# instr_fetch

**instr_fetch: cell sizes after repair**

(3 px per um)
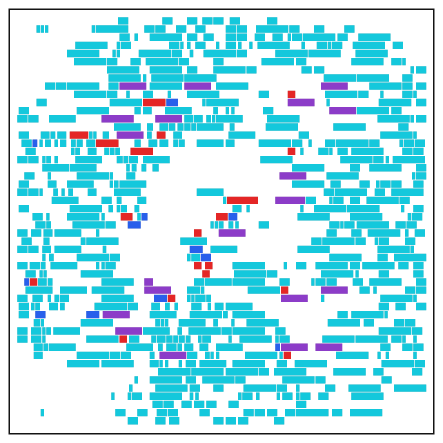

==> src/rtl/fetch_pkg.sv <==
// Shared types and constants for the instruction-fetch slice.
package fetch_pkg;

    localparam int XLEN = 32;

    localparam logic [XLEN-1:0] NOP_INSTR = 32'h0000_0013;
    localparam logic [XLEN-1:0] PC_STEP   = 32'd4;

    typedef struct packed {
        logic [XLEN-1:0] pc;
        logic [XLEN-1:0] instr;
    } fetch_entry_t;

endpackage

==> src/rtl/fetch_fifo.sv <==
// Prefetch FIFO of fetch_entry_t with flush; head is presented combinationally
// and reads as zero while empty.
module fetch_fifo
    import fetch_pkg::*;
#(
    parameter int FIFO_DEPTH = 2,
    localparam int AW = $clog2(FIFO_DEPTH),
    localparam int CW = AW + 1
) (
    input  logic         clk,
    input  logic         rst_n,
    input  logic         i_push,
    input  logic         i_pop,
    input  logic         i_flush,
    input  fetch_entry_t i_entry,
    output logic [CW-1:0] o_count,
    output fetch_entry_t o_head
);

    fetch_entry_t  r_mem [FIFO_DEPTH];
    logic [AW-1:0] r_head;
    logic [AW-1:0] r_tail;
    logic [CW-1:0] r_count;

    always_ff @(posedge clk) begin
        if (i_push) begin
            r_mem[r_tail] <= i_entry;
        end
    end

    // Power-of-two depth lets the pointers wrap by natural overflow.
    always_ff @(posedge clk or negedge rst_n) begin
        if (!rst_n) begin
            r_head  <= '0;
            r_tail  <= '0;
            r_count <= '0;
        end else if (i_flush) begin
            r_head  <= '0;
            r_tail  <= '0;
            r_count <= '0;
        end else begin
            if (i_push) begin
                r_tail <= r_tail + AW'(1);
            end
            if (i_pop) begin
                r_head <= r_head + AW'(1);
            end
            case ({i_push, i_pop})
                2'b10:   r_count <= r_count + CW'(1);
                2'b01:   r_count <= r_count - CW'(1);
                default: r_count <= r_count;
            endcase
        end
    end

    assign o_count = r_count;
    assign o_head  = (r_count != '0) ? r_mem[r_head] : '0;

endmodule

==> src/rtl/instr_fetch.sv <==
// Instruction-fetch initiator: PC, redirect priority, prefetch FIFO to decode.
// Optional macro FETCH_BOUNDS_CHECK_EN halts fetch past MEM_WORDS with a sticky fault.
module instr_fetch
    import fetch_pkg::*;
#(
    parameter logic [31:0] RESET_PC   = 32'h0000_0000,
    parameter int          FIFO_DEPTH = 2,
    parameter int          MEM_WORDS  = 16
) (
    input  logic        clk,
    input  logic        rst_n,
    output logic [31:0] imem_addr,
    input  logic [31:0] imem_data,
    output logic        instr_valid,
    input  logic        instr_ready,
    output logic [31:0] instr_data,
    output logic [31:0] instr_pc,
    input  logic        redirect_valid,
    input  logic [31:0] redirect_pc,
    output logic        fetch_fault
);

    localparam int              CW       = $clog2(FIFO_DEPTH) + 1;
    localparam logic [XLEN-1:0] PC_LIMIT = XLEN'(MEM_WORDS * 4);

    logic [XLEN-1:0] r_pc;
    logic [CW-1:0]   w_count;
    fetch_entry_t    w_head;
    fetch_entry_t    w_entry;
    logic            w_valid;
    logic            w_pop;
    logic            w_room;
    logic            w_oob;
    logic            w_halted;
    logic            w_want;
    logic            w_push;
    logic [XLEN-1:0] w_target;

    assign w_valid  = (w_count != '0);
    assign w_pop    = w_valid && instr_ready;
    assign w_room   = (w_count < CW'(FIFO_DEPTH)) || w_pop;
    assign w_oob    = (r_pc >= PC_LIMIT);
    assign w_want   = !redirect_valid && !w_halted && w_room;
    assign w_target = redirect_pc & 32'hFFFF_FFFC;

`ifdef FETCH_BOUNDS_CHECK_EN
    logic r_fault;

    assign w_push   = w_want && !w_oob;
    assign w_halted = r_fault;

    // Sticky until a redirect gives the core somewhere valid to go.
    always_ff @(posedge clk or negedge rst_n) begin
        if (!rst_n) begin
            r_fault <= 1'b0;
        end else if (redirect_valid) begin
            r_fault <= 1'b0;
        end else if (w_want && w_oob) begin
            r_fault <= 1'b1;
        end
    end

    assign fetch_fault = r_fault;
`else
    logic w_unused_oob;

    assign w_push       = w_want;
    assign w_halted     = 1'b0;
    assign w_unused_oob = w_oob;
    assign fetch_fault  = 1'b0;
`endif

    always_ff @(posedge clk or negedge rst_n) begin
        if (!rst_n) begin
            r_pc <= RESET_PC;
        end else if (redirect_valid) begin
            r_pc <= w_target;
        end else if (w_push) begin
            r_pc <= r_pc + PC_STEP;
        end
    end

    assign w_entry = '{pc: r_pc, instr: imem_data};

    fetch_fifo #(
        .FIFO_DEPTH(FIFO_DEPTH)
    ) u_fifo (
        .clk     (clk),
        .rst_n   (rst_n),
        .i_push  (w_push),
        .i_pop   (w_pop),
        .i_flush (redirect_valid),
        .i_entry (w_entry),
        .o_count (w_count),
        .o_head  (w_head)
    );

    assign imem_addr   = r_pc;
    assign instr_valid = w_valid;
    assign instr_data  = w_head.instr;
    assign instr_pc    = w_head.pc;

endmodule
==> config.mk <==
export PLATFORM = sky130hd
export DESIGN_NAME = instr_fetch
export DESIGN_NICKNAME = d
export VERILOG_FILES = /design/src/rtl/fetch_pkg.sv /design/src/rtl/fetch_fifo.sv /design/src/rtl/instr_fetch.sv
export SDC_FILE = /design/constraint.sdc
export NUM_CORES = 1
export LEC_CHECK = 0
export CORE_MARGIN = 2
export CORE_UTILIZATION = 35
export CTS_CLUSTER_SIZE = 30
export DETAILED_ROUTE_END_ITERATION = 12
export HOLD_SLACK_MARGIN = 0.06
export PLACE_DENSITY = 0.62
export SLEW_MARGIN = 25
export SYNTH_ARGS = -nofsm -noshare
export SYNTH_HDL_FRONTEND = slang
export SYNTH_SLANG_ARGS = --single-unit
==> constraint.sdc <==
create_clock -name clk -period 8.4 [get_ports clk]
set_input_delay 2.1 -clock clk [delete_from_list [all_inputs] [get_ports clk]]
set_output_delay 2.1 -clock clk [all_outputs]
set_load 0.01 [all_outputs]
# alu_control_sequencer

### src/rtl/alu_control_sequencer_pkg.sv
// Shared definitions for the ALU control sequencer.
//   - ALU function-select (FS) encodings and flag bit order {D,N,V,C,Z}
//   - control-class op codes, register-file write-source codes
//   - sequencer state encoding
//   - helper: is_shift_fs() identifies FS codes that consume the shift amount
package alu_control_sequencer_pkg;

  localparam logic [3:0] FS_TSA  = 4'h0;
  localparam logic [3:0] FS_INC  = 4'h1;
  localparam logic [3:0] FS_ADD  = 4'h2;
  localparam logic [3:0] FS_ADDC = 4'h3;
  localparam logic [3:0] FS_SUB  = 4'h4;
  localparam logic [3:0] FS_SUBB = 4'h5;
  localparam logic [3:0] FS_DEC  = 4'h6;
  localparam logic [3:0] FS_AND  = 4'h7;
  localparam logic [3:0] FS_OR   = 4'h8;
  localparam logic [3:0] FS_XOR  = 4'h9;
  localparam logic [3:0] FS_NOT  = 4'hA;
  localparam logic [3:0] FS_TSB  = 4'hB;
  localparam logic [3:0] FS_SHL  = 4'hC;
  localparam logic [3:0] FS_SHR  = 4'hD;
  localparam logic [3:0] FS_ROL  = 4'hE;
  localparam logic [3:0] FS_ROR  = 4'hF;

  localparam int FLAG_Z = 0;
  localparam int FLAG_C = 1;
  localparam int FLAG_V = 2;
  localparam int FLAG_N = 3;
  localparam int FLAG_D = 4;

  localparam logic [2:0] OP_NOP  = 3'd0;
  localparam logic [2:0] OP_JMP  = 3'd1;
  localparam logic [2:0] OP_JZ   = 3'd2;
  localparam logic [2:0] OP_JC   = 3'd3;
  localparam logic [2:0] OP_JN   = 3'd4;
  localparam logic [2:0] OP_LDI  = 3'd5;
  localparam logic [2:0] OP_IN   = 3'd6;
  localparam logic [2:0] OP_HALT = 3'd7;

  localparam logic [1:0] WSEL_ALU = 2'd0;
  localparam logic [1:0] WSEL_IMM = 2'd1;
  localparam logic [1:0] WSEL_IN  = 2'd2;

  typedef enum logic [2:0] {
    ST_FETCH  = 3'd0,
    ST_DECODE = 3'd1,
    ST_EXEC   = 3'd2,
    ST_WB     = 3'd3,
    ST_HALT   = 3'd4,
    ST_PAUSE  = 3'd5
  } seq_state_e;

  // The four shift/rotate functions occupy the top quarter of the FS space.
  function automatic logic is_shift_fs(input logic [3:0] fs);
    return (fs[3:2] == 2'b11);
  endfunction

endpackage

### src/rtl/alu_control_sequencer_decode.sv
// seq_instr_decode: combinational instruction decode for the sequencer.
// Ports:
//   ir            in   16  instruction register
//   flag_z/c/n    in   1   latched flags used for branch resolution
//   is_alu        out  1   instruction is ALU class ([15]=0)
//   fs, sh        out  4/3 ALU function select and shift amount
//   ra, rb, rd    out  3   register fields
//   imm           out  8   immediate / branch target (CTL class only)
//   writes_rf     out  1   instruction writes the register file in WB
//   wsel          out  2   write-data source
//   branch_taken  out  1   PC loads imm in WB
//   is_halt       out  1   HALT op
module seq_instr_decode
  import alu_control_sequencer_pkg::*;
(
  input  logic [15:0] ir,
  input  logic        flag_z,
  input  logic        flag_c,
  input  logic        flag_n,
  output logic        is_alu,
  output logic [3:0]  fs,
  output logic [2:0]  sh,
  output logic [2:0]  ra,
  output logic [2:0]  rb,
  output logic [2:0]  rd,
  output logic [7:0]  imm,
  output logic        writes_rf,
  output logic [1:0]  wsel,
  output logic        branch_taken,
  output logic        is_halt
);

  always_comb begin
    is_alu       = ~ir[15];
    fs           = 4'h0;
    sh           = 3'd0;
    ra           = 3'd0;
    rb           = 3'd0;
    rd           = ir[10:8];
    imm          = 8'h00;
    writes_rf    = 1'b0;
    wsel         = WSEL_ALU;
    branch_taken = 1'b0;
    is_halt      = 1'b0;

    if (!ir[15]) begin
      fs        = ir[14:11];
      ra        = ir[7:5];
      rb        = ir[4:2];
      // rb field doubles as the shift amount for shift/rotate functions
      sh        = is_shift_fs(ir[14:11]) ? ir[4:2] : 3'd0;
      writes_rf = 1'b1;
    end else begin
      imm = ir[7:0];
      case (ir[14:12])
        OP_JMP:  branch_taken = 1'b1;
        OP_JZ:   branch_taken = flag_z;
        OP_JC:   branch_taken = flag_c;
        OP_JN:   branch_taken = flag_n;
        OP_LDI: begin
          writes_rf = 1'b1;
          wsel      = WSEL_IMM;
        end
        OP_IN: begin
          writes_rf = 1'b1;
          wsel      = WSEL_IN;
        end
        OP_HALT: is_halt = 1'b1;
        default: ;
      endcase
    end
  end

endmodule

### src/rtl/alu_control_sequencer.sv
// alu_control_sequencer: multi-cycle fetch/decode/execute controller for the
// 8-bit datapath. Fetches 16-bit instructions, drives ALU FS/SH and register-
// file controls, latches ALU flags and resolves branches from them.
// Optional feature macro: SEQ_SINGLE_STEP_EN adds input 'step'; after each WB
// the FSM waits in PAUSE until step=1.
// Ports:
//   clk, rst              clock; synchronous active-high reset
//   step                  single-step advance (SEQ_SINGLE_STEP_EN only)
//   imem_req/addr/ack/rdata   instruction fetch handshake
//   alu_fs, alu_sh        ALU function select / shift amount
//   alu_z/c/v/n/d         ALU flags (combinational from the ALU)
//   rf_ra, rf_rb          register-file read addresses
//   rf_we, rf_wa, rf_wsel register-file write pulse, address, data source
//   imm                   immediate for LDI
//   halted                high while in HALT
//   flags_q               latched {D,N,V,C,Z}
//
// state     | meaning
// ----------+-----------------------------------------------------------
// ST_FETCH  | imem_req high, imem_addr=PC; IR loads on imem_ack
// ST_DECODE | IR fields drive ALU/RF read controls
// ST_EXEC   | ALU instr: flags_q captures ALU flags
// ST_WB     | rf_we pulse for ALU/LDI/IN; PC update
// ST_HALT   | absorbing until rst; no fetch, no writes
// ST_PAUSE  | single-step wait for step=1 (SEQ_SINGLE_STEP_EN only)
module alu_control_sequencer
  import alu_control_sequencer_pkg::*;
#(
  parameter int              PC_W     = 8,
  parameter logic [PC_W-1:0] RESET_PC = '0
) (
  input  logic            clk,
  input  logic            rst,
`ifdef SEQ_SINGLE_STEP_EN
  input  logic            step,
`endif
  output logic            imem_req,
  output logic [PC_W-1:0] imem_addr,
  input  logic            imem_ack,
  input  logic [15:0]     imem_rdata,
  output logic [3:0]      alu_fs,
  output logic [2:0]      alu_sh,
  input  logic            alu_z,
  input  logic            alu_c,
  input  logic            alu_v,
  input  logic            alu_n,
  input  logic            alu_d,
  output logic [2:0]      rf_ra,
  output logic [2:0]      rf_rb,
  output logic            rf_we,
  output logic [2:0]      rf_wa,
  output logic [1:0]      rf_wsel,
  output logic [7:0]      imm,
  output logic            halted,
  output logic [4:0]      flags_q
);

  seq_state_e      state, state_nxt;
  logic [PC_W-1:0] pc;
  logic [15:0]     ir;

  logic       dec_is_alu;
  logic [3:0] dec_fs;
  logic [2:0] dec_sh, dec_ra, dec_rb, dec_rd;
  logic [7:0] dec_imm;
  logic       dec_writes_rf, dec_taken, dec_is_halt;
  logic [1:0] dec_wsel;

  seq_instr_decode u_decode (
    .ir           (ir),
    .flag_z       (flags_q[FLAG_Z]),
    .flag_c       (flags_q[FLAG_C]),
    .flag_n       (flags_q[FLAG_N]),
    .is_alu       (dec_is_alu),
    .fs           (dec_fs),
    .sh           (dec_sh),
    .ra           (dec_ra),
    .rb           (dec_rb),
    .rd           (dec_rd),
    .imm          (dec_imm),
    .writes_rf    (dec_writes_rf),
    .wsel         (dec_wsel),
    .branch_taken (dec_taken),
    .is_halt      (dec_is_halt)
  );

  always_ff @(posedge clk) begin
    if (rst) state <= ST_FETCH;
    else     state <= state_nxt;
  end

  always_comb begin
    state_nxt = state;
    imem_req  = 1'b0;
    rf_we     = 1'b0;
    halted    = 1'b0;
    case (state)
      ST_FETCH: begin
        imem_req = ~rst;
        if (imem_ack) state_nxt = ST_DECODE;
      end
      ST_DECODE: state_nxt = ST_EXEC;
      ST_EXEC:   state_nxt = ST_WB;
      ST_WB: begin
        rf_we = dec_writes_rf & ~rst;
        if (dec_is_halt) state_nxt = ST_HALT;
`ifdef SEQ_SINGLE_STEP_EN
        else             state_nxt = ST_PAUSE;
`else
        else             state_nxt = ST_FETCH;
`endif
      end
      ST_HALT: halted = 1'b1;
`ifdef SEQ_SINGLE_STEP_EN
      ST_PAUSE: if (step) state_nxt = ST_FETCH;
`endif
      default: state_nxt = ST_FETCH;
    endcase
  end

  always_ff @(posedge clk) begin
    if (rst) begin
      pc      <= RESET_PC;
      ir      <= 16'h0000;
      flags_q <= 5'b00000;
    end else begin
      if (state == ST_FETCH && imem_ack)
        ir <= imem_rdata;
      if (state == ST_EXEC && dec_is_alu)
        flags_q <= {alu_d, alu_n, alu_v, alu_c, alu_z};
      if (state == ST_WB && !dec_is_halt)
        pc <= dec_taken ? PC_W'(dec_imm) : pc + PC_W'(1);
    end
  end

  // IR only changes on a fetch ack, so the decoded fields stay stable from
  // DECODE through WB without extra holding registers.
  assign imem_addr = pc;
  assign alu_fs    = dec_fs;
  assign alu_sh    = dec_sh;
  assign rf_ra     = dec_ra;
  assign rf_rb     = dec_rb;
  assign rf_wa     = dec_rd;
  assign rf_wsel   = dec_wsel;
  assign imm       = dec_imm;

endmodule

### config.mk
export PLATFORM = sky130hd
export DESIGN_NAME = alu_control_sequencer
export DESIGN_NICKNAME = d
export VERILOG_FILES = /design/src/rtl/alu_control_sequencer_pkg.sv /design/src/rtl/alu_control_sequencer_decode.sv /design/src/rtl/alu_control_sequencer.sv
export SDC_FILE = /design/constraint.sdc
export NUM_CORES = 1
export LEC_CHECK = 0
export CAP_MARGIN = 20
export CELL_PAD_IN_SITES_DETAIL_PLACEMENT = 1
export CELL_PAD_IN_SITES_GLOBAL_PLACEMENT = 1
export CORE_UTILIZATION = 33
export CTS_CLUSTER_DIAMETER = 30
export CTS_CLUSTER_SIZE = 40
export DETAILED_ROUTE_END_ITERATION = 7
export PLACE_DENSITY_LB_ADDON = 0.05
export RECOVER_POWER = 50
export SETUP_SLACK_MARGIN = 0.02
export SYNTH_ARGS = -nofsm -noshare
export SYNTH_HDL_FRONTEND = slang
export SYNTH_SLANG_ARGS = --single-unit
### constraint.sdc
create_clock -name clk -period 3.1 [get_ports clk]
set_input_delay 0.62 -clock clk [delete_from_list [all_inputs] [get_ports clk]]
set_output_delay 0.62 -clock clk [all_outputs]
set_load 0.05 [all_outputs]
# urv_dbus_fabric_flat

--- src/rtl/urv_dbus_pkg.sv ---
// urv_dbus_pkg: shared widths, FSM state type and latched request payload
// for the uRV data-bus fabric.
package urv_dbus_pkg;

    localparam int unsigned ADDR_W = 32;
    localparam int unsigned DATA_W = 32;
    localparam int unsigned BE_W   = 4;
    // Wait counter holds up to TIMEOUT-1 (TIMEOUT <= 65535)
    localparam int unsigned WCNT_W = 16;

    typedef enum logic [1:0] {
        ST_IDLE = 2'd0,
        ST_BUSY = 2'd1,
        ST_DONE = 2'd2
    } state_e;

    // Request as presented to the slaves
    typedef struct packed {
        logic [ADDR_W-1:0] addr;
        logic [DATA_W-1:0] data;
        logic [BE_W-1:0]   be;
        logic              we;
        logic              re;
    } req_t;

endpackage

--- src/rtl/urv_dbus_fabric_if.sv ---
// urv_dbus_fabric_if: CPU-side request bus, slave-side broadcast bus and
// error reporting signals of the data-bus fabric.
//   modport slave  : view of the fabric (serves CPU requests, drives slaves)
//   modport master : view of the CPU / slave environment
interface urv_dbus_fabric_if import urv_dbus_pkg::*; #(
    parameter int unsigned NSLV = 4
);
    logic [ADDR_W-1:0]      m_addr_i;
    logic [DATA_W-1:0]      m_data_i;
    logic [BE_W-1:0]        m_sel_i;
    logic                   m_store_i;
    logic                   m_load_i;
    logic                   m_ready_o;
    logic [DATA_W-1:0]      m_data_o;
    logic                   m_load_done_o;
    logic                   m_store_done_o;
    logic [NSLV-1:0]        s_sel_o;
    logic [ADDR_W-1:0]      s_addr_o;
    logic [DATA_W-1:0]      s_data_o;
    logic [BE_W-1:0]        s_be_o;
    logic                   s_we_o;
    logic                   s_re_o;
    logic [DATA_W*NSLV-1:0] s_data_i;
    logic [NSLV-1:0]        s_ack_i;
    logic                   err_o;
    logic [ADDR_W-1:0]      err_addr_o;
    logic                   err_clr_i;

    modport slave (
        input  m_addr_i, m_data_i, m_sel_i, m_store_i, m_load_i,
               s_data_i, s_ack_i, err_clr_i,
        output m_ready_o, m_data_o, m_load_done_o, m_store_done_o,
               s_sel_o, s_addr_o, s_data_o, s_be_o, s_we_o, s_re_o,
               err_o, err_addr_o
    );

    modport master (
        output m_addr_i, m_data_i, m_sel_i, m_store_i, m_load_i,
               s_data_i, s_ack_i, err_clr_i,
        input  m_ready_o, m_data_o, m_load_done_o, m_store_done_o,
               s_sel_o, s_addr_o, s_data_o, s_be_o, s_we_o, s_re_o,
               err_o, err_addr_o
    );

endinterface

--- src/rtl/urv_dbus_decode.sv ---
// urv_dbus_decode: masked address compare against every slave window with
// lowest-index priority.
//   addr_i  : CPU byte address
//   match_c : one-hot winning slave (all zero when nothing matches)
//   hit_c   : at least one slave matched
module urv_dbus_decode import urv_dbus_pkg::*; #(
    parameter int unsigned             NSLV     = 4,
    parameter logic [ADDR_W*NSLV-1:0]  SLV_BASE = {NSLV{32'h0}},
    parameter logic [ADDR_W*NSLV-1:0]  SLV_MASK = {NSLV{32'hFFFF_0000}}
) (
    input  logic [ADDR_W-1:0] addr_i,
    output logic [NSLV-1:0]   match_c,
    output logic              hit_c
);

    // First match in ascending order blocks all later ones
    always_comb begin
        match_c = '0;
        hit_c   = 1'b0;
        for (int unsigned i = 0; i < NSLV; i++) begin
            if (!hit_c &&
                ((addr_i & SLV_MASK[i*ADDR_W +: ADDR_W]) ==
                 (SLV_BASE[i*ADDR_W +: ADDR_W] & SLV_MASK[i*ADDR_W +: ADDR_W]))) begin
                match_c[i] = 1'b1;
                hit_c      = 1'b1;
            end
        end
    end

endmodule

--- src/rtl/urv_dbus_fabric.sv ---
// urv_dbus_fabric: single-outstanding data-bus fabric between the uRV CPU
// and NSLV memory-mapped slaves, with ack timeout and sticky error capture.
//   clk_i : clock
//   rst   : asynchronous active-low reset
//   bus   : CPU request/response, slave broadcast/ack and error signals
module urv_dbus_fabric import urv_dbus_pkg::*; #(
    parameter int unsigned             NSLV     = 4,
    parameter int unsigned             TIMEOUT  = 255,
    parameter logic [ADDR_W*NSLV-1:0]  SLV_BASE = {NSLV{32'h0}},
    parameter logic [ADDR_W*NSLV-1:0]  SLV_MASK = {NSLV{32'hFFFF_0000}},
    parameter logic [DATA_W-1:0]       ERR_DATA = 32'h0
) (
    input  logic              clk_i,
    input  logic              rst,
    urv_dbus_fabric_if.slave  bus
);

    state_e              state_q, state_d;
    logic                ready_q, ready_d;
    req_t                req_q, req_d;
    logic [NSLV-1:0]     sel_q, sel_d;
    logic [DATA_W-1:0]   rdata_q, rdata_d;
    logic                ld_done_q, ld_done_d;
    logic                st_done_q, st_done_d;
    logic                err_q, err_d;
    logic [ADDR_W-1:0]   err_addr_q, err_addr_d;
    logic [WCNT_W-1:0]   wcnt_q, wcnt_d;

    logic [NSLV-1:0]     match_c;
    logic                hit_c;
    logic                ack_sel_c;
    logic [DATA_W-1:0]   ack_data_c;
    logic                new_err_c;
    logic [ADDR_W-1:0]   new_err_addr_c;

    urv_dbus_decode #(
        .NSLV     (NSLV),
        .SLV_BASE (SLV_BASE),
        .SLV_MASK (SLV_MASK)
    ) u_decode (
        .addr_i  (bus.m_addr_i),
        .match_c (match_c),
        .hit_c   (hit_c)
    );

    // Only the selected slave's ack and data slice are looked at
    always_comb begin
        ack_sel_c  = |(bus.s_ack_i & sel_q);
        ack_data_c = '0;
        for (int unsigned i = 0; i < NSLV; i++) begin
            if (sel_q[i]) begin
                ack_data_c = ack_data_c | bus.s_data_i[i*DATA_W +: DATA_W];
            end
        end
    end

    // Next-state, request latch, completion and error logic
    always_comb begin
        state_d        = state_q;
        req_d          = req_q;
        sel_d          = sel_q;
        rdata_d        = rdata_q;
        ld_done_d      = 1'b0;
        st_done_d      = 1'b0;
        wcnt_d         = wcnt_q;
        new_err_c      = 1'b0;
        new_err_addr_c = '0;
        err_d          = err_q;
        err_addr_d     = err_addr_q;

        case (state_q)
            ST_IDLE: begin
                if (bus.m_load_i || bus.m_store_i) begin
                    if (hit_c) begin
                        req_d.addr = bus.m_addr_i;
                        req_d.data = bus.m_data_i;
                        req_d.be   = bus.m_sel_i;
                        req_d.we   = bus.m_store_i;
                        req_d.re   = !bus.m_store_i;
                        sel_d      = match_c;
                        wcnt_d     = '0;
                        state_d    = ST_BUSY;
                    end else begin
                        new_err_c      = 1'b1;
                        new_err_addr_c = bus.m_addr_i;
                        st_done_d      = bus.m_store_i;
                        ld_done_d      = !bus.m_store_i;
                        if (!bus.m_store_i) begin
                            rdata_d = ERR_DATA;
                        end
                        state_d = ST_DONE;
                    end
                end
            end
            ST_BUSY: begin
                // Ack on the terminal count still completes cleanly
                if (ack_sel_c || (wcnt_q == WCNT_W'(TIMEOUT - 1))) begin
                    sel_d     = '0;
                    req_d.we  = 1'b0;
                    req_d.re  = 1'b0;
                    ld_done_d = req_q.re;
                    st_done_d = req_q.we;
                    state_d   = ST_DONE;
                    if (ack_sel_c) begin
                        if (req_q.re) begin
                            rdata_d = ack_data_c;
                        end
                    end else begin
                        new_err_c      = 1'b1;
                        new_err_addr_c = req_q.addr;
                        if (req_q.re) begin
                            rdata_d = ERR_DATA;
                        end
                    end
                end else begin
                    wcnt_d = wcnt_q + WCNT_W'(1);
                end
            end
            ST_DONE: begin
                state_d = ST_IDLE;
            end
            default: begin
                state_d = ST_IDLE;
            end
        endcase

        // Sticky flag; a clear coinciding with a new error re-arms capture
        if (bus.err_clr_i) begin
            err_d = 1'b0;
        end
        if (new_err_c) begin
            err_d = 1'b1;
            if (!err_q || bus.err_clr_i) begin
                err_addr_d = new_err_addr_c;
            end
        end

        ready_d = (state_d == ST_IDLE);
    end

    always_ff @(posedge clk_i or negedge rst) begin
        if (!rst) begin
            state_q    <= ST_IDLE;
            ready_q    <= 1'b1;
            req_q      <= '0;
            sel_q      <= '0;
            rdata_q    <= '0;
            ld_done_q  <= 1'b0;
            st_done_q  <= 1'b0;
            err_q      <= 1'b0;
            err_addr_q <= '0;
            wcnt_q     <= '0;
        end else begin
            state_q    <= state_d;
            ready_q    <= ready_d;
            req_q      <= req_d;
            sel_q      <= sel_d;
            rdata_q    <= rdata_d;
            ld_done_q  <= ld_done_d;
            st_done_q  <= st_done_d;
            err_q      <= err_d;
            err_addr_q <= err_addr_d;
            wcnt_q     <= wcnt_d;
        end
    end

    assign bus.m_ready_o      = ready_q;
    assign bus.m_data_o       = rdata_q;
    assign bus.m_load_done_o  = ld_done_q;
    assign bus.m_store_done_o = st_done_q;
    assign bus.s_sel_o        = sel_q;
    assign bus.s_addr_o       = req_q.addr;
    assign bus.s_data_o       = req_q.data;
    assign bus.s_be_o         = req_q.be;
    assign bus.s_we_o         = req_q.we;
    assign bus.s_re_o         = req_q.re;
    assign bus.err_o          = err_q;
    assign bus.err_addr_o     = err_addr_q;

endmodule

--- src/flat_wrapper.sv ---
// flat-port wrapper written by rule: the top's interface ports become plain ports
module urv_dbus_fabric_flat import urv_dbus_pkg::*;
#(
    parameter int unsigned             NSLV     = 4,
    parameter int unsigned             TIMEOUT  = 255,
    parameter logic [ADDR_W*NSLV-1:0]  SLV_BASE = {NSLV{32'h0}},
    parameter logic [ADDR_W*NSLV-1:0]  SLV_MASK = {NSLV{32'hFFFF_0000}},
    parameter logic [DATA_W-1:0]       ERR_DATA = 32'h0
)
  (clk_i, rst, bus_m_addr_i, bus_m_data_i, bus_m_sel_i, bus_m_store_i, bus_m_load_i, bus_s_data_i, bus_s_ack_i, bus_err_clr_i, bus_m_ready_o, bus_m_data_o, bus_m_load_done_o, bus_m_store_done_o, bus_s_sel_o, bus_s_addr_o, bus_s_data_o, bus_s_be_o, bus_s_we_o, bus_s_re_o, bus_err_o, bus_err_addr_o);
  urv_dbus_fabric_if #(.NSLV(NSLV)) bus_i ();
  input  logic clk_i;
  input  logic rst;
  input wire logic [$bits(bus_i.m_addr_i)-1:0] bus_m_addr_i;
  input wire logic [$bits(bus_i.m_data_i)-1:0] bus_m_data_i;
  input wire logic [$bits(bus_i.m_sel_i)-1:0] bus_m_sel_i;
  input wire logic [$bits(bus_i.m_store_i)-1:0] bus_m_store_i;
  input wire logic [$bits(bus_i.m_load_i)-1:0] bus_m_load_i;
  input wire logic [$bits(bus_i.s_data_i)-1:0] bus_s_data_i;
  input wire logic [$bits(bus_i.s_ack_i)-1:0] bus_s_ack_i;
  input wire logic [$bits(bus_i.err_clr_i)-1:0] bus_err_clr_i;
  output wire logic [$bits(bus_i.m_ready_o)-1:0] bus_m_ready_o;
  output wire logic [$bits(bus_i.m_data_o)-1:0] bus_m_data_o;
  output wire logic [$bits(bus_i.m_load_done_o)-1:0] bus_m_load_done_o;
  output wire logic [$bits(bus_i.m_store_done_o)-1:0] bus_m_store_done_o;
  output wire logic [$bits(bus_i.s_sel_o)-1:0] bus_s_sel_o;
  output wire logic [$bits(bus_i.s_addr_o)-1:0] bus_s_addr_o;
  output wire logic [$bits(bus_i.s_data_o)-1:0] bus_s_data_o;
  output wire logic [$bits(bus_i.s_be_o)-1:0] bus_s_be_o;
  output wire logic [$bits(bus_i.s_we_o)-1:0] bus_s_we_o;
  output wire logic [$bits(bus_i.s_re_o)-1:0] bus_s_re_o;
  output wire logic [$bits(bus_i.err_o)-1:0] bus_err_o;
  output wire logic [$bits(bus_i.err_addr_o)-1:0] bus_err_addr_o;
  assign bus_i.m_addr_i = bus_m_addr_i;
  assign bus_i.m_data_i = bus_m_data_i;
  assign bus_i.m_sel_i = bus_m_sel_i;
  assign bus_i.m_store_i = bus_m_store_i;
  assign bus_i.m_load_i = bus_m_load_i;
  assign bus_i.s_data_i = bus_s_data_i;
  assign bus_i.s_ack_i = bus_s_ack_i;
  assign bus_i.err_clr_i = bus_err_clr_i;
  assign bus_m_ready_o = bus_i.m_ready_o;
  assign bus_m_data_o = bus_i.m_data_o;
  assign bus_m_load_done_o = bus_i.m_load_done_o;
  assign bus_m_store_done_o = bus_i.m_store_done_o;
  assign bus_s_sel_o = bus_i.s_sel_o;
  assign bus_s_addr_o = bus_i.s_addr_o;
  assign bus_s_data_o = bus_i.s_data_o;
  assign bus_s_be_o = bus_i.s_be_o;
  assign bus_s_we_o = bus_i.s_we_o;
  assign bus_s_re_o = bus_i.s_re_o;
  assign bus_err_o = bus_i.err_o;
  assign bus_err_addr_o = bus_i.err_addr_o;
  urv_dbus_fabric #(.NSLV(NSLV), .TIMEOUT(TIMEOUT), .SLV_BASE(SLV_BASE), .SLV_MASK(SLV_MASK), .ERR_DATA(ERR_DATA)) u_core (.clk_i(clk_i), .rst(rst), .bus(bus_i));
endmodule
--- config.mk ---
export PLATFORM = sky130hd
export DESIGN_NAME = urv_dbus_fabric_flat
export DESIGN_NICKNAME = d
export VERILOG_FILES = /design/src/rtl/urv_dbus_pkg.sv /design/src/rtl/urv_dbus_fabric_if.sv /design/src/rtl/urv_dbus_decode.sv /design/src/rtl/urv_dbus_fabric.sv /design/src/flat_wrapper.sv
export SDC_FILE = /design/constraint.sdc
export NUM_CORES = 1
export LEC_CHECK = 0
export CAP_MARGIN = 15
export CORE_ASPECT_RATIO = 1.2
export CORE_UTILIZATION = 40
export DETAILED_ROUTE_END_ITERATION = 10
export PLACE_DENSITY_LB_ADDON = 0.15
export RECOVER_POWER = 100
export SYNTH_ARGS = -nofsm -noshare
export SYNTH_HDL_FRONTEND = slang
export SYNTH_HIERARCHICAL = 1
export SYNTH_SLANG_ARGS = --single-unit
--- constraint.sdc ---
create_clock -name clk_i -period 2.2 [get_ports clk_i]
set_input_delay 0.44 -clock clk_i [delete_from_list [all_inputs] [get_ports clk_i]]
set_output_delay 0.44 -clock clk_i [all_outputs]
set_load 0.01 [all_outputs]
**urv_dbus_fabric_flat: cell sizes after repair**

(2 px per um)
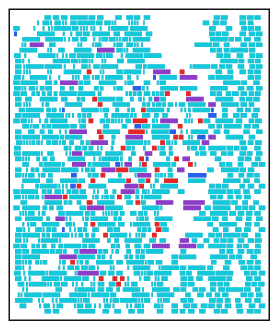
| color | size | cells | share | most used |
|---|---|---|---|---|
| purple | _6 and larger | 36 | 3.1% | clkbuf_16 |
| cyan | _0 and _1 cells | 1080 | 92% | nand2_1 |
| red | _3 and _4 cells | 46 | 3.9% | buf_4 |
| blue | _2 cells | 15 | 1.3% | clkbuf_2 |
Post-Layout Inst Area: 0.0123 mm^2
synth-to-layout area growth: 58.7%
final worst slack: 0.0744 ns
bufs w/o clock: 400

==> results.txt, urv_dbus_fabric_flat <==
flow finished, numbers: clk latency of the worst-skew pair=0.43 ns, Distinct lib cells used=46, Worst Hold Class=flop to flop, combinational power=1.40 mW, yosys aoi share=0.222, FMAX=0.470 GHz, Register Area=0.00401 mm^2, reg-to-reg startpoint=u_core/wcnt_q[0]$_DFFE_PN0P_, Max Transition Viols Final=0, final period utilization=0.966, Adder-Cell Fraction of Synth Area=0.00322, top cell type's share of synthesized area=0.512, Arr. time, crit path=1.69 ns, Synth area leader=dfrtp_1, post-place setup slack=-0.336 ns, switching pwr=1.93 mW, FFs & Latches=160, Top logic family=AND-OR/OR-AND gates, worst hold slack=0.468 ns, Routed Wire Length=26.6 mm, outcome=finished, final reports clean, pwr dens=616 mW/mm^2, routability cong.=0.815, EDFF count, synth=0, critical path's largest stage delay=0.59 ns, largest net degree at the start of global routing=45, PortBufs=346, Core ar.=0.0189 mm^2, total congestion overflow=0, R2R depth=7, Initial Util=0.411, tally of OpenROAD warnings=27, multi-input gates=582, R2R Setup Slk=0.17 ns, proportion of cell area occupied by registers=0.325, first-pass GRT wire length=41.3 mm, Final ANT Viol Nets=0, Post-CTS Setup Bufs=0, Non-clk invs=3, CTS tree=done, Clock Power Share=0.387, Post-synth top cells=262 x nand2_1, 159 x dfrtp_1, 65 x o211ai_1, Max clock buf depth=2, DR pass1 iterations=4, Max FO, Critical Path=34, Yosys top cell by instances=nand2_1, fin cells=1436
-- urv_dbus_fabric_flat: cells by family after synthesis --
kind of cell,count (synthesis)
compound gates,219
buf+inv,77
other cells,1
fa+ha+maj,2
flops,160
simple gates,349
mux,9
-- urv_dbus_fabric_flat: state kept, by name, summed over array words and instances (netlist names) --
| register | cells |
|---|---|
| u_core/bus.err_addr_o | 32 |
| u_core/bus.err_o | 1 |
| u_core/bus.m_data_o | 32 |
| u_core/bus.m_load_done_o | 1 |
| u_core/bus.m_ready_o | 1 |
| u_core/bus.m_store_done_o | 1 |
| u_core/bus.s_addr_o | 32 |
| u_core/bus.s_be_o | 4 |
| u_core/bus.s_data_o | 32 |
| u_core/bus.s_re_o | 1 |
| u_core/bus.s_sel_o | 4 |
| u_core/bus.s_we_o | 1 |
| u_core/state_q | 2 |
| u_core/wcnt_q | 16 |
-- urv_dbus_fabric_flat: routing by layer --
layer,up-vias,track usage,wire length [um]
met2,310,0.450,12800
met1,3736,0.323,10500
met4,2,0.0818,515
met5,-,0,9
met3,33,0.0924,2710
li1,3667,-,-
-- urv_dbus_fabric_flat: critical path: cells and delay by family (launching register included) --
family                 cells  cell delay [ns]
buffers and inverters      2             0.88
DFF                        1             0.37
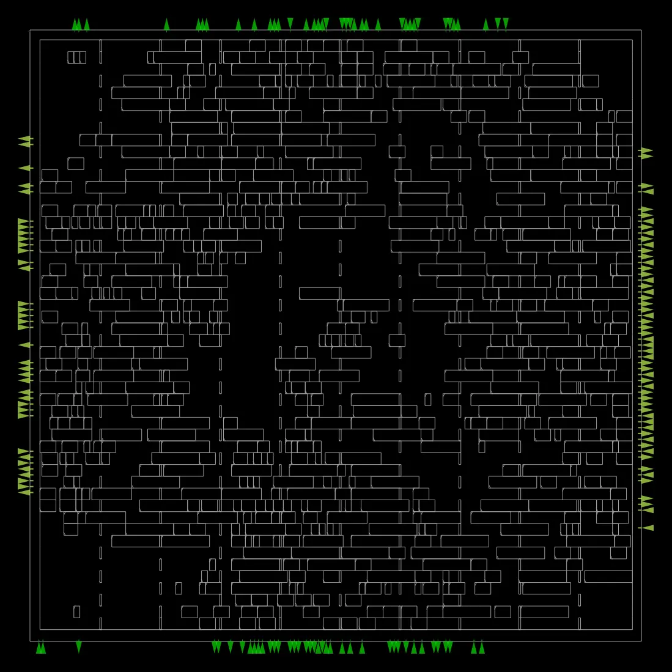
**Above:** instr_fetch (cell placement).
FFs & Latches: 158
final core utilization: 0.483
filler instances: 1662
fin cells: 882

Notes on 'cell sizes after repair' of instr_fetch above:
| color | size | cells | share |
|---|---|---|---|
| red | _3 and _4 cells | 19 | 2.9% |
| cyan | _0 and _1 cells | 597 | 92% |
| purple | _6 and larger | 20 | 3.1% |
| blue | _2 cells | 12 | 1.9% |
Post-Layout Inst Area: 0.00897 mm^2
bufs w/o clock: 166
final worst slack: 3.83 ns

==> results.txt, instr_fetch <==
flow finished, numbers: Yosys warning count=0, CTS Sinks=158, total congestion overflow=0, n_diodes=0, max reg flops=124, Resize count post-CTS=0, Final setup violation count=0, post-route minimum period=4.57 ns, I/O pin total=166, Top reg by flops=u_fifo.r_mem, routability cong.=0.748, Endpoint, Worst Hold=u_fifo.r_mem[0][63]$_DFFE_PP_, Max FO, Critical Path=45, htree depth=4, cts hold-fix bufs=0, worst hold stages=0, worst hold slack=0.530 ns, Worst Hold Class=flop to flop, proportion of cell area occupied by registers=0.510, Core ar.=0.0186 mm^2, Max Transition Viols Final=0, setup TNS=0 ns, Critical Path End Type=output port, Worst-Margin Slew=0.809 ns, Async S/R FF share, synth=0.215, clk latency of the worst-skew pair=0.41 ns, Leak=3.16 nW, Post-CTS Setup Bufs=0, CTS tree=done, placed instance count=850, Startpoint Class=flop, most numerous logic cells after layout=156 x clkdlybuf4s50_1, 124 x edfxtp_1, 70 x nor2_1, Gate Area=0.00190 mm^2, ClkCell Share=0.0596, FF+latch count, synth=158, Routed Wire Length=14.7 mm, Detail Placement HPWL=9.79 mm, relative max-transition margin=0.460, initial antenna violation count=0, Area-dominant class=sequential cells, outcome=finished, final reports clean, WP depth=4, die height=141 um, Yosys Chip Area=0.00657 mm^2, Syn Area/Cell=13.9 um^2, Mux area share=0.0977, final tally of hold violations=0, CTS clk-pin slew, worst paths=0.06 ns, layout clock buffer count=21, Area after DPL=0.00843 mm^2, R2R depth=5, PortBufs=158, layout cell share with drive strength beyond 1=0.0787, Seq share, synth=0.697, Initial DRC Count=180, clock root buffer master=clkbuf_16, Synth area leader=edfxtp_1, Tap Cells=234, xor/xnor share=0.0413, Commonest flop=edfxtp_1, Pwr Total=1.98 mW, final period utilization=0.544, yosys cell count=473, Post-Syn Area=0.00657 mm^2, CTS Buf Count=17
==> instr_fetch: cell families after synthesis <==
family	Yosys count
multiplexers	64
AND/OR/NAND/NOR	157
buffers and inverters	30
adder cells (fa/ha/maj)	1
flip-flops	158
other	1
AND-OR/OR-AND	31
XOR/XNOR	31
==> instr_fetch: power breakdown <==
part / internal, mW / switching (mW) / total [mW]
combinational: 0.167 / 0.147 / 0.314
sequential: 0.916 / 0.0477 / 0.963
clock: 0.405 / 0.294 / 0.698
==> instr_fetch: synth_stat cells, types with 3 or more instances <==
library cell  instances
xnor2_1               6
xor2_1               25
nor2_1               71
dfrtp_1              34
mux2i_1              63
nor4_1                3
and2_1                3
edfxtp_1            124
nand3_1              14
nand4_1               8
o21ai_0              27
inv_1                 3
and3_1                5
nor3_1                3
buf_1                 6
nor4_4                3
clkbuf_1             14
nand2_1              37
buf_4                 5
==> instr_fetch: layer usage <==
| layer | global-route usage | wire length (um) |
|---|---|---|
| met1 | 0.194 | 6600 |
| met5 | 0 | 0 |
| met2 | 0.255 | 7230 |
| met3 | 0.0411 | 713 |
| met4 | 0.0416 | 107 |
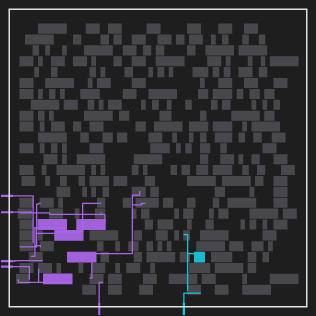
**Above:** alu_control_sequencer (nets reached from selected ports).
(4 px per um)
| color | port | direction | edge | end cells | buffers | wire |
|---|---|---|---|---|---|---|
| cyan | halted | output | bottom | 1 | 1 | 23.7 um |
| purple | flags_q | output | 4 left, 1 bottom | 5 | 5 | 178 um |

==> results.txt, alu_control_sequencer <==
flow finished, numbers: filler instances=600, crit path capture=imem_addr[6]$_SDFFE_PP0P_, largest net degree at the start of global routing=30, Pwr Total=1.10 mW, number of global-route vias before repair=1575, initial antenna violation count=0, Resize count post-CTS=0, clock skew=0.00344 ns, Endpoint, Worst Hold=ir[8]$_SDFFE_PP0P_, Worst Hold Class=flop to flop, Post-synth top cells=37 x nand2_1, 32 x dfxtp_1, 19 x a21oi_1, Post-Layout Inst Area=0.00246 mm^2, pwr dens=449 mW/mm^2, Initial Util=0.353, Startpoint Class=primary input, WL met2=2.08 mm, Max clock buf depth=2, clk latency of the worst-skew pair=0.28 ns, Top cell excl fill/tap=clkdlybuf4s50_1, Distinct lib cells used=40, Comb area share=0.372, R2R depth=6, outcome=finished, final reports clean, Max Cap Viol=0, Core ar.=0.00485 mm^2, placed instance count=328, Area-dominant class=combinational gates, tally of OpenROAD warnings=26, Remaining DRCs=0, total congestion overflow=0, fin cells=335, worst hold stages=2, floorplan net count=238, layout cell share with drive strength beyond 1=0.0784, layout clock buffer count=7, Syn Area/Cell=8.04 um^2, FF+latch count, synth=32, WP depth=4, yosys cell count=213, Synth area leader=dfxtp_1, post-place setup slack=0.739 ns, Yosys Chip Area=0.00171 mm^2, CTS Sinks=32, Tap Cells=67, DR WL/cell=14.0 um
==> alu_control_sequencer: kinds of logic (layout without fill, tap and decap cells) <==
kind of cell	count (synthesis)	after routing	synth area share
buffers and inverters	28	83	0.0914
and+or+nand+nor	102	102	0.319
AOI/OAI and AO/OA	39	39	0.144
xor gates and xnor gates	2	2	0.0102
DFF	32	32	0.374
adders and majority gates	1	1	0.00731
muxes	9	9	0.0534
==> alu_control_sequencer: where the power goes <==
| group | switching, mW | total [mW] | leakage (nW) | internal, mW |
|---|---|---|---|---|
| registers | 0.0360 | 0.475 | 0.261 | 0.439 |
| logic | 0.166 | 0.278 | 0.644 | 0.113 |
| clock network | 0.154 | 0.351 | 0.0503 | 0.198 |
| total | 0.355 | 1.10 | 0.955 | 0.749 |
==> alu_control_sequencer: registers in the layout, indices dropped and copies added (netlist names) <==
signal / cells
state: 3
ir: 16
imem_addr: 8
flags_q: 5
==> alu_control_sequencer: metal layers <==
metal / vias to the layer above / global-route usage
met4: 0 / 0.0577
met1: 731 / 0.250
met5: - / 0
met2: 43 / 0.282
li1: 825 / -
met3: 4 / 0.0650

# regfile_dump

## config.mk

```make
export PLATFORM = sky130hd
export DESIGN_NAME = regfile_dump
export DESIGN_NICKNAME = d
export VERILOG_FILES = /design/src/rtl/regfile_dump.sv
export SDC_FILE = /design/constraint.sdc
export NUM_CORES = 1
export LEC_CHECK = 0
export CORE_ASPECT_RATIO = 1.5
export CORE_MARGIN = 4
export CORE_UTILIZATION = 40
export DETAILED_ROUTE_END_ITERATION = 10
export HOLD_SLACK_MARGIN = 0.15
export PLACE_DENSITY = 0.8
export SYNTH_ARGS = -nofsm -noshare
export SYNTH_HDL_FRONTEND = slang
export SYNTH_SLANG_ARGS = --single-unit
```

## constraint.sdc

```tcl
create_clock -name clk -period 2.1 [get_ports clk]
set_input_delay 0.63 -clock clk [delete_from_list [all_inputs] [get_ports clk]]
set_output_delay 0.63 -clock clk [all_outputs]
set_load 0.005 [all_outputs]
```

## src/rtl/regfile_dump.sv

```systemverilog
// rtl/regfile_dump.sv - walks a register-file address range and streams (addr, data) pairs over valid/ready
module regfile_dump #(
    parameter int DATA_W = 32,
    parameter int ADDR_W = 5,
    parameter int RD_LAT = 1
) (
    input  logic              clk,
    input  logic              rst,
    input  logic              i_start,
    input  logic              i_abort,
    input  logic [ADDR_W-1:0] i_first_addr,
    input  logic [ADDR_W-1:0] i_last_addr,
    output logic [ADDR_W-1:0] o_rf_rd_addr,
    input  logic [DATA_W-1:0] i_rf_rd_dat,
    output logic              o_busy,
    output logic              o_valid,
    input  logic              i_ready,
    output logic [ADDR_W-1:0] o_addr,
    output logic [DATA_W-1:0] o_dat,
    output logic              o_done
);

    localparam int CNT_W = 3;

    typedef enum logic [1:0] {
        S_IDLE,
        S_WAIT,
        S_PRESENT,
        S_DONE
    } state_t;

    state_t              state_q, state_d;
    logic [CNT_W-1:0]    cnt_q, cnt_d;
    logic [ADDR_W-1:0]   last_q, last_d;
    logic [ADDR_W-1:0]   rd_addr_q, rd_addr_d;
    logic [ADDR_W-1:0]   addr_q, addr_d;
    logic [DATA_W-1:0]   dat_q, dat_d;
    logic                busy_q, busy_d;
    logic                valid_q, valid_d;
    logic                done_q, done_d;

    always_comb begin
        state_d   = state_q;
        cnt_d     = cnt_q;
        last_d    = last_q;
        rd_addr_d = rd_addr_q;
        addr_d    = addr_q;
        dat_d     = dat_q;
        busy_d    = busy_q;
        valid_d   = valid_q;
        done_d    = done_q;

        case (state_q)
            S_IDLE: begin
                if (i_start && !i_abort) begin
                    last_d    = i_last_addr;
                    rd_addr_d = i_first_addr;
                    cnt_d     = CNT_W'(RD_LAT);
                    busy_d    = 1'b1;
                    state_d   = S_WAIT;
                end
            end
            S_WAIT: begin
                cnt_d = cnt_q - CNT_W'(1);
                // Read data is valid once the address has been stable for RD_LAT cycles.
                if (cnt_q == CNT_W'(1)) begin
                    dat_d   = i_rf_rd_dat;
                    addr_d  = rd_addr_q;
                    valid_d = 1'b1;
                    state_d = S_PRESENT;
                end
            end
            S_PRESENT: begin
                if (i_ready) begin
                    valid_d = 1'b0;
                    if (addr_q == last_q) begin
                        done_d  = 1'b1;
                        state_d = S_DONE;
                    end else begin
                        rd_addr_d = rd_addr_q + ADDR_W'(1);
                        cnt_d     = CNT_W'(RD_LAT);
                        state_d   = S_WAIT;
                    end
                end
            end
            S_DONE: begin
                busy_d  = 1'b0;
                done_d  = 1'b0;
                state_d = S_IDLE;
            end
            default: state_d = S_IDLE;
        endcase

        // Abort drops the handshake outputs but leaves the address/data registers as they were.
        if (i_abort && state_q != S_IDLE) begin
            state_d   = S_IDLE;
            busy_d    = 1'b0;
            valid_d   = 1'b0;
            done_d    = 1'b0;
            cnt_d     = cnt_q;
            rd_addr_d = rd_addr_q;
            addr_d    = addr_q;
            dat_d     = dat_q;
        end
    end

    always_ff @(posedge clk) begin
        if (rst) begin
            state_q   <= S_IDLE;
            cnt_q     <= '0;
            last_q    <= '0;
            rd_addr_q <= '0;
            addr_q    <= '0;
            dat_q     <= '0;
            busy_q    <= 1'b0;
            valid_q   <= 1'b0;
            done_q    <= 1'b0;
        end else begin
            state_q   <= state_d;
            cnt_q     <= cnt_d;
            last_q    <= last_d;
            rd_addr_q <= rd_addr_d;
            addr_q    <= addr_d;
            dat_q     <= dat_d;
            busy_q    <= busy_d;
            valid_q   <= valid_d;
            done_q    <= done_d;
        end
    end

    assign o_rf_rd_addr = rd_addr_q;
    assign o_busy       = busy_q;
    assign o_valid      = valid_q;
    assign o_addr       = addr_q;
    assign o_dat        = dat_q;
    assign o_done       = done_q;

endmodule

```

# mem_access_unit

<file path="src/rtl/mem_access_unit.sv">
// rtl/mem_access_unit.sv - load/store memory access FSM with byte-lane steering and load extension
// Optional MISALIGN_TRAP_EN: flag misaligned half/word accesses instead of issuing them aligned.
module mem_access_unit (
    input  logic        CLK,
    input  logic        RESET,
    input  logic [2:0]  MEM_WRITE,
    input  logic [3:0]  MEM_READ,
    input  logic [31:0] ADDRESS,
    input  logic [31:0] WRITE_DATA,
    output logic [31:0] READ_DATA,
    output logic        BUSYWAIT,
    output logic        MISALIGNED,
    output logic        MEM_REQ,
    output logic        MEM_WE,
    output logic [31:0] MEM_ADDR,
    output logic [31:0] MEM_WDATA,
    output logic [3:0]  MEM_BYTE_EN,
    input  logic [31:0] MEM_RDATA,
    input  logic        MEM_ACK
);
    typedef enum logic [1:0] {IDLE = 2'd0, ACCESS = 2'd1, DONE = 2'd2} state_t;
    typedef enum logic [1:0] {SZ_B = 2'd0, SZ_H = 2'd1, SZ_W = 2'd2} size_t;

    state_t      state_q, state_d;
    logic        we_q, we_d;
    logic [31:0] addr_q, addr_d;
    logic [31:0] wdata_q, wdata_d;
    logic [31:0] rdata_q, rdata_d;
    logic [3:0]  be_q, be_d;
    size_t       size_q, size_d;
    logic        uns_q, uns_d;
    logic [1:0]  lane_q, lane_d;

    logic        req, trap, accept, uns;
    size_t       size;
    logic [1:0]  lane;
    logic [15:0] sel_half;
    logic [7:0]  sel_byte;

    // Decode the incoming request; a store always takes priority over a load.
    always_comb begin
        req  = MEM_WRITE[2] | MEM_READ[3];
        uns  = 1'b0;
        size = SZ_W;
        if (MEM_WRITE[2]) begin
            case (MEM_WRITE[1:0])
                2'b00:   size = SZ_B;
                2'b01:   size = SZ_H;
                default: size = SZ_W;
            endcase
        end else begin
            case (MEM_READ[2:0])
                3'b000:  size = SZ_B;
                3'b001:  size = SZ_H;
                3'b100:  begin size = SZ_B; uns = 1'b1; end
                3'b101:  begin size = SZ_H; uns = 1'b1; end
                default: size = SZ_W;
            endcase
        end
        case (size)
            SZ_B:    lane = ADDRESS[1:0];
            SZ_H:    lane = {ADDRESS[1], 1'b0};
            default: lane = 2'b00;
        endcase
`ifdef MISALIGN_TRAP_EN
        trap = req & (((size == SZ_H) & ADDRESS[0]) | ((size == SZ_W) & (ADDRESS[1:0] != 2'b00)));
`else
        trap = 1'b0;
`endif
        accept = req & ~trap;
    end

    always_comb begin
        state_d  = state_q;
        we_d     = we_q;
        addr_d   = addr_q;
        wdata_d  = wdata_q;
        be_d     = be_q;
        size_d   = size_q;
        uns_d    = uns_q;
        lane_d   = lane_q;
        rdata_d  = rdata_q;
        sel_half = lane_q[1] ? MEM_RDATA[31:16] : MEM_RDATA[15:0];
        sel_byte = lane_q[0] ? sel_half[15:8] : sel_half[7:0];
        case (state_q)
            IDLE: begin
                if (accept) begin
                    state_d = ACCESS;
                    we_d    = MEM_WRITE[2];
                    addr_d  = {ADDRESS[31:2], 2'b00};
                    size_d  = size;
                    uns_d   = uns;
                    lane_d  = lane;
                    be_d    = 4'b1111;
                    wdata_d = WRITE_DATA;
                    if (MEM_WRITE[2]) begin
                        case (size)
                            SZ_B: begin
                                be_d    = 4'b0001 << lane;
                                wdata_d = {4{WRITE_DATA[7:0]}};
                            end
                            SZ_H: begin
                                be_d    = 4'b0011 << lane;
                                wdata_d = {2{WRITE_DATA[15:0]}};
                            end
                            default: ;
                        endcase
                    end
                end
            end
            ACCESS: begin
                if (MEM_ACK) begin
                    state_d = DONE;
                    if (!we_q) begin
                        case (size_q)
                            SZ_B:    rdata_d = {{24{sel_byte[7] & ~uns_q}}, sel_byte};
                            SZ_H:    rdata_d = {{16{sel_half[15] & ~uns_q}}, sel_half};
                            default: rdata_d = MEM_RDATA;
                        endcase
                    end
                end
            end
            DONE:    state_d = IDLE;
            default: state_d = IDLE;
        endcase
    end

    always_ff @(posedge CLK) begin
        if (!RESET) begin
            state_q <= IDLE;
            we_q    <= 1'b0;
            addr_q  <= 32'h0;
            wdata_q <= 32'h0;
            be_q    <= 4'h0;
            size_q  <= SZ_B;
            uns_q   <= 1'b0;
            lane_q  <= 2'b00;
            rdata_q <= 32'h0;
        end else begin
            state_q <= state_d;
            we_q    <= we_d;
            addr_q  <= addr_d;
            wdata_q <= wdata_d;
            be_q    <= be_d;
            size_q  <= size_d;
            uns_q   <= uns_d;
            lane_q  <= lane_d;
            rdata_q <= rdata_d;
        end
    end

    assign BUSYWAIT    = RESET & (((state_q == IDLE) & accept) | (state_q == ACCESS));
    assign MISALIGNED  = RESET & (state_q == IDLE) & trap;
    assign MEM_REQ     = (state_q == ACCESS);
    assign MEM_WE      = we_q;
    assign MEM_ADDR    = addr_q;
    assign MEM_WDATA   = wdata_q;
    assign MEM_BYTE_EN = be_q;
    assign READ_DATA   = rdata_q;
endmodule
</file>
<file path="config.mk">
export PLATFORM = sky130hd
export DESIGN_NAME = mem_access_unit
export DESIGN_NICKNAME = d
export VERILOG_FILES = /design/src/rtl/mem_access_unit.sv
export SDC_FILE = /design/constraint.sdc
export NUM_CORES = 1
export LEC_CHECK = 0
export CORE_MARGIN = 3
export CORE_UTILIZATION = 43
export DETAILED_ROUTE_END_ITERATION = 12
export PLACE_DENSITY = 0.85
export SLEW_MARGIN = 20
export SYNTH_ARGS = -nofsm -noshare
export SYNTH_HDL_FRONTEND = slang
export SYNTH_SLANG_ARGS = --single-unit
export TNS_END_PERCENT = 50
</file>
<file path="constraint.sdc">
create_clock -name CLK -period 1.63 [get_ports CLK]
set_input_delay 0.326 -clock CLK [delete_from_list [all_inputs] [get_ports CLK]]
set_output_delay 0.326 -clock CLK [all_outputs]
set_load 0.02 [all_outputs]
</file>
# entrada_salida

==> src/rtl/entrada_salida.sv <==
// rtl/entrada_salida.sv - memory-mapped E/S unit: output registers, synchronised inputs, optional timer
// Define ES_TIMER_EN to build the down-counting timer, its control/status register and irq.
module entrada_salida (
   input  logic       clk,
   input  logic       reset,
   input  logic       activar,
   input  logic       escribir,
   input  logic [6:0] direccion,
   input  logic [7:0] dato_in,
   output logic [7:0] dato_out,
   input  logic [7:0] entrada0,
   input  logic [7:0] entrada1,
   input  logic [7:0] entrada2,
   input  logic [7:0] entrada3,
   output logic [7:0] salida0,
   output logic [7:0] salida1,
   output logic [7:0] salida2,
   output logic [7:0] salida3,
   output logic       irq
);

   logic             wr;
   logic             rd;
   logic [3:0][7:0]  ent;
   logic [3:0][7:0]  sync1;
   logic [3:0][7:0]  sync2;
   logic [3:0][7:0]  sal;

   assign wr  = activar & escribir;
   assign rd  = activar & ~escribir;
   assign ent = {entrada3, entrada2, entrada1, entrada0};

   assign salida0 = sal[0];
   assign salida1 = sal[1];
   assign salida2 = sal[2];
   assign salida3 = sal[3];

   // Two-flop synchroniser per input port; only the second stage is ever read.
   always_ff @(posedge clk or posedge reset) begin
      if (reset) begin
         sync1 <= '0;
         sync2 <= '0;
      end else begin
         sync1 <= ent;
         sync2 <= sync1;
      end
   end

   always_ff @(posedge clk or posedge reset) begin
      if (reset) begin
         sal <= '0;
      end else if (wr && direccion[6:2] == 5'd0) begin
         sal[direccion[1:0]] <= dato_in;
      end
   end

`ifdef ES_TIMER_EN
   logic [7:0] recarga;
   logic [7:0] cuenta;
   logic       en;
   logic       modo_auto;
   logic       exp_r;
   logic       expira;
   logic       wr_rec;
   logic       wr_ctl;

   assign expira = en && (cuenta == 8'd0);
   assign wr_rec = wr && (direccion == 7'h08);
   assign wr_ctl = wr && (direccion == 7'h0A);

   // CPU writes take priority over the timer for count and en; expiry beats an exp clear.
   always_ff @(posedge clk or posedge reset) begin
      if (reset) begin
         recarga   <= 8'd0;
         cuenta    <= 8'd0;
         en        <= 1'b0;
         modo_auto <= 1'b0;
         exp_r     <= 1'b0;
      end else begin
         if (wr_rec) begin
            recarga <= dato_in;
            cuenta  <= dato_in;
         end else if (en) begin
            if (cuenta != 8'd0)
               cuenta <= cuenta - 8'd1;
            else if (modo_auto)
               cuenta <= recarga;
         end

         if (wr_ctl) begin
            en        <= dato_in[0];
            modo_auto <= dato_in[1];
         end else if (expira && !modo_auto) begin
            en <= 1'b0;
         end

         if (expira)
            exp_r <= 1'b1;
         else if (wr_ctl && dato_in[7])
            exp_r <= 1'b0;
      end
   end

   assign irq = exp_r;
`else
   assign irq = 1'b0;
`endif

   always_comb begin
      dato_out = 8'h00;
      if (rd) begin
         case (direccion)
            7'h00, 7'h01, 7'h02, 7'h03: dato_out = sal[direccion[1:0]];
            7'h04, 7'h05, 7'h06, 7'h07: dato_out = sync2[direccion[1:0]];
`ifdef ES_TIMER_EN
            7'h08: dato_out = recarga;
            7'h09: dato_out = cuenta;
            7'h0A: dato_out = {exp_r, 5'b00000, modo_auto, en};
`endif
            default: dato_out = 8'h00;
         endcase
      end
   end

endmodule
==> config.mk <==
export PLATFORM = sky130hd
export DESIGN_NAME = entrada_salida
export DESIGN_NICKNAME = d
export VERILOG_FILES = /design/src/rtl/entrada_salida.sv
export SDC_FILE = /design/constraint.sdc
export NUM_CORES = 1
export LEC_CHECK = 0
export CAP_MARGIN = 10
export CORE_ASPECT_RATIO = 0.7
export CORE_UTILIZATION = 43
export DETAILED_ROUTE_END_ITERATION = 7
export PLACE_DENSITY = 0.8
export SYNTH_ARGS = -nofsm -noshare
export SYNTH_HDL_FRONTEND = slang
export SYNTH_SLANG_ARGS = --single-unit
==> constraint.sdc <==
create_clock -name clk -period 3.3 [get_ports clk]
set_clock_uncertainty 0.15 [all_clocks]
set_input_delay 0.33 -clock clk [delete_from_list [all_inputs] [get_ports clk]]
set_output_delay 0.33 -clock clk [all_outputs]
set_load 0.01 [all_outputs]
# pulse_train_gen

$ cat src/rtl/pulse_train_gen.sv
// Pulse-train generator: on en, emits PULSES high phases of HIGH_CYC cycles
// separated by LOW_CYC low cycles; busy/done/pulse_cnt report train progress.
module pulse_train_gen #(
  parameter int CNT_W    = 8,
  parameter int HIGH_CYC = 10,
  parameter int LOW_CYC  = 5,
  parameter int PULSES   = 1,
  parameter int RETRIG   = 0
) (
  input  logic       clk,
  input  logic       rst_n,
  input  logic       en,
  output logic       dout,
  output logic       busy,
  output logic       done,
  output logic [7:0] pulse_cnt
);

  typedef enum logic [1:0] {
    IDLE,
    HIGH,
    LOW
  } state_t;

  localparam logic [CNT_W-1:0] HI_LAST = CNT_W'(HIGH_CYC - 1);
  localparam logic [CNT_W-1:0] LO_LAST = CNT_W'(LOW_CYC - 1);
  localparam logic [8:0]       N_PULSE = 9'(PULSES);

  state_t           state;
  state_t           state_nx;
  logic [CNT_W-1:0] cnt;
  logic [CNT_W-1:0] cnt_nx;
  logic [7:0]       pcnt_nx;
  logic [8:0]       pcnt_inc;
  logic             done_nx;
  logic             restart;

  assign restart  = (RETRIG != 0) && en;
  // one extra bit so PULSES=255 compares without wrapping
  assign pcnt_inc = {1'b0, pulse_cnt} + 9'd1;

  always_comb begin
    state_nx = state;
    cnt_nx   = cnt;
    pcnt_nx  = pulse_cnt;
    done_nx  = 1'b0;
    unique case (state)
      IDLE: begin
        if (en) begin
          state_nx = HIGH;
          cnt_nx   = '0;
          pcnt_nx  = '0;
        end
      end
      HIGH: begin
        if (restart) begin
          state_nx = HIGH;
          cnt_nx   = '0;
          pcnt_nx  = '0;
        end else if (cnt == HI_LAST) begin
          cnt_nx  = '0;
          pcnt_nx = pcnt_inc[7:0];
          if (pcnt_inc == N_PULSE) begin
            state_nx = IDLE;
            done_nx  = 1'b1;
          end else begin
            state_nx = LOW;
          end
        end else begin
          cnt_nx = cnt + CNT_W'(1);
        end
      end
      LOW: begin
        if (restart) begin
          state_nx = HIGH;
          cnt_nx   = '0;
          pcnt_nx  = '0;
        end else if (cnt == LO_LAST) begin
          state_nx = HIGH;
          cnt_nx   = '0;
        end else begin
          cnt_nx = cnt + CNT_W'(1);
        end
      end
      default: begin
        state_nx = IDLE;
        cnt_nx   = '0;
      end
    endcase
  end

  always_ff @(posedge clk or negedge rst_n) begin
    if (!rst_n) begin
      state     <= IDLE;
      cnt       <= '0;
      pulse_cnt <= '0;
      dout      <= 1'b0;
      busy      <= 1'b0;
      done      <= 1'b0;
    end else begin
      state     <= state_nx;
      cnt       <= cnt_nx;
      pulse_cnt <= pcnt_nx;
      dout      <= (state_nx == HIGH);
      busy      <= (state_nx != IDLE);
      done      <= done_nx;
    end
  end

endmodule

$ cat config.mk
export PLATFORM = sky130hd
export DESIGN_NAME = pulse_train_gen
export DESIGN_NICKNAME = d
export VERILOG_FILES = /design/src/rtl/pulse_train_gen.sv
export SDC_FILE = /design/constraint.sdc
export NUM_CORES = 1
export LEC_CHECK = 0
export CORE_UTILIZATION = 40
export CTS_BUF_LIST = sky130_fd_sc_hd__clkbuf_16
export DETAILED_ROUTE_END_ITERATION = 10
export SLEW_MARGIN = 0
export SYNTH_ARGS = -nofsm -noshare
export SYNTH_HDL_FRONTEND = slang
export SYNTH_SLANG_ARGS = --single-unit
$ cat constraint.sdc
create_clock -name clk -period 2.2 [get_ports clk]
set_clock_uncertainty 0.2 [all_clocks]
set_input_delay 0.55 -clock clk [delete_from_list [all_inputs] [get_ports clk]]
set_output_delay 0.55 -clock clk [all_outputs]
set_load 0.01 [all_outputs]

==> layout pictures side by side <==
Cell placement.
image #1
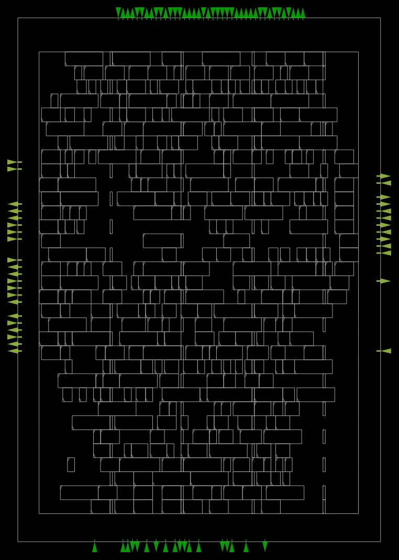
image #2
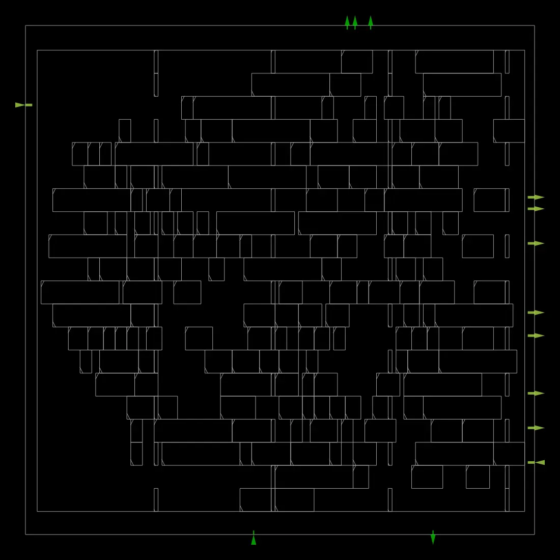
image #3
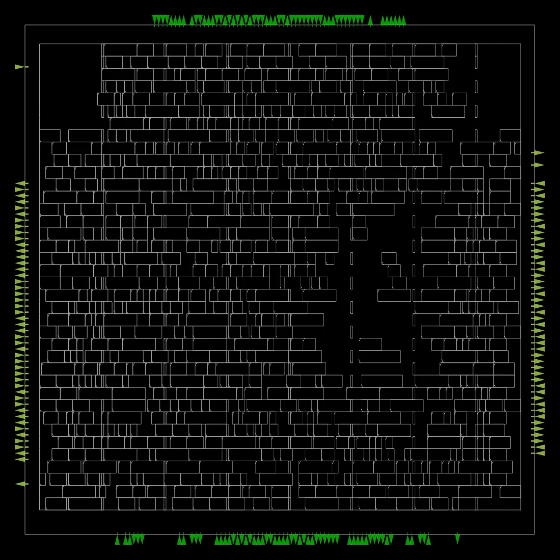
image #4
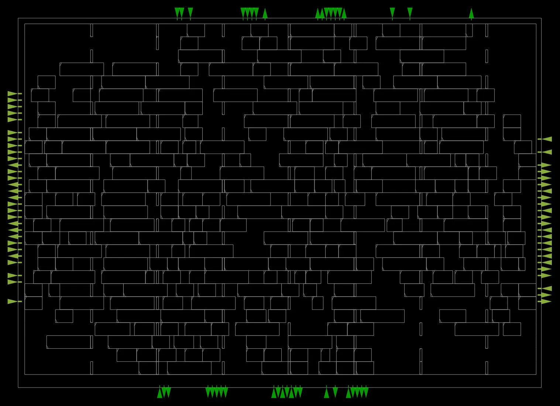
image #1: regfile_dump
image #3: mem_access_unit
image #2: pulse_train_gen
image #4: entrada_salida

**entrada_salida: cell sizes after repair**

(3 px per um)
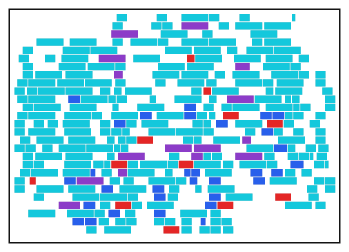
| color | size | cells | share | most used |
|---|---|---|---|---|
| cyan | _0 and _1 cells | 248 | 81% | dfrtp_1 |
| blue | _2 cells | 31 | 10% | mux2_2 |
| red | _3 and _4 cells | 12 | 3.9% | mux2_4 |
| purple | _6 and larger | 15 | 4.9% | clkbuf_16 |

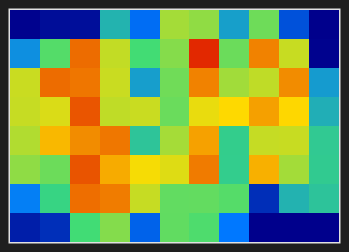
**Above:** entrada_salida (local utilization).
(3 px per um) The die is cut into 11 by 8 equal tiles; dark blue is low, red is high, 0 to 100% covered.
fullest tile: 96%
densest ninth of the die: left middle
nearly empty tiles: 6.8%
mean over tiles: 54%
tiles over 75% full: 24%

==> results.txt, entrada_salida <==
flow finished, numbers: largest registers=sync1: 32 flops, sync2: 32 flops, FF+latch count, synth=96, Arr. time, crit path=2.28 ns, final period utilization=0.836, WL met2=3.46 mm, die height=77.4 um, yosys cell count=209, Remaining DRCs=0, crit-path leading delay family=simple AND/OR/NAND/NOR gates, final core utilization=0.602, tally of OpenROAD warnings=26, Post-Syn Area=0.00349 mm^2, met3 usage=0.0681, met1 Resource Use GR=0.245, top cell type's share of synthesized area=0.689, synth-to-layout area growth=35.9%, Top cell excl fill/tap=dfrtp_1, CTS clk-pin slew, worst paths=0.07 ns, htree depth=3, Distinct lib cells used=20, Slowest-stage cell, CP=clkdlybuf4s50_1, outcome=finished, final reports clean, Die ar.=0.00848 mm^2, layout cell share with drive strength beyond 1=0.190, top cells, area=dfrtp_1 69%, mux2i_1 9.2%, mux2_2 7.7%, a22oi_1 3.4%, mux2_4 3.4%, FMAX=0.362 GHz, Final ANT Viol Nets=0, Routed Wire Length=7.12 mm, Metal-1 WL=3.07 mm, Max Cap Viol=0, Commonest flop=dfrtp_1, R2R depth=1, fin cells=407, Initial DRC Count=91, Max FO, Critical Path=8, setup TNS=0 ns, CP most frequent cell=clkdlybuf4s50_1, Top Layer Used=met4, Die Width=110 um, Final #Nets=352, CP Cell Sequence=clkdlybuf4s50_1 -> nor2_1 -> and4b_1 -> and3_1 -> clkdlybuf4s50_1, total congestion overflow=0, R2R Setup Slk=2.32 ns, initial antenna violation count=0, Final setup violation count=0, worst hold slack=0.167 ns
[entrada_salida: final cells by class]
cell class | count | area [um^2]
Clock buffer | 10 | 239
Clock inverter | 6 | 50.0
Fill cell | 622 | 3130
Inverter | 1 | 6.26
Multi-Input combinational cell | 101 | 992
Sequential cell | 96 | 2400
Tap cell | 101 | 126
Timing Repair Buffer | 92 | 923
[entrada_salida: cell families after synthesis]
| family | after synthesis | share of synthesized area |
|---|---|---|
| multiplexers | 64 | 0.204 |
| other | 1 | 0.00108 |
| AND/OR/NAND/NOR | 20 | 0.0452 |
| buffers and inverters | 12 | 0.0269 |
| AND-OR/OR-AND | 16 | 0.0344 |
| flip-flops | 96 | 0.689 |
[entrada_salida: power breakdown]
group / total (mW) / internal, mW / leakage [nW] / switching, mW
Sequential: 1.26 / 1.23 / 1.19 / 0.0271
Combinational: 0.222 / 0.130 / 0.853 / 0.0919
Clock: 0.991 / 0.543 / 0.142 / 0.447
Total: 2.47 / 1.91 / 2.18 / 0.566
[entrada_salida: cell usage after synthesis (2+ instances only)]
cell type and number:
buf_6 4, mux2_4 8, dfrtp_1 96, mux2i_1 32, mux2_2 24, and3_1 8
and4b_1 3, buf_4 5, a22oi_1 16, nor2_1 2, clkbuf_1 2
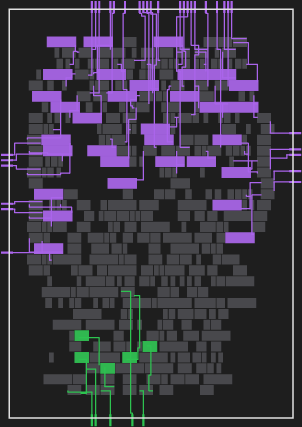
**Above:** regfile_dump (nets reached from selected ports).
(4 px per um)
| color | port | direction | edge | end cells | buffers | wire |
|---|---|---|---|---|---|---|
| green | i_last_addr | input | bottom | 5 | 5 | 141 um |
| purple | o_dat | output | 21 top, 6 left, 5 right | 32 | 32 | 861 um |

==> results.txt, regfile_dump <==
flow finished, numbers: Post-CTS Setup Bufs=0, DR WL/cell=14.2 um, DR pass1 iterations=4, Yosys warning count=0, NonClk Buf Share=0.294, proportion of cell area occupied by registers=0.319, ClkCell Share=0.0247, outcome=finished, final reports clean, xor/xnor share=0.0187, Arr. time, crit path=1.31 ns, WP depth=1, Routed Wire Length=6.38 mm, Worst Hold Class=flop to flop, routability cong.=0.886, Reg2Reg Capture Point=o_rf_rd_addr[0]$_SDFFE_PP0P_, final tally of hold violations=0, synth-to-layout area growth=47.0%, largest net degree at the start of global routing=38
regfile_dump: layout by cell type, fill, tap and decap left out, types with 2 or more instances in the layout:
cell type        synthesis  final
o32ai_1                  3      3
clkbuf_8                 0      5
o31a_1                   2      2
nor2b_1                  3      3
and3_1                   2      2
dfxtp_1                 55     55
a221oi_1                 4      4
a211oi_1                 5      5
mux2_2                   4      4
buf_4                    1     12
clkdlybuf4s50_1          0     90
nand2_1                 86     86
mux2i_1                  5      5
inv_1                    8      8
a22oi_1                  2      2
nor2_1                  12     12
nand3_1                  2      2
nor3_1                   2      2
ha_1                     3      3
xor2_1                   4      4
o21ai_0                  2      2
a21oi_1                 44     44
a2111oi_0                2      2
regfile_dump: per-layer routing:
layer  GRT usage  up-vias
met5           0        -
met4      0.0564        0
met3      0.0374        4
met2       0.330       58
met1       0.198     1051
li1            -     1148
regfile_dump: through the flow:
stage / setup TNS, ns / hold WS, ns / instances / instance area, um^2
after floorplan: 0 / 0.453 / 286 / 2350
after global placement: 0 / 0.441 / 440 / 3370
after detailed placement: -0.102 / 0.446 / 440 / 3370
after CTS: 0 / 0.460 / 448 / 3450
after global routing: 0 / 0.484 / 448 / 3450
final: 0 / 0.456 / 448 / 3450
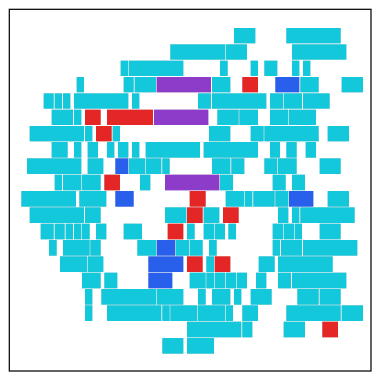
**Above:** pulse_train_gen (cell sizes after repair).
(6 px per um)
| color | size | cells | share | most used |
|---|---|---|---|---|
| blue | _2 cells | 7 | 4.2% | mux2_2 |
| purple | _6 and larger | 3 | 1.8% | clkbuf_16 |
| red | _3 and _4 cells | 12 | 7.1% | buf_4 |
| cyan | _0 and _1 cells | 146 | 87% | dfrtp_1 |

==> results.txt, pulse_train_gen <==
flow finished, numbers: Initial Util=0.431, combinational power share=0.017, yosys cell count=145, final period utilization=0.940, routability cong.=0.770, Endpoint, Worst Hold=cnt[0]$_DFFE_PN0P_, GRT Overall Usage=0.179, Final ANT Viol Nets=0, number of global-route vias before repair=1088, Post-CTS Setup Bufs=0, Die Width=60.0 um, CTS tree=done, post-place setup slack=-0.0285 ns, Routed Wire Length=2.89 mm, FMAX=0.484 GHz, Max Transition Viols Final=0, Pwr Total=0.775 mW, floorplan net count=157, Area after DPL=0.00160 mm^2, total congestion overflow=0, crit path capture=cnt[5]$_DFFE_PN0P_, FF+latch count, synth=21, Buf/Inv on CP=0, Worst EP required=2.15 ns, combinational power=0.0132 mW, Post-Layout Inst Area=0.00168 mm^2, Max Cap Viol=0, final core utilization=0.536, Synth area leader=dfrtp_1, largest registers=cnt: 8 flops, pulse_cnt: 8 flops, state: 2 flops, Final #Nets=181, outcome=finished, final reports clean, Critical Path End Type=flop, Worst-Margin Slew=0.401 ns, reg-to-reg startpoint=cnt[0]$_DFFE_PN0P_, die height=60.0 um, R2R depth=5, EDFF count, synth=0
==> pulse_train_gen: final cells by class <==
cell class / instances / area (um^2)
Clock inverter: 1 / 3.75
Inverter: 8 / 30.0
Fill cell: 296 / 1450
Sequential cell: 21 / 526
Tap cell: 44 / 55.1
Multi-Input combinational cell: 111 / 776
Timing Repair Buffer: 24 / 213
Clock buffer: 3 / 75.1
==> pulse_train_gen: metal layers <==
metal	vias to the layer above	routed length [um]	GRT usage
li1	577	-	-
met3	0	62	0.0281
met1	547	1420	0.242
met2	14	1410	0.305
met4	0	0	0.0299
met5	-	0	0
==> pulse_train_gen: worst reg2reg max path: stages (launching register included) <==
cell and delay, ns:
dfrtp_1 0.43, ha_1 0.22, and3b_1 0.25, a21oi_2 0.38, o211ai_1 0.19, o311ai_1 0.29
==> pulse_train_gen: cell families (layout without fill, tap and decap cells) <==
kind of cell / after synthesis / count (layout) / synth area share
xor gates and xnor gates: 3 / 3 / 0.0195
buffers and inverters: 13 / 36 / 0.0371
adders and majority gates: 9 / 9 / 0.0836
and+or+nand+nor: 60 / 60 / 0.238
muxes: 6 / 6 / 0.0464
AOI/OAI and AO/OA: 33 / 33 / 0.186
DFF: 21 / 21 / 0.390
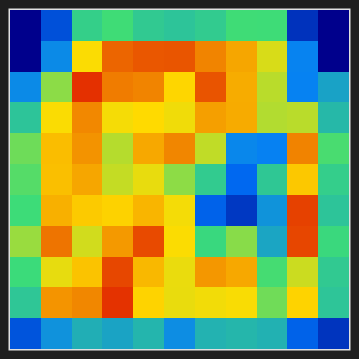
**Above:** mem_access_unit (local utilization).
(3 px per um) The die is cut into 11 by 11 equal tiles; dark blue is low, red is high, 0 to 100% covered.
mean over tiles: 59%
fullest tile: 95%
emptiest ninth of the die: top right
tiles over 75% full: 35%

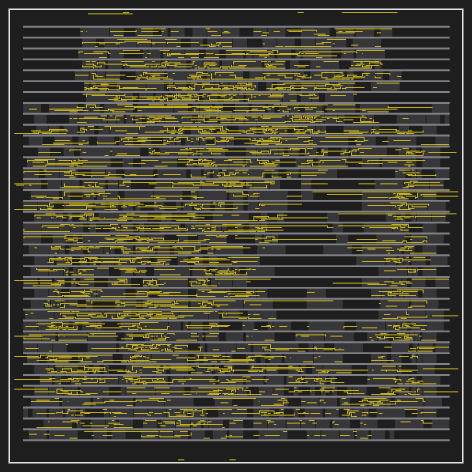
**Above:** mem_access_unit (metal 1).
(4 px per um) Supply wires on this layer in gray. Cells faint in the background.
longest straight run: 40.5 um
main direction: horizontal
wire length on this layer: 6230 um
share of all routed wire: 38%
vias: 5235
met1 Resource Use GR: 0.300
Routed Wire Length: 16.2 mm

==> results.txt, mem_access_unit <==
flow finished, numbers: outcome=finished, final reports clean, worst hold slack=0.451 ns, Switching Fraction=0.293, number of global-route vias before repair=5214, critical path class=primary input to flop, clk latency of the worst-skew pair=0.34 ns, Tap Cells=140, CP Cell Sequence=clkdlybuf4s50_1 -> mux2i_1 -> mux2_2 -> o31a_4 -> a21oi_1, Final #Nets=908, GRT Overall Usage=0.244, Reg2Reg Capture Point=READ_DATA[19]$_SDFFE_PN0P_, Die ar.=0.0128 mm^2, Max Transition Viols Final=0, combinational power share=0.273, Syn Area/Cell=8.31 um^2, seq pwr=2.94 mW, Slowest-stage cell, CP=clkdlybuf4s50_1, filler instances=862, Pwr Total=6.82 mW, Max FO, Critical Path=16, DR pass1 iterations=5, Detail Placement HPWL=12.1 mm, Cell Rows=38, Non-clk invs=1, FMAX=0.619 GHz, Yosys top cell by instances=nand2_1, bufs w/o clock=249, worst setup path start=MEM_RDATA[31], Remaining DRCs=0, Clock Power Share=0.296, layout clock buffer count=13, Yosys warning count=0, post-route minimum period=1.62 ns, final tally of hold violations=0, Seq share, synth=0.431
## mem_access_unit: logic make-up (layout without fill, tap and decap cells)
logic type / after synthesis / in the layout / share of synthesized area
AOI/OAI and AO/OA: 204 / 204 / 0.286
buffers and inverters: 53 / 265 / 0.0574
DFF: 106 / 106 / 0.431
muxes: 12 / 12 / 0.0280
other: 1 / 4 / 0.000762
and+or+nand+nor: 216 / 216 / 0.197
## mem_access_unit: per-layer routing
metal / share of wire / vias up / GRT usage
met1: 0.38 / 2432 / 0.300
met5: 0 / - / 0
met4: 0.034 / 0 / 0.113
met2: 0.50 / 266 / 0.412
li1: - / 2494 / -
met3: 0.083 / 43 / 0.0497
## mem_access_unit: repair_timing
action                     4_1_cts  5_1_grt
pin swaps                        0        1
gates cloned                     0        0
setup endpoints to repair       97      126
hold buffers                     0        0
resized                         38       62
## mem_access_unit: worst max-delay path, delay by kind of cell
family                 cells  cell delay (ns)
AND-OR/OR-AND              2             0.59
buffers and inverters      1             0.54
multiplexers               2             0.40

# mux_scan_ctrl

**mux_scan_ctrl: metal 1**

(8 px per um) Supply wires on this layer in gray. Cells faint in the background.
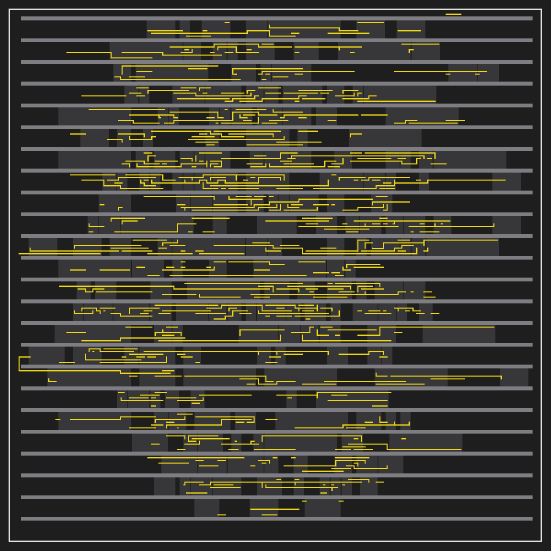

<file path="src/rtl/mux_scan_ctrl_pkg.sv">
// Shared encodings and sizes for the mux scan controller.
package mux_scan_ctrl_pkg;

    localparam int N_CH  = 8;
    localparam int SEL_W = 3;
    localparam int CNT_W = 4;

    localparam logic [SEL_W-1:0] LAST_SEL = SEL_W'(N_CH - 1);

    typedef enum logic [1:0] {
        IDLE   = 2'd0,
        SETTLE = 2'd1,
        SAMPLE = 2'd2,
        DONE   = 2'd3
    } scan_state_t;

endpackage

</file>
<file path="src/rtl/mux_scan_ctrl_settle_timer.sv">
// Down-counter that measures the settle time after each select change.
// zero is high on the last settle cycle, so the FSM can leave SETTLE on it.
module settle_timer
    import mux_scan_ctrl_pkg::*;
(
    input  logic             clk,
    input  logic             rst_n,
    input  logic             load,
    input  logic             en,
    input  logic [CNT_W-1:0] load_val,
    output logic             zero
);

    logic [CNT_W-1:0] count;

    // Load has priority; counting stops at zero.
    always_ff @(posedge clk or negedge rst_n) begin
        if (!rst_n) begin
            count <= '0;
        end else if (load) begin
            count <= load_val;
        end else if (en && (count != '0)) begin
            count <= count - 1'b1;
        end
    end

    assign zero = (count == '0);

endmodule

</file>
<file path="src/rtl/mux_scan_ctrl.sv">
// Scans an external 8-to-1 mux: steps mux_sel through 0..7, waits for the
// mux output to settle on each code, samples mux_y and publishes a complete
// 8-bit snapshot on data with a one-cycle valid pulse.
module mux_scan_ctrl
    import mux_scan_ctrl_pkg::*;
#(
    parameter int SETTLE_CYCLES = 2
) (
    input  logic             clk,
    input  logic             rst_n,
    input  logic             start,
    input  logic             continuous,
    input  logic             mux_y,
    output logic [SEL_W-1:0] mux_sel,
    output logic [N_CH-1:0]  data,
    output logic             valid,
    output logic             changed,
    output logic             busy
);

    // With no settle time, each channel goes straight to SAMPLE. Otherwise
    // the timer is loaded with SETTLE_CYCLES-1 so zero marks the last cycle.
    localparam bit               SKIP_SETTLE = (SETTLE_CYCLES == 0);
    localparam logic [CNT_W-1:0] SETTLE_LOAD =
        SKIP_SETTLE ? '0 : CNT_W'(SETTLE_CYCLES - 1);
    localparam scan_state_t      CH_ENTRY    = SKIP_SETTLE ? SAMPLE : SETTLE;

    scan_state_t     state_q, state_d;
    logic            tmr_load, tmr_en, tmr_zero;
    logic [N_CH-1:0] shadow;
    logic [N_CH-1:0] snap;

    settle_timer u_settle_timer (
        .clk      (clk),
        .rst_n    (rst_n),
        .load     (tmr_load),
        .en       (tmr_en),
        .load_val (SETTLE_LOAD),
        .zero     (tmr_zero)
    );

    // State register.
    always_ff @(posedge clk or negedge rst_n) begin
        if (!rst_n) begin
            state_q <= IDLE;
        end else begin
            state_q <= state_d;
        end
    end

    // Next-state and timer control.
    always_comb begin
        state_d  = state_q;
        tmr_load = 1'b0;
        tmr_en   = 1'b0;
        case (state_q)
            IDLE: begin
                if (start) begin
                    state_d  = CH_ENTRY;
                    tmr_load = 1'b1;
                end
            end
            SETTLE: begin
                if (tmr_zero) begin
                    state_d = SAMPLE;
                end else begin
                    tmr_en = 1'b1;
                end
            end
            SAMPLE: begin
                if (mux_sel == LAST_SEL) begin
                    state_d = DONE;
                end else begin
                    state_d  = CH_ENTRY;
                    tmr_load = 1'b1;
                end
            end
            DONE: begin
                if (continuous) begin
                    state_d  = CH_ENTRY;
                    tmr_load = 1'b1;
                end else begin
                    state_d = IDLE;
                end
            end
            default: state_d = IDLE;
        endcase
    end

    // Snapshot including the bit being sampled this cycle, so data can be
    // updated on the same edge that enters DONE.
    always_comb begin
        snap          = shadow;
        snap[mux_sel] = mux_y;
    end

    // Select stepping, shadow capture and registered snapshot outputs.
    always_ff @(posedge clk or negedge rst_n) begin
        if (!rst_n) begin
            mux_sel <= '0;
            shadow  <= '0;
            data    <= '0;
            valid   <= 1'b0;
            changed <= 1'b0;
        end else begin
            valid   <= 1'b0;
            changed <= 1'b0;
            case (state_q)
                SAMPLE: begin
                    shadow[mux_sel] <= mux_y;
                    if (mux_sel == LAST_SEL) begin
                        data    <= snap;
                        valid   <= 1'b1;
                        changed <= (snap != data);
                    end else begin
                        mux_sel <= mux_sel + 1'b1;
                    end
                end
                IDLE, DONE: mux_sel <= '0;
                default: ;
            endcase
        end
    end

    assign busy = (state_q != IDLE);

endmodule

</file>
<file path="config.mk">
export PLATFORM = sky130hd
export DESIGN_NAME = mux_scan_ctrl
export DESIGN_NICKNAME = d
export VERILOG_FILES = /design/src/rtl/mux_scan_ctrl_pkg.sv /design/src/rtl/mux_scan_ctrl_settle_timer.sv /design/src/rtl/mux_scan_ctrl.sv
export SDC_FILE = /design/constraint.sdc
export NUM_CORES = 1
export LEC_CHECK = 0
export CORE_UTILIZATION = 40
export DETAILED_ROUTE_END_ITERATION = 7
export PLACE_DENSITY = 0.67
export SETUP_SLACK_MARGIN = 0.5
export SYNTH_ARGS = -nofsm -noshare
export SYNTH_HDL_FRONTEND = slang
export SYNTH_SLANG_ARGS = --single-unit
</file>
<file path="constraint.sdc">
create_clock -name clk -period 2.74 [get_ports clk]
set_clock_uncertainty 0.2 [all_clocks]
set_input_delay 0.685 -clock clk [delete_from_list [all_inputs] [get_ports clk]]
set_output_delay 0.685 -clock clk [all_outputs]
set_load 0.005 [all_outputs]
</file>
# taylor_in_stage

<file path="src/rtl/taylor_io_pkg.sv">
// Shared constants and helpers for the Taylor-network input staging path.
package taylor_io_pkg;

    localparam int TAYLOR_NCH   = 4;
    localparam int TAYLOR_WIDTH = 19;
    localparam int TAYLOR_DEPTH = 8;

    // Occupancy needs one extra bit so a full FIFO (count == DEPTH) is representable.
    function automatic int lvl_w(input int depth);
        return $clog2(depth) + 1;
    endfunction

endpackage

</file>
<file path="src/rtl/taylor_ch_fifo.sv">
// Single-channel circular FIFO with a hold register that remembers the last popped sample.
module taylor_ch_fifo
    import taylor_io_pkg::*;
#(
    parameter int WIDTH = TAYLOR_WIDTH,
    parameter int DEPTH = TAYLOR_DEPTH
) (
    input  logic                     clk,
    input  logic                     rst,
    input  logic                     push_i,
    input  logic [WIDTH-1:0]         data_i,
    input  logic                     pop_i,
    output logic [WIDTH-1:0]         head_o,
    output logic [WIDTH-1:0]         hold_o,
    output logic [$clog2(DEPTH):0]   count_o,
    output logic                     full_o,
    output logic                     empty_o
);

    localparam int AW = $clog2(DEPTH);
    localparam logic [AW-1:0] PTR_ONE  = {{(AW-1){1'b0}}, 1'b1};
    localparam logic [AW:0]   CNT_ONE  = {{AW{1'b0}}, 1'b1};
    localparam logic [AW:0]   CNT_FULL = {1'b1, {AW{1'b0}}};

    logic [WIDTH-1:0] mem_q [DEPTH];
    logic [AW-1:0]    wr_ptr_q, wr_ptr_d;
    logic [AW-1:0]    rd_ptr_q, rd_ptr_d;
    logic [AW:0]      count_q, count_d;
    logic [WIDTH-1:0] hold_q, hold_d;
    logic             push_ok, pop_ok;

    assign full_o  = (count_q == CNT_FULL);
    assign empty_o = (count_q == '0);
    assign head_o  = mem_q[rd_ptr_q];
    assign hold_o  = hold_q;
    assign count_o = count_q;

    // Full/empty come from registered count only, so a same-cycle pop never admits a push.
    assign push_ok = push_i & ~full_o;
    assign pop_ok  = pop_i & ~empty_o;

    always_comb begin
        wr_ptr_d = wr_ptr_q;
        rd_ptr_d = rd_ptr_q;
        count_d  = count_q;
        hold_d   = hold_q;
        if (push_ok) wr_ptr_d = wr_ptr_q + PTR_ONE;
        if (pop_ok) begin
            rd_ptr_d = rd_ptr_q + PTR_ONE;
            hold_d   = mem_q[rd_ptr_q];
        end
        case ({push_ok, pop_ok})
            2'b10:   count_d = count_q + CNT_ONE;
            2'b01:   count_d = count_q - CNT_ONE;
            default: count_d = count_q;
        endcase
    end

    always_ff @(posedge clk or posedge rst) begin
        if (rst) begin
            wr_ptr_q <= '0;
            rd_ptr_q <= '0;
            count_q  <= '0;
            hold_q   <= '0;
        end else begin
            wr_ptr_q <= wr_ptr_d;
            rd_ptr_q <= rd_ptr_d;
            count_q  <= count_d;
            hold_q   <= hold_d;
        end
    end

    // Storage needs no reset: entries are only observable once count covers them.
    always_ff @(posedge clk) begin
        if (push_ok) mem_q[wr_ptr_q] <= data_i;
    end

endmodule

</file>
<file path="src/rtl/taylor_in_stage.sv">
// Input staging for the Taylor-network processor: per-channel FIFOs served onto io_in by one-hot req_in.
module taylor_in_stage
    import taylor_io_pkg::*;
#(
    parameter int NCH   = TAYLOR_NCH,
    parameter int WIDTH = TAYLOR_WIDTH,
    parameter int DEPTH = TAYLOR_DEPTH
) (
    input  logic                          clk,
    input  logic                          rst,
    input  logic [NCH*WIDTH-1:0]          wr_data,
    input  logic [NCH-1:0]                wr_valid,
    output logic [NCH-1:0]                wr_ready,
    input  logic [NCH-1:0]                req_in,
    output logic [WIDTH-1:0]              io_in,
    output logic [NCH*lvl_w(DEPTH)-1:0]   level,
    output logic [NCH-1:0]                underflow,
    output logic                          err_multi,
    input  logic                          clr_err
);

    localparam int LW = lvl_w(DEPTH);

    logic [NCH-1:0][WIDTH-1:0] head;
    logic [NCH-1:0][WIDTH-1:0] hold;
    logic [NCH-1:0][LW-1:0]    count;
    logic [NCH-1:0]            full, empty;
    logic [NCH-1:0]            sel_oh;
    logic                      multi;
    logic [NCH-1:0]            underflow_q, underflow_d;
    logic                      err_multi_q, err_multi_d;

    // Lowest set request wins; any further set bit flags a malformed strobe.
    always_comb begin
        logic found;
        found  = 1'b0;
        sel_oh = '0;
        multi  = 1'b0;
        for (int k = 0; k < NCH; k++) begin
            if (req_in[k]) begin
                if (found) begin
                    multi = 1'b1;
                end else begin
                    sel_oh[k] = 1'b1;
                    found     = 1'b1;
                end
            end
        end
    end

    for (genvar k = 0; k < NCH; k++) begin : g_ch
        taylor_ch_fifo #(
            .WIDTH (WIDTH),
            .DEPTH (DEPTH)
        ) u_fifo (
            .clk     (clk),
            .rst     (rst),
            .push_i  (wr_valid[k]),
            .data_i  (wr_data[k*WIDTH +: WIDTH]),
            .pop_i   (sel_oh[k]),
            .head_o  (head[k]),
            .hold_o  (hold[k]),
            .count_o (count[k]),
            .full_o  (full[k]),
            .empty_o (empty[k])
        );
        assign level[k*LW +: LW] = count[k];
    end

    assign wr_ready = ~full;

    // An empty channel replays its last popped value rather than stale storage.
    always_comb begin
        io_in = '0;
        for (int k = 0; k < NCH; k++) begin
            if (sel_oh[k]) io_in = empty[k] ? hold[k] : head[k];
        end
    end

    assign underflow_d = (clr_err ? '0 : underflow_q) | (sel_oh & empty);
    assign err_multi_d = (err_multi_q & ~clr_err) | multi;

    always_ff @(posedge clk or posedge rst) begin
        if (rst) begin
            underflow_q <= '0;
            err_multi_q <= 1'b0;
        end else begin
            underflow_q <= underflow_d;
            err_multi_q <= err_multi_d;
        end
    end

    assign underflow = underflow_q;
    assign err_multi = err_multi_q;

endmodule
</file>
<file path="config.mk">
export PLATFORM = sky130hd
export DESIGN_NAME = taylor_in_stage
export DESIGN_NICKNAME = d
export VERILOG_FILES = /design/src/rtl/taylor_io_pkg.sv /design/src/rtl/taylor_ch_fifo.sv /design/src/rtl/taylor_in_stage.sv
export SDC_FILE = /design/constraint.sdc
export NUM_CORES = 1
export LEC_CHECK = 0
export ABC_AREA = 0
export ABC_CLOCK_PERIOD_IN_PS = 5100
export CORE_MARGIN = 2
export CORE_UTILIZATION = 55
export CTS_CLUSTER_DIAMETER = 50
export DETAILED_ROUTE_END_ITERATION = 8
export PLACE_DENSITY = 0.86
export SLEW_MARGIN = 20
export SYNTH_ARGS = -nofsm -noshare
export SYNTH_HDL_FRONTEND = slang
export SYNTH_SLANG_ARGS = --single-unit
export TNS_END_PERCENT = 5
</file>
<file path="constraint.sdc">
create_clock -name clk -period 5.1 [get_ports clk]
set_input_delay 0.51 -clock clk [delete_from_list [all_inputs] [get_ports clk]]
set_output_delay 0.51 -clock clk [all_outputs]
set_load 0.03 [all_outputs]
</file>
# leaf_inject_ctrl

**src/rtl/leaf_inject_ctrl_pkg.sv**
```systemverilog
// Shared leaf packet layout and source identifiers.
// The extract side uses the same field offsets.
package leaf_inject_ctrl_pkg;

  localparam int DEF_PACKET_BITS = 97;
  localparam int DEF_FIFO_DEPTH  = 4;
  localparam int NUM_LEAF_BITS   = 6;
  localparam int NUM_PORT_BITS   = 4;

  localparam int VLD_BIT = DEF_PACKET_BITS - 1;
  localparam int LEAF_HI = VLD_BIT - 1;
  localparam int LEAF_LO = LEAF_HI - NUM_LEAF_BITS + 1;
  localparam int PORT_HI = LEAF_LO - 1;
  localparam int PORT_LO = PORT_HI - NUM_PORT_BITS + 1;

  localparam int INPUT_PORT_MAX_NUM  = 8;
  localparam int OUTPUT_PORT_MIN_NUM = 9;

  typedef enum logic {
    SRC_CONFIG = 1'b0,
    SRC_STREAM = 1'b1
  } src_e;

endpackage

```
**src/rtl/leaf_inject_ctrl_fifo.sv**
```systemverilog
// Small per-source packet FIFO: register array, wrap-around pointers.
// A push at full is only taken when a pop happens on the same edge.
module leaf_pkt_fifo #(
  parameter int PACKET_BITS = 97,
  parameter int FIFO_DEPTH  = 4
) (
  input  logic                         clk,
  input  logic                         reset,
  input  logic                         push,
  input  logic                         pop,
  input  logic [PACKET_BITS-1:0]       din,
  output logic [PACKET_BITS-1:0]       head,
  output logic [$clog2(FIFO_DEPTH):0]  count,
  output logic                         empty
);

  localparam int AW    = $clog2(FIFO_DEPTH);
  localparam int CNT_W = AW + 1;
  localparam logic [CNT_W-1:0] DEPTH_C = CNT_W'(FIFO_DEPTH);

  logic [PACKET_BITS-1:0] mem_q [FIFO_DEPTH];
  logic [PACKET_BITS-1:0] mem_d [FIFO_DEPTH];
  logic [AW-1:0]          wr_ptr_q, wr_ptr_d;
  logic [AW-1:0]          rd_ptr_q, rd_ptr_d;
  logic [CNT_W-1:0]       count_q, count_d;
  logic                   do_push, do_pop;

  always_comb begin
    do_pop   = pop && (count_q != '0);
    do_push  = push && ((count_q != DEPTH_C) || do_pop);
    mem_d    = mem_q;
    wr_ptr_d = wr_ptr_q;
    rd_ptr_d = rd_ptr_q;
    count_d  = count_q;
    if (do_push) begin
      mem_d[wr_ptr_q] = din;
      wr_ptr_d        = wr_ptr_q + AW'(1);
    end
    if (do_pop) begin
      rd_ptr_d = rd_ptr_q + AW'(1);
    end
    case ({do_push, do_pop})
      2'b10:   count_d = count_q + CNT_W'(1);
      2'b01:   count_d = count_q - CNT_W'(1);
      default: count_d = count_q;
    endcase
  end

  always_ff @(posedge clk) begin
    if (reset) begin
      mem_q    <= '{default: '0};
      wr_ptr_q <= '0;
      rd_ptr_q <= '0;
      count_q  <= '0;
    end else begin
      mem_q    <= mem_d;
      wr_ptr_q <= wr_ptr_d;
      rd_ptr_q <= rd_ptr_d;
      count_q  <= count_d;
    end
  end

  assign head  = mem_q[rd_ptr_q];
  assign count = count_q;
  assign empty = (count_q == '0);

endmodule

```
**src/rtl/leaf_inject_ctrl.sv**
```systemverilog
// Merges stream and config packets onto the leaf-to-BFT output with
// round-robin arbitration, resend stall handling and per-source buffering.
module leaf_inject_ctrl
  import leaf_inject_ctrl_pkg::*;
#(
  parameter int PACKET_BITS = DEF_PACKET_BITS,
  parameter int FIFO_DEPTH  = DEF_FIFO_DEPTH
) (
  input  logic                   clk,
  input  logic                   reset,
  input  logic [PACKET_BITS-1:0] stream_in,
  output logic                   stream_full,
  input  logic [PACKET_BITS-1:0] config_in,
  output logic                   config_full,
  input  logic                   resend,
  output logic [PACKET_BITS-1:0] dout_leaf_interface2bft,
  output logic                   overflow,
  output logic [15:0]            resend_cnt
);

  localparam int VLD   = PACKET_BITS - 1;
  localparam int CNT_W = $clog2(FIFO_DEPTH) + 1;
  localparam logic [CNT_W-1:0] DEPTH_C = CNT_W'(FIFO_DEPTH);
  localparam logic [CNT_W-1:0] FULL_C  = CNT_W'(FIFO_DEPTH - 1);

  logic [PACKET_BITS-1:0] s_head, c_head;
  logic [CNT_W-1:0]       s_count, c_count;
  logic                   s_empty, c_empty;
  logic                   s_push, c_push, s_pop, c_pop;
  logic                   out_free;

  logic [PACKET_BITS-1:0] dout_q, dout_d;
  src_e                   rr_q, rr_d;
  logic                   overflow_q, overflow_d;
  logic [15:0]            resend_cnt_q, resend_cnt_d;

  leaf_pkt_fifo #(.PACKET_BITS(PACKET_BITS), .FIFO_DEPTH(FIFO_DEPTH)) u_stream_fifo (
    .clk   (clk),
    .reset (reset),
    .push  (s_push),
    .pop   (s_pop),
    .din   (stream_in),
    .head  (s_head),
    .count (s_count),
    .empty (s_empty)
  );

  leaf_pkt_fifo #(.PACKET_BITS(PACKET_BITS), .FIFO_DEPTH(FIFO_DEPTH)) u_config_fifo (
    .clk   (clk),
    .reset (reset),
    .push  (c_push),
    .pop   (c_pop),
    .din   (config_in),
    .head  (c_head),
    .count (c_count),
    .empty (c_empty)
  );

  // rr_q names the source that wins the next tie.
  always_comb begin
    out_free = !dout_q[VLD] || !resend;
    c_pop    = out_free && !c_empty && (s_empty || (rr_q == SRC_CONFIG));
    s_pop    = out_free && !s_empty && (c_empty || (rr_q == SRC_STREAM));
    s_push   = stream_in[VLD] && ((s_count != DEPTH_C) || s_pop);
    c_push   = config_in[VLD] && ((c_count != DEPTH_C) || c_pop);

    dout_d = dout_q;
    rr_d   = rr_q;
    if (out_free) begin
      if (c_pop) begin
        dout_d = c_head;
        rr_d   = SRC_STREAM;
      end else if (s_pop) begin
        dout_d = s_head;
        rr_d   = SRC_CONFIG;
      end else begin
        dout_d = '0;
      end
    end

    overflow_d = overflow_q
               | (stream_in[VLD] & ~s_push)
               | (config_in[VLD] & ~c_push);

    resend_cnt_d = resend_cnt_q;
    if (dout_q[VLD] && resend && (resend_cnt_q != 16'hFFFF)) begin
      resend_cnt_d = resend_cnt_q + 16'd1;
    end
  end

  always_ff @(posedge clk) begin
    if (reset) begin
      dout_q       <= '0;
      rr_q         <= SRC_CONFIG;
      overflow_q   <= 1'b0;
      resend_cnt_q <= '0;
    end else begin
      dout_q       <= dout_d;
      rr_q         <= rr_d;
      overflow_q   <= overflow_d;
      resend_cnt_q <= resend_cnt_d;
    end
  end

  assign stream_full             = (s_count >= FULL_C);
  assign config_full             = (c_count >= FULL_C);
  assign dout_leaf_interface2bft = dout_q;
  assign overflow                = overflow_q;
  assign resend_cnt              = resend_cnt_q;

endmodule
```
**config.mk**
```make
export PLATFORM = sky130hd
export DESIGN_NAME = leaf_inject_ctrl
export DESIGN_NICKNAME = d
export VERILOG_FILES = /design/src/rtl/leaf_inject_ctrl_pkg.sv /design/src/rtl/leaf_inject_ctrl_fifo.sv /design/src/rtl/leaf_inject_ctrl.sv
export SDC_FILE = /design/constraint.sdc
export NUM_CORES = 2
export LEC_CHECK = 0
export CAP_MARGIN = 10
export CORE_MARGIN = 2
export CORE_UTILIZATION = 55
export DETAILED_ROUTE_END_ITERATION = 6
export HOLD_SLACK_MARGIN = 0.1
export PLACE_DENSITY = 0.79
export REMOVE_ABC_BUFFERS = 1
export SETUP_SLACK_MARGIN = 0.2
export SLEW_MARGIN = 20
export SYNTH_ARGS = -nofsm -noshare
export SYNTH_HDL_FRONTEND = slang
export SYNTH_SLANG_ARGS = --single-unit
```
**constraint.sdc**
```tcl
create_clock -name clk -period 5.95 [get_ports clk]
set_input_delay 1.19 -clock clk [delete_from_list [all_inputs] [get_ports clk]]
set_output_delay 1.19 -clock clk [all_outputs]
set_load 0.1 [all_outputs]
```
**mux_scan_ctrl: local utilization**

(6 px per um) The die is cut into 7 by 7 equal tiles; dark blue is low, red is high, 0 to 100% covered.
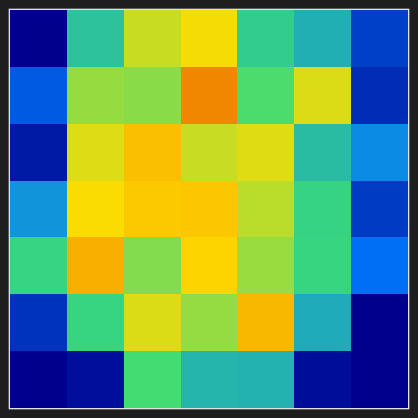
mean over tiles: 46%
tiles over 75% full: 14%
emptiest ninth of the die: bottom right
nearly empty tiles: 8.2%
fullest tile: 85%

Notes on 'metal 1' of mux_scan_ctrl above:
nets with wire on the layer: 204
share of all routed wire: 50%
longest straight run: 23.0 um

==> results.txt, mux_scan_ctrl <==
flow finished, numbers: outcome=finished, final reports clean, Reg power frac=0.366, xor/xnor share=0.0265, final core utilization=0.517, clk latency of the worst-skew pair=0.28 ns, Simple Share, Synth=0.199, vias=1448, cts hold-fix bufs=0, Max Cap Viol=0, Endpoint, Worst Hold=shadow[6]$_DFFE_PN0P_, reg-to-reg startpoint=mux_sel[2]$_DFFE_PN0P_, Routed Wire Length=3.65 mm, Clock Power Share=0.159, Final #Nets=229, Mux area share=0.0499, Leak=0.934 nW, top cell type's share of synthesized area=0.408, NonClk Buf Share=0.156, Arr. time, crit path=1.29 ns, Area after DPL=0.00191 mm^2
-- mux_scan_ctrl: per-layer routing --
layer / routed length, um / GRT usage / vias to the layer above
li1: - / - / 721
met1: 1840 / 0.232 / 693
met2: 1660 / 0.276 / 30
met3: 105 / 0.0207 / 4
met4: 44 / 0.0638 / 0
met5: 0 / 0 / -
-- mux_scan_ctrl: synthesized netlist by cell type, drive strengths merged (2+ instances only) --
cell / number
a2111oi: 3
a21oi: 7
a31oi: 6
a32o: 2
and3b: 2
buf: 7
dfrtp: 27
ha: 8
inv: 12
mux2: 2
mux2i: 6
nand2: 21
nand2b: 6
nand3: 5
nor2: 13
nor2b: 4
nor3: 3
nor3b: 2
o211ai: 2
o21a: 3
o21ai: 16
o31ai: 5
xnor2: 3
xor2: 2
-- mux_scan_ctrl: stage by stage --
step | total power, mW | setup WS, ns | hold WS, ns | cells
2_1_floorplan | 1.00 | 0.677 | 0.189 | 183
3_3_place_gp | 1.18 | 0.109 | 0.264 | 251
3_5_place_dp | 1.19 | 0.0738 | 0.281 | 251
4_1_cts | 1.46 | 0.403 | 0.302 | 260
5_1_grt | 1.60 | 0.495 | 0.338 | 265
6_report | 1.48 | 0.562 | 0.306 | 265
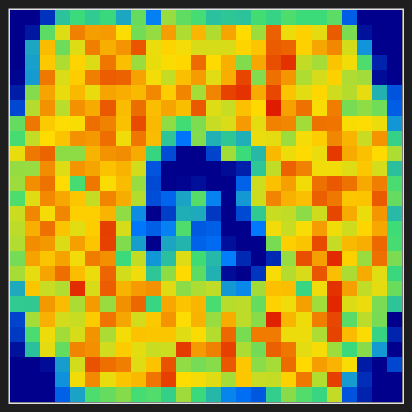
**Above:** leaf_inject_ctrl (local utilization).
(1.5 px per um) The die is cut into 26 by 26 equal tiles; dark blue is low, red is high, 0 to 100% covered.
nearly empty tiles: 7.4%
emptiest ninth of the die: middle
mean over tiles: 61%

==> results.txt, leaf_inject_ctrl <==
flow finished, numbers: Worst EP required=6.50 ns, clock root buffer master=clkbuf_16, Final #Nets=4538, routability cong.=0.826, Slowest-stage cell, CP=o211a_4, Seq share, synth=0.496, cts hold-fix bufs=0, CTS clk-pin slew, worst paths=0.06 ns, Remaining DRCs=0, Max FO, Critical Path=49, most numerous logic cells after layout=1645 x nand2_1, 901 x dfxtp_1, 841 x a21oi_1, Arr. time, crit path=4.24 ns, yosys aoi share=0.150, CTS Sinks=905, outcome=finished, final reports clean, synth-to-layout area growth=17.5%, post-place setup slack=1.66 ns, Resize count post-CTS=0, Post-Syn Area=0.0365 mm^2
leaf_inject_ctrl: sequential cells by signal (all words and copies together) (netlist names):
register / count
dout_leaf_interface2bft: 97
overflow: 1
resend_cnt: 16
rr_q: 1
u_config_fifo.count: 3
u_config_fifo.mem_q: 388
u_config_fifo.rd_ptr_q: 2
u_config_fifo.wr_ptr_q: 2
u_stream_fifo.count: 3
u_stream_fifo.mem_q: 388
u_stream_fifo.rd_ptr_q: 2
u_stream_fifo.wr_ptr_q: 2
leaf_inject_ctrl: stage by stage:
step | hold slack, ns | setup TNS (ns) | cells | cell area, um^2
global placement | 0.438 | 0 | 5100 | 40000
detailed placement | 0.442 | 0 | 5101 | 40000
global route | 0.463 | 0 | 5270 | 42900
finish | 0.451 | 0 | 5275 | 42900
CTS | 0.451 | 0 | 5262 | 42900
floorplan | 0.427 | -1112.12 | 3879 | 35000
leaf_inject_ctrl: power groups by stage:
stage	logic [mW]	registers (mW)	clock network, mW
floorplan	2.22	7.89	0
global placement	4.71	7.14	0
detailed placement	4.82	7.13	0
CTS	4.83	7.00	5.63
global route	5.12	7.07	5.87
finish	4.86	7.01	5.59
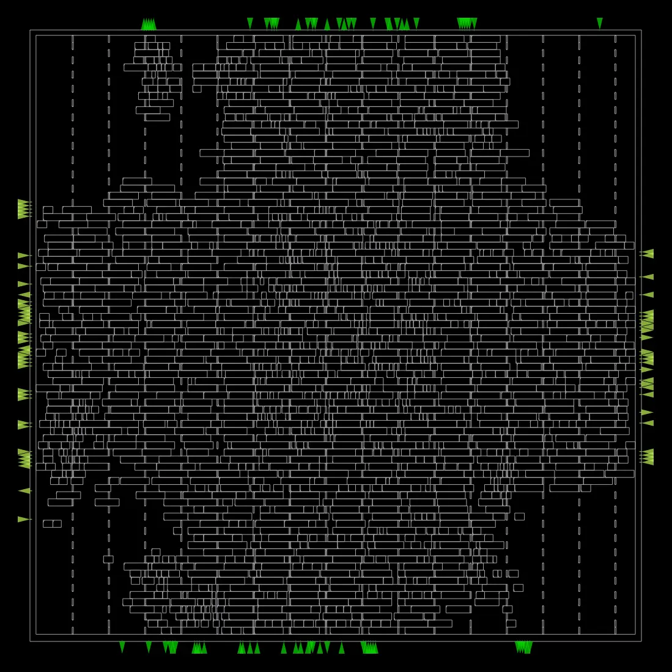
**Above:** taylor_in_stage (cell placement).
Tap Cells: 688
Core ar.: 0.0522 mm^2
Cell Rows: 84
final core utilization: 0.642
fin cells: 2649

==> results.txt, taylor_in_stage <==
flow finished, numbers: Detail Placement HPWL=43.0 mm, multi-input gates=909, proportion of cell area occupied by registers=0.635, Top cell excl fill/tap=edfxtp_1, relative max-transition margin=0.280, Mapped Cells=1734, clock root buffer master=clkbuf_16, R2R Setup Slk=1.80 ns, CTS Sinks=729, Post-CTS Setup Bufs=0, Final setup violation count=0, DR pass1 iterations=6, I/O pin total=131, CTS Buf Count=74, critical path's largest stage delay=0.89 ns, bufs w/o clock=182, Max Transition Viols Final=0, yosys aoi share=0.0537, Resize count post-CTS=0, Arr. time, crit path=4.16 ns, crit-path leading delay family=simple AND/OR/NAND/NOR gates, Routed Wire Length=69.2 mm, top cell type's share of synthesized area=0.632, Adder-Cell Fraction of Synth Area=0.00900, htree depth=3, DR WL/cell=26.1 um, Worst Hold Class=primary input to async pin, CP Cell Sequence=nand2b_1 -> o22ai_1 -> nor3_1 -> nor2_1 -> nand4_1 -> clkdlybuf4s50_1, Non-clk invs=6, Metal-1 WL=26.2 mm, reg-to-reg startpoint=g_ch[0].u_fifo.count_o[1]$_DFFE_PP0P_, Die ar.=0.0544 mm^2, Initial DRC Count=2448, Worst EP required=4.59 ns, Reg power frac=0.435, Simple Share, Synth=0.0590, vias per std cell=6.29, Clock Power Share=0.273, Gate Area=0.00723 mm^2, CTS tree=done, most numerous logic cells after layout=608 x edfxtp_1, 164 x mux2i_1, 130 x clkdlybuf4s50_1, first-pass GRT wire length=102 mm, crit path capture=io_in[3], Startpoint Class=flop, Async S/R FF share, synth=0.166, floorplan net count=1841, layout clock buffer count=104, outcome=finished, final reports clean, routability cong.=0.874, P_int=13.0 mW, clk latency of the worst-skew pair=0.61 ns
taylor_in_stage: stage by stage:
step | area, um^2 | cells
after floorplan | 28900 | 1734
after global placement | 31100 | 2514
final | 33500 | 2649
after global routing | 33500 | 2649
after CTS | 33500 | 2649
after detailed placement | 31100 | 2514
taylor_in_stage: sequential cells by signal (all words and copies together) (netlist names):
| name | flops |
|---|---|
| g_ch.u_fifo.wr_ptr_q | 12 |
| g_ch.u_fifo.hold_o | 76 |
| g_ch.u_fifo.rd_ptr_q | 12 |
| err_multi | 1 |
| underflow | 4 |
| g_ch.u_fifo.count_o | 16 |
| g_ch.u_fifo.mem_q | 608 |
taylor_in_stage: power by group through the flow:
stage	registers (mW)	logic (mW)	clock network (mW)
finish	8.52	5.70	5.34
global route	8.62	6.01	5.64
CTS	8.50	5.67	5.39
detailed placement	8.60	5.60	0
global placement	8.50	5.47	0
floorplan	8.31	3.71	0
taylor_in_stage: cells by family after synthesis:
logic type      count (synthesis)
compound gates                210
mux                           279
flops                         729
simple gates                  366
buf+inv                        96
fa+ha+maj                      21
xor+xnor                       33

# reservation_station_multi_flat

**reservation_station_multi_flat: local utilization**

(2 px per um) The die is cut into 20 by 20 equal tiles; dark blue is low, red is high, 0 to 100% covered.
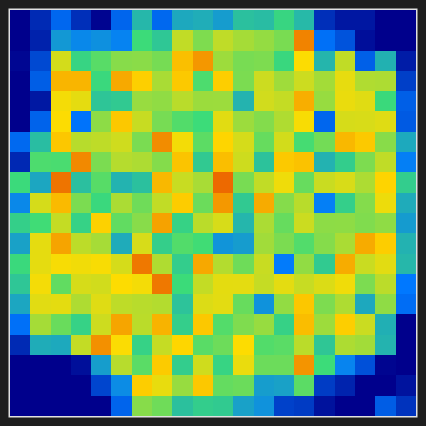
## src/rtl/reservation_station_multi_if.sv

```systemverilog
// Issue, CDB broadcast and ALU dispatch bundle for reservation_station_multi.
// master = issue/CDB/ALU side driving the station, slave = the station itself.
interface reservation_station_multi_if #(
    parameter int DEPTH  = 4,
    parameter int DATA_W = 32,
    parameter int TAG_W  = 5,
    parameter int OP_W   = 6
);
    localparam int CNT_W = $clog2(DEPTH + 1);

    logic              flush;
    logic              issue_en;
    logic [OP_W-1:0]   opcode;
    logic [TAG_W-1:0]  tag_dest;
    logic [TAG_W-1:0]  tag_rs;
    logic              rs_ready;
    logic [DATA_W-1:0] val_rs;
    logic [TAG_W-1:0]  tag_rt;
    logic              rt_ready;
    logic [DATA_W-1:0] val_rt;
    logic              stall;
    logic [CNT_W-1:0]  occupancy;
    logic              alu_ready;
    logic              rs_valid_out;
    logic [OP_W-1:0]   alu_opcode;
    logic [DATA_W-1:0] alu_op1;
    logic [DATA_W-1:0] alu_op2;
    logic [TAG_W-1:0]  alu_dest_tag;
    logic              cdb_valid;
    logic [TAG_W-1:0]  cdb_tag;
    logic [DATA_W-1:0] cdb_data;

    modport master (
        output flush, issue_en, opcode, tag_dest, tag_rs, rs_ready, val_rs,
               tag_rt, rt_ready, val_rt, alu_ready, cdb_valid, cdb_tag, cdb_data,
        input  stall, occupancy, rs_valid_out, alu_opcode, alu_op1, alu_op2, alu_dest_tag
    );

    modport slave (
        input  flush, issue_en, opcode, tag_dest, tag_rs, rs_ready, val_rs,
               tag_rt, rt_ready, val_rt, alu_ready, cdb_valid, cdb_tag, cdb_data,
        output stall, occupancy, rs_valid_out, alu_opcode, alu_op1, alu_op2, alu_dest_tag
    );
endinterface

```

## src/rtl/reservation_station_multi.sv

```systemverilog
// DEPTH-entry Tomasulo reservation station: issue with CDB bypass, CDB capture, flush, one dispatch/cycle.
// Optional RS_AGE_PRIORITY_EN: oldest-first dispatch via per-entry ages; otherwise lowest-index first.
module reservation_station_multi #(
    parameter int DEPTH  = 4,
    parameter int DATA_W = 32,
    parameter int TAG_W  = 5,
    parameter int OP_W   = 6
) (
    input logic                         clk,
    input logic                         rst_n,
    reservation_station_multi_if.slave  bus
);
    localparam int CNT_W = $clog2(DEPTH + 1);
    localparam int IDX_W = $clog2(DEPTH);

    logic [DEPTH-1:0]  busy_r;
    logic [DEPTH-1:0]  rj_r;
    logic [DEPTH-1:0]  rk_r;
    logic [OP_W-1:0]   op_r   [DEPTH];
    logic [TAG_W-1:0]  dest_r [DEPTH];
    logic [TAG_W-1:0]  qj_r   [DEPTH];
    logic [TAG_W-1:0]  qk_r   [DEPTH];
    logic [DATA_W-1:0] vj_r   [DEPTH];
    logic [DATA_W-1:0] vk_r   [DEPTH];
    logic [CNT_W-1:0]  occupancy_r;

    logic              stall_s;
    logic              free_found_s;
    logic [IDX_W-1:0]  free_idx_s;
    logic              issue_accept_s;
    logic              issue_rj_s;
    logic              issue_rk_s;
    logic [DATA_W-1:0] issue_vj_s;
    logic [DATA_W-1:0] issue_vk_s;
    logic [DEPTH-1:0]  eligible_s;
    logic [IDX_W-1:0]  sel_idx_s;
    logic              dispatch_valid_s;
    logic              transfer_s;

    // Stall looks only at registered occupancy, so a same-cycle dispatch never frees a slot for issue.
    assign stall_s        = (occupancy_r == CNT_W'(DEPTH));
    assign issue_accept_s = bus.issue_en && !stall_s && !bus.flush && free_found_s;

    // Issue-time bypass: an operand arriving not-ready but matching this cycle's broadcast is captured now.
    assign issue_rj_s = bus.rs_ready || (bus.cdb_valid && (bus.cdb_tag == bus.tag_rs));
    assign issue_rk_s = bus.rt_ready || (bus.cdb_valid && (bus.cdb_tag == bus.tag_rt));
    assign issue_vj_s = bus.rs_ready ? bus.val_rs : bus.cdb_data;
    assign issue_vk_s = bus.rt_ready ? bus.val_rt : bus.cdb_data;

    assign eligible_s       = busy_r & rj_r & rk_r;
    assign dispatch_valid_s = (|eligible_s) && !bus.flush;
    assign transfer_s       = dispatch_valid_s && bus.alu_ready;

    // Lowest-index free entry for the next issue.
    always_comb begin
        free_found_s = 1'b0;
        free_idx_s   = '0;
        for (int i = DEPTH - 1; i >= 0; i--) begin
            free_idx_s   = busy_r[i] ? free_idx_s : IDX_W'(i);
            free_found_s = free_found_s || !busy_r[i];
        end
    end

`ifdef RS_AGE_PRIORITY_EN
    logic [IDX_W-1:0] age_r [DEPTH];
    logic [IDX_W-1:0] issue_age_s;
    logic [IDX_W-1:0] best_age_s;
    logic             sel_found_s;

    // A new entry is the youngest: its age equals the number of entries left after this cycle's dispatch.
    assign issue_age_s = IDX_W'(occupancy_r - CNT_W'(transfer_s));

    // Oldest-first selection: the eligible entry with the smallest age.
    always_comb begin
        sel_idx_s   = '0;
        best_age_s  = '1;
        sel_found_s = 1'b0;
        for (int i = 0; i < DEPTH; i++) begin
            logic take_v;
            take_v      = eligible_s[i] && (!sel_found_s || (age_r[i] < best_age_s));
            sel_idx_s   = take_v ? IDX_W'(i) : sel_idx_s;
            best_age_s  = take_v ? age_r[i] : best_age_s;
            sel_found_s = sel_found_s || take_v;
        end
    end

    // Age bookkeeping: younger entries move up one rank when an older one leaves.
    always_ff @(posedge clk or negedge rst_n) begin
        if (!rst_n) begin
            for (int i = 0; i < DEPTH; i++) begin
                age_r[i] <= '0;
            end
        end else if (!bus.flush) begin
            for (int i = 0; i < DEPTH; i++) begin
                if (issue_accept_s && (free_idx_s == IDX_W'(i))) begin
                    age_r[i] <= issue_age_s;
                end else if (transfer_s && busy_r[i] && (age_r[i] > age_r[sel_idx_s])) begin
                    age_r[i] <= age_r[i] - IDX_W'(1);
                end
            end
        end
    end
`else
    // Fixed priority: the lowest-index eligible entry wins.
    always_comb begin
        sel_idx_s = '0;
        for (int i = DEPTH - 1; i >= 0; i--) begin
            sel_idx_s = eligible_s[i] ? IDX_W'(i) : sel_idx_s;
        end
    end
`endif

    // Entry storage: flush squashes everything, otherwise dispatch clear, CDB capture and issue write.
    always_ff @(posedge clk or negedge rst_n) begin
        if (!rst_n) begin
            busy_r <= '0;
            rj_r   <= '0;
            rk_r   <= '0;
            for (int i = 0; i < DEPTH; i++) begin
                op_r[i]   <= '0;
                dest_r[i] <= '0;
                qj_r[i]   <= '0;
                qk_r[i]   <= '0;
                vj_r[i]   <= '0;
                vk_r[i]   <= '0;
            end
        end else if (bus.flush) begin
            busy_r <= '0;
        end else begin
            for (int i = 0; i < DEPTH; i++) begin
                if (transfer_s && (sel_idx_s == IDX_W'(i))) begin
                    busy_r[i] <= 1'b0;
                end
                if (busy_r[i] && !rj_r[i] && bus.cdb_valid && (qj_r[i] == bus.cdb_tag)) begin
                    rj_r[i] <= 1'b1;
                    vj_r[i] <= bus.cdb_data;
                end
                if (busy_r[i] && !rk_r[i] && bus.cdb_valid && (qk_r[i] == bus.cdb_tag)) begin
                    rk_r[i] <= 1'b1;
                    vk_r[i] <= bus.cdb_data;
                end
                if (issue_accept_s && (free_idx_s == IDX_W'(i))) begin
                    busy_r[i] <= 1'b1;
                    op_r[i]   <= bus.opcode;
                    dest_r[i] <= bus.tag_dest;
                    qj_r[i]   <= bus.tag_rs;
                    qk_r[i]   <= bus.tag_rt;
                    rj_r[i]   <= issue_rj_s;
                    rk_r[i]   <= issue_rk_s;
                    vj_r[i]   <= issue_vj_s;
                    vk_r[i]   <= issue_vk_s;
                end
            end
        end
    end

    // Busy entry count.
    always_ff @(posedge clk or negedge rst_n) begin
        if (!rst_n) begin
            occupancy_r <= '0;
        end else if (bus.flush) begin
            occupancy_r <= '0;
        end else begin
            occupancy_r <= occupancy_r + CNT_W'(issue_accept_s) - CNT_W'(transfer_s);
        end
    end

    assign bus.stall        = stall_s;
    assign bus.occupancy    = occupancy_r;
    assign bus.rs_valid_out = dispatch_valid_s;
    assign bus.alu_opcode   = dispatch_valid_s ? op_r[sel_idx_s]   : '0;
    assign bus.alu_op1      = dispatch_valid_s ? vj_r[sel_idx_s]   : '0;
    assign bus.alu_op2      = dispatch_valid_s ? vk_r[sel_idx_s]   : '0;
    assign bus.alu_dest_tag = dispatch_valid_s ? dest_r[sel_idx_s] : '0;
endmodule

```

## src/flat_wrapper.sv

```systemverilog
// flat-port wrapper written by rule: the top's interface ports become plain ports
module reservation_station_multi_flat 
#(
    parameter int DEPTH  = 4,
    parameter int DATA_W = 32,
    parameter int TAG_W  = 5,
    parameter int OP_W   = 6
)
  (clk, rst_n, bus_flush, bus_issue_en, bus_opcode, bus_tag_dest, bus_tag_rs, bus_rs_ready, bus_val_rs, bus_tag_rt, bus_rt_ready, bus_val_rt, bus_alu_ready, bus_cdb_valid, bus_cdb_tag, bus_cdb_data, bus_stall, bus_occupancy, bus_rs_valid_out, bus_alu_opcode, bus_alu_op1, bus_alu_op2, bus_alu_dest_tag);
  reservation_station_multi_if #(.DEPTH(DEPTH), .DATA_W(DATA_W), .TAG_W(TAG_W), .OP_W(OP_W)) bus_i ();
  input logic clk;
  input logic rst_n;
  input wire logic [$bits(bus_i.flush)-1:0] bus_flush;
  input wire logic [$bits(bus_i.issue_en)-1:0] bus_issue_en;
  input wire logic [$bits(bus_i.opcode)-1:0] bus_opcode;
  input wire logic [$bits(bus_i.tag_dest)-1:0] bus_tag_dest;
  input wire logic [$bits(bus_i.tag_rs)-1:0] bus_tag_rs;
  input wire logic [$bits(bus_i.rs_ready)-1:0] bus_rs_ready;
  input wire logic [$bits(bus_i.val_rs)-1:0] bus_val_rs;
  input wire logic [$bits(bus_i.tag_rt)-1:0] bus_tag_rt;
  input wire logic [$bits(bus_i.rt_ready)-1:0] bus_rt_ready;
  input wire logic [$bits(bus_i.val_rt)-1:0] bus_val_rt;
  input wire logic [$bits(bus_i.alu_ready)-1:0] bus_alu_ready;
  input wire logic [$bits(bus_i.cdb_valid)-1:0] bus_cdb_valid;
  input wire logic [$bits(bus_i.cdb_tag)-1:0] bus_cdb_tag;
  input wire logic [$bits(bus_i.cdb_data)-1:0] bus_cdb_data;
  output wire logic [$bits(bus_i.stall)-1:0] bus_stall;
  output wire logic [$bits(bus_i.occupancy)-1:0] bus_occupancy;
  output wire logic [$bits(bus_i.rs_valid_out)-1:0] bus_rs_valid_out;
  output wire logic [$bits(bus_i.alu_opcode)-1:0] bus_alu_opcode;
  output wire logic [$bits(bus_i.alu_op1)-1:0] bus_alu_op1;
  output wire logic [$bits(bus_i.alu_op2)-1:0] bus_alu_op2;
  output wire logic [$bits(bus_i.alu_dest_tag)-1:0] bus_alu_dest_tag;
  assign bus_i.flush = bus_flush;
  assign bus_i.issue_en = bus_issue_en;
  assign bus_i.opcode = bus_opcode;
  assign bus_i.tag_dest = bus_tag_dest;
  assign bus_i.tag_rs = bus_tag_rs;
  assign bus_i.rs_ready = bus_rs_ready;
  assign bus_i.val_rs = bus_val_rs;
  assign bus_i.tag_rt = bus_tag_rt;
  assign bus_i.rt_ready = bus_rt_ready;
  assign bus_i.val_rt = bus_val_rt;
  assign bus_i.alu_ready = bus_alu_ready;
  assign bus_i.cdb_valid = bus_cdb_valid;
  assign bus_i.cdb_tag = bus_cdb_tag;
  assign bus_i.cdb_data = bus_cdb_data;
  assign bus_stall = bus_i.stall;
  assign bus_occupancy = bus_i.occupancy;
  assign bus_rs_valid_out = bus_i.rs_valid_out;
  assign bus_alu_opcode = bus_i.alu_opcode;
  assign bus_alu_op1 = bus_i.alu_op1;
  assign bus_alu_op2 = bus_i.alu_op2;
  assign bus_alu_dest_tag = bus_i.alu_dest_tag;
  reservation_station_multi #(.DEPTH(DEPTH), .DATA_W(DATA_W), .TAG_W(TAG_W), .OP_W(OP_W)) u_core (.clk(clk), .rst_n(rst_n), .bus(bus_i));
endmodule
```

## config.mk

```make
export PLATFORM = sky130hd
export DESIGN_NAME = reservation_station_multi_flat
export DESIGN_NICKNAME = d
export VERILOG_FILES = /design/src/rtl/reservation_station_multi_if.sv /design/src/rtl/reservation_station_multi.sv /design/src/flat_wrapper.sv
export SDC_FILE = /design/constraint.sdc
export NUM_CORES = 1
export LEC_CHECK = 0
export CORE_MARGIN = 2
export CORE_UTILIZATION = 45
export DETAILED_ROUTE_END_ITERATION = 10
export GPL_TIMING_DRIVEN = 0
export HOLD_SLACK_MARGIN = 0.12
export PLACE_DENSITY_LB_ADDON = 0.2
export SYNTH_ARGS = -nofsm -noshare
export SYNTH_HDL_FRONTEND = slang
export SYNTH_SLANG_ARGS = --single-unit
export TNS_END_PERCENT = 20
```

## constraint.sdc

```tcl
create_clock -name clk -period 5.5 [get_ports clk]
set_input_delay 1.1 -clock clk [delete_from_list [all_inputs] [get_ports clk]]
set_output_delay 1.1 -clock clk [all_outputs]
set_load 0.02 [all_outputs]
```

==> results.txt <==
flow finished, numbers: Yosys top cell by instances=dfrtp_1, critical path class=flop to output port, R2R Setup Slk=2.10 ns, Worst-Margin Slew=0.942 ns, Max FO, Critical Path=10, post-place setup slack=0.0711 ns, top cells, area=dfrtp_1 50%, o221a_2 9.9%, a22oi_1 6.4%, o22ai_1 4.8%, nand2_1 4.3%, vias per std cell=6.38, Area-dominant class=sequential cells, proportion of cell area occupied by registers=0.412, multi-input gates=1193, reg-to-reg startpoint=u_core.busy_r[0]$_DFFE_PN0P_, outcome=finished, final reports clean, NonClk Buf Share=0.126, Tap Cells=518, Synth area leader=dfrtp_1
Notes on 'local utilization' of reservation_station_multi_flat above:
nearly empty tiles: 7.7%
mean over tiles: 51%
tiles over 75% full: 13%
fullest tile: 88%
Core ar.: 0.0388 mm^2
Initial Util: 0.459
final core utilization: 0.556

-- flip-flops by register name, indices dropped and copies added, names as in the netlist, 4 cells and up --
name,count
u_core.vj_r,128
u_core.dest_r,20
u_core.qj_r,20
u_core.rk_r,4
u_core.qk_r,20
u_core.op_r,24
u_core.rj_r,4
u_core.busy_r,4
u_core.vk_r,128
-- per-stage QoR --
step	util	instances
floorplan	-	1743
global placement	0.520	2433
detailed placement	0.522	2436
CTS	0.556	2505
global route	0.556	2505
finish	0.556	2507
-- worst reg2reg max path: cells and delay by family, from the launching register on --
family / cells / cell delay, ns
AOI/OAI and AO/OA: 1 / 0.40
xor gates and xnor gates: 2 / 0.31
and+or+nand+nor: 4 / 0.76
DFF: 1 / 0.52
adders and majority gates: 3 / 0.77
buffers and inverters: 3 / 0.50
-- report_power, final --
group	internal [mW]	switching, mW
clock	1.61	1.11
sequential	3.54	0.557
combinational	1.24	1.23
total	6.38	2.89
-- metal layers --
layer / wire length (um) / global-route usage / up-vias
li1: - / - / 6860
met1: 27400 / 0.442 / 8077
met2: 29300 / 0.482 / 888
met3: 6170 / 0.0735 / 163
met4: 2700 / 0.131 / 0
met5: 0 / 0 / -


==> gallery <==
Nets reached from selected ports.
panel A
(1.5 px per um)
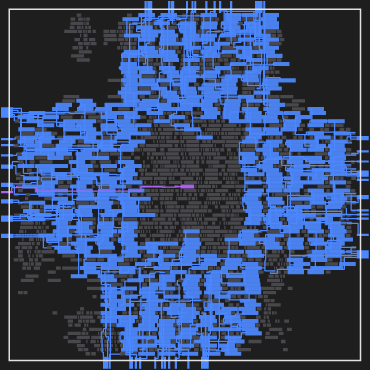
panel B
(2 px per um)
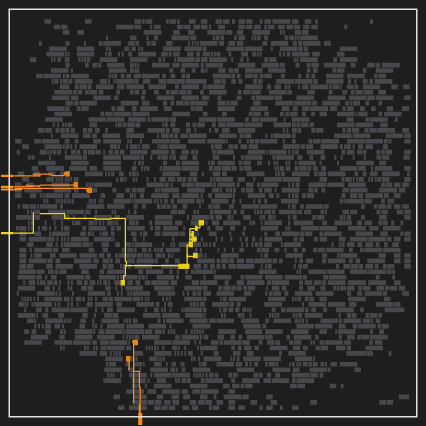
panel C
(2 px per um)
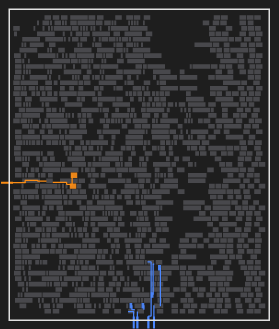
panel D
(3 px per um)
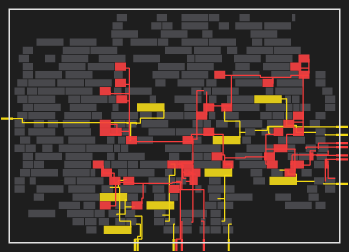
panel E
(1.5 px per um)
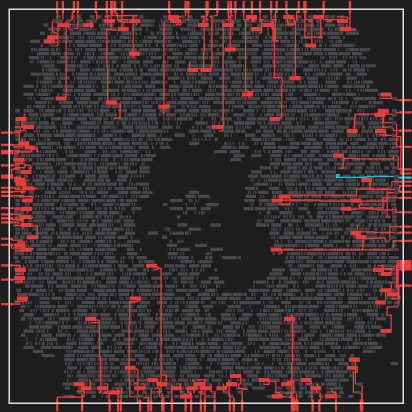
panel F
(3 px per um)
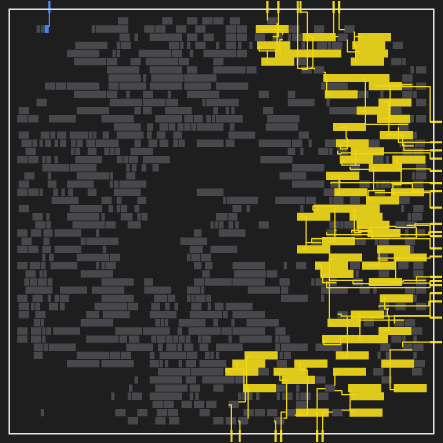
| from | picture |
|---|---|
| urv_dbus_fabric_flat | panel C |
| leaf_inject_ctrl | panel E |
| instr_fetch | panel F |
| entrada_salida | panel D |
| reservation_station_multi_flat | panel B |
| taylor_in_stage | panel A |
The one with the most cells is panel E.
The one with the smallest die is panel D.

Key to panel B:
| color | port | direction | edge | end cells | buffers | wire |
|---|---|---|---|---|---|---|
| orange | bus_alu_dest_tag | output | 3 left, 2 bottom | 5 | 5 | 184 um |
| yellow | bus_rs_ready | input | left | 8 | 1 | 173 um |


==> notes/layouts.md <==
Pictures saved along the way, in no particular order.

Local utilization.
picture 1
(4 px per um) The die is cut into 7 by 10 equal tiles; dark blue is low, red is high, 0 to 100% covered.
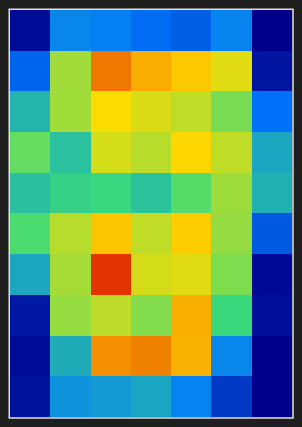
picture 2
(1.5 px per um) The die is cut into 23 by 23 equal tiles; dark blue is low, red is high, 0 to 100% covered.
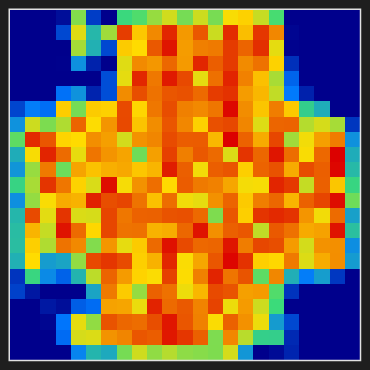
picture 3
(2 px per um) The die is cut into 13 by 15 equal tiles; dark blue is low, red is high, 0 to 100% covered.
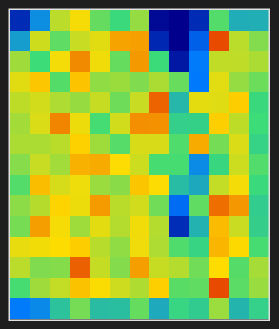
picture 4
(4 px per um) The die is cut into 7 by 7 equal tiles; dark blue is low, red is high, 0 to 100% covered.
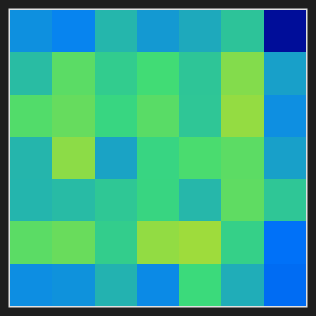
picture 5
(6 px per um) The die is cut into 6 by 6 equal tiles; dark blue is low, red is high, 0 to 100% covered.
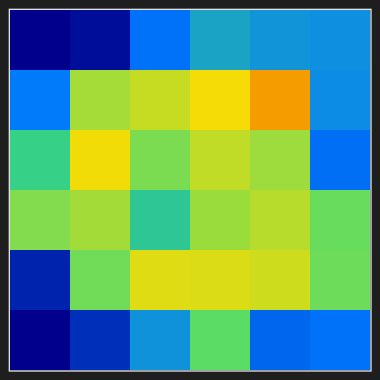
picture 6
(3 px per um) The die is cut into 14 by 14 equal tiles; dark blue is low, red is high, 0 to 100% covered.
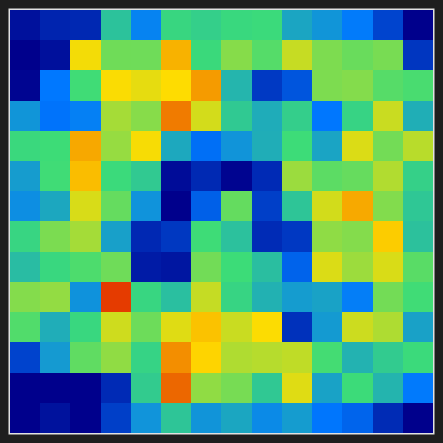
- picture 2 = taylor_in_stage
- picture 5 = pulse_train_gen
- picture 6 = instr_fetch
- picture 1 = regfile_dump
- picture 4 = alu_control_sequencer
- picture 3 = urv_dbus_fabric_flat

Power is estimated from default activity; no workload was simulated.
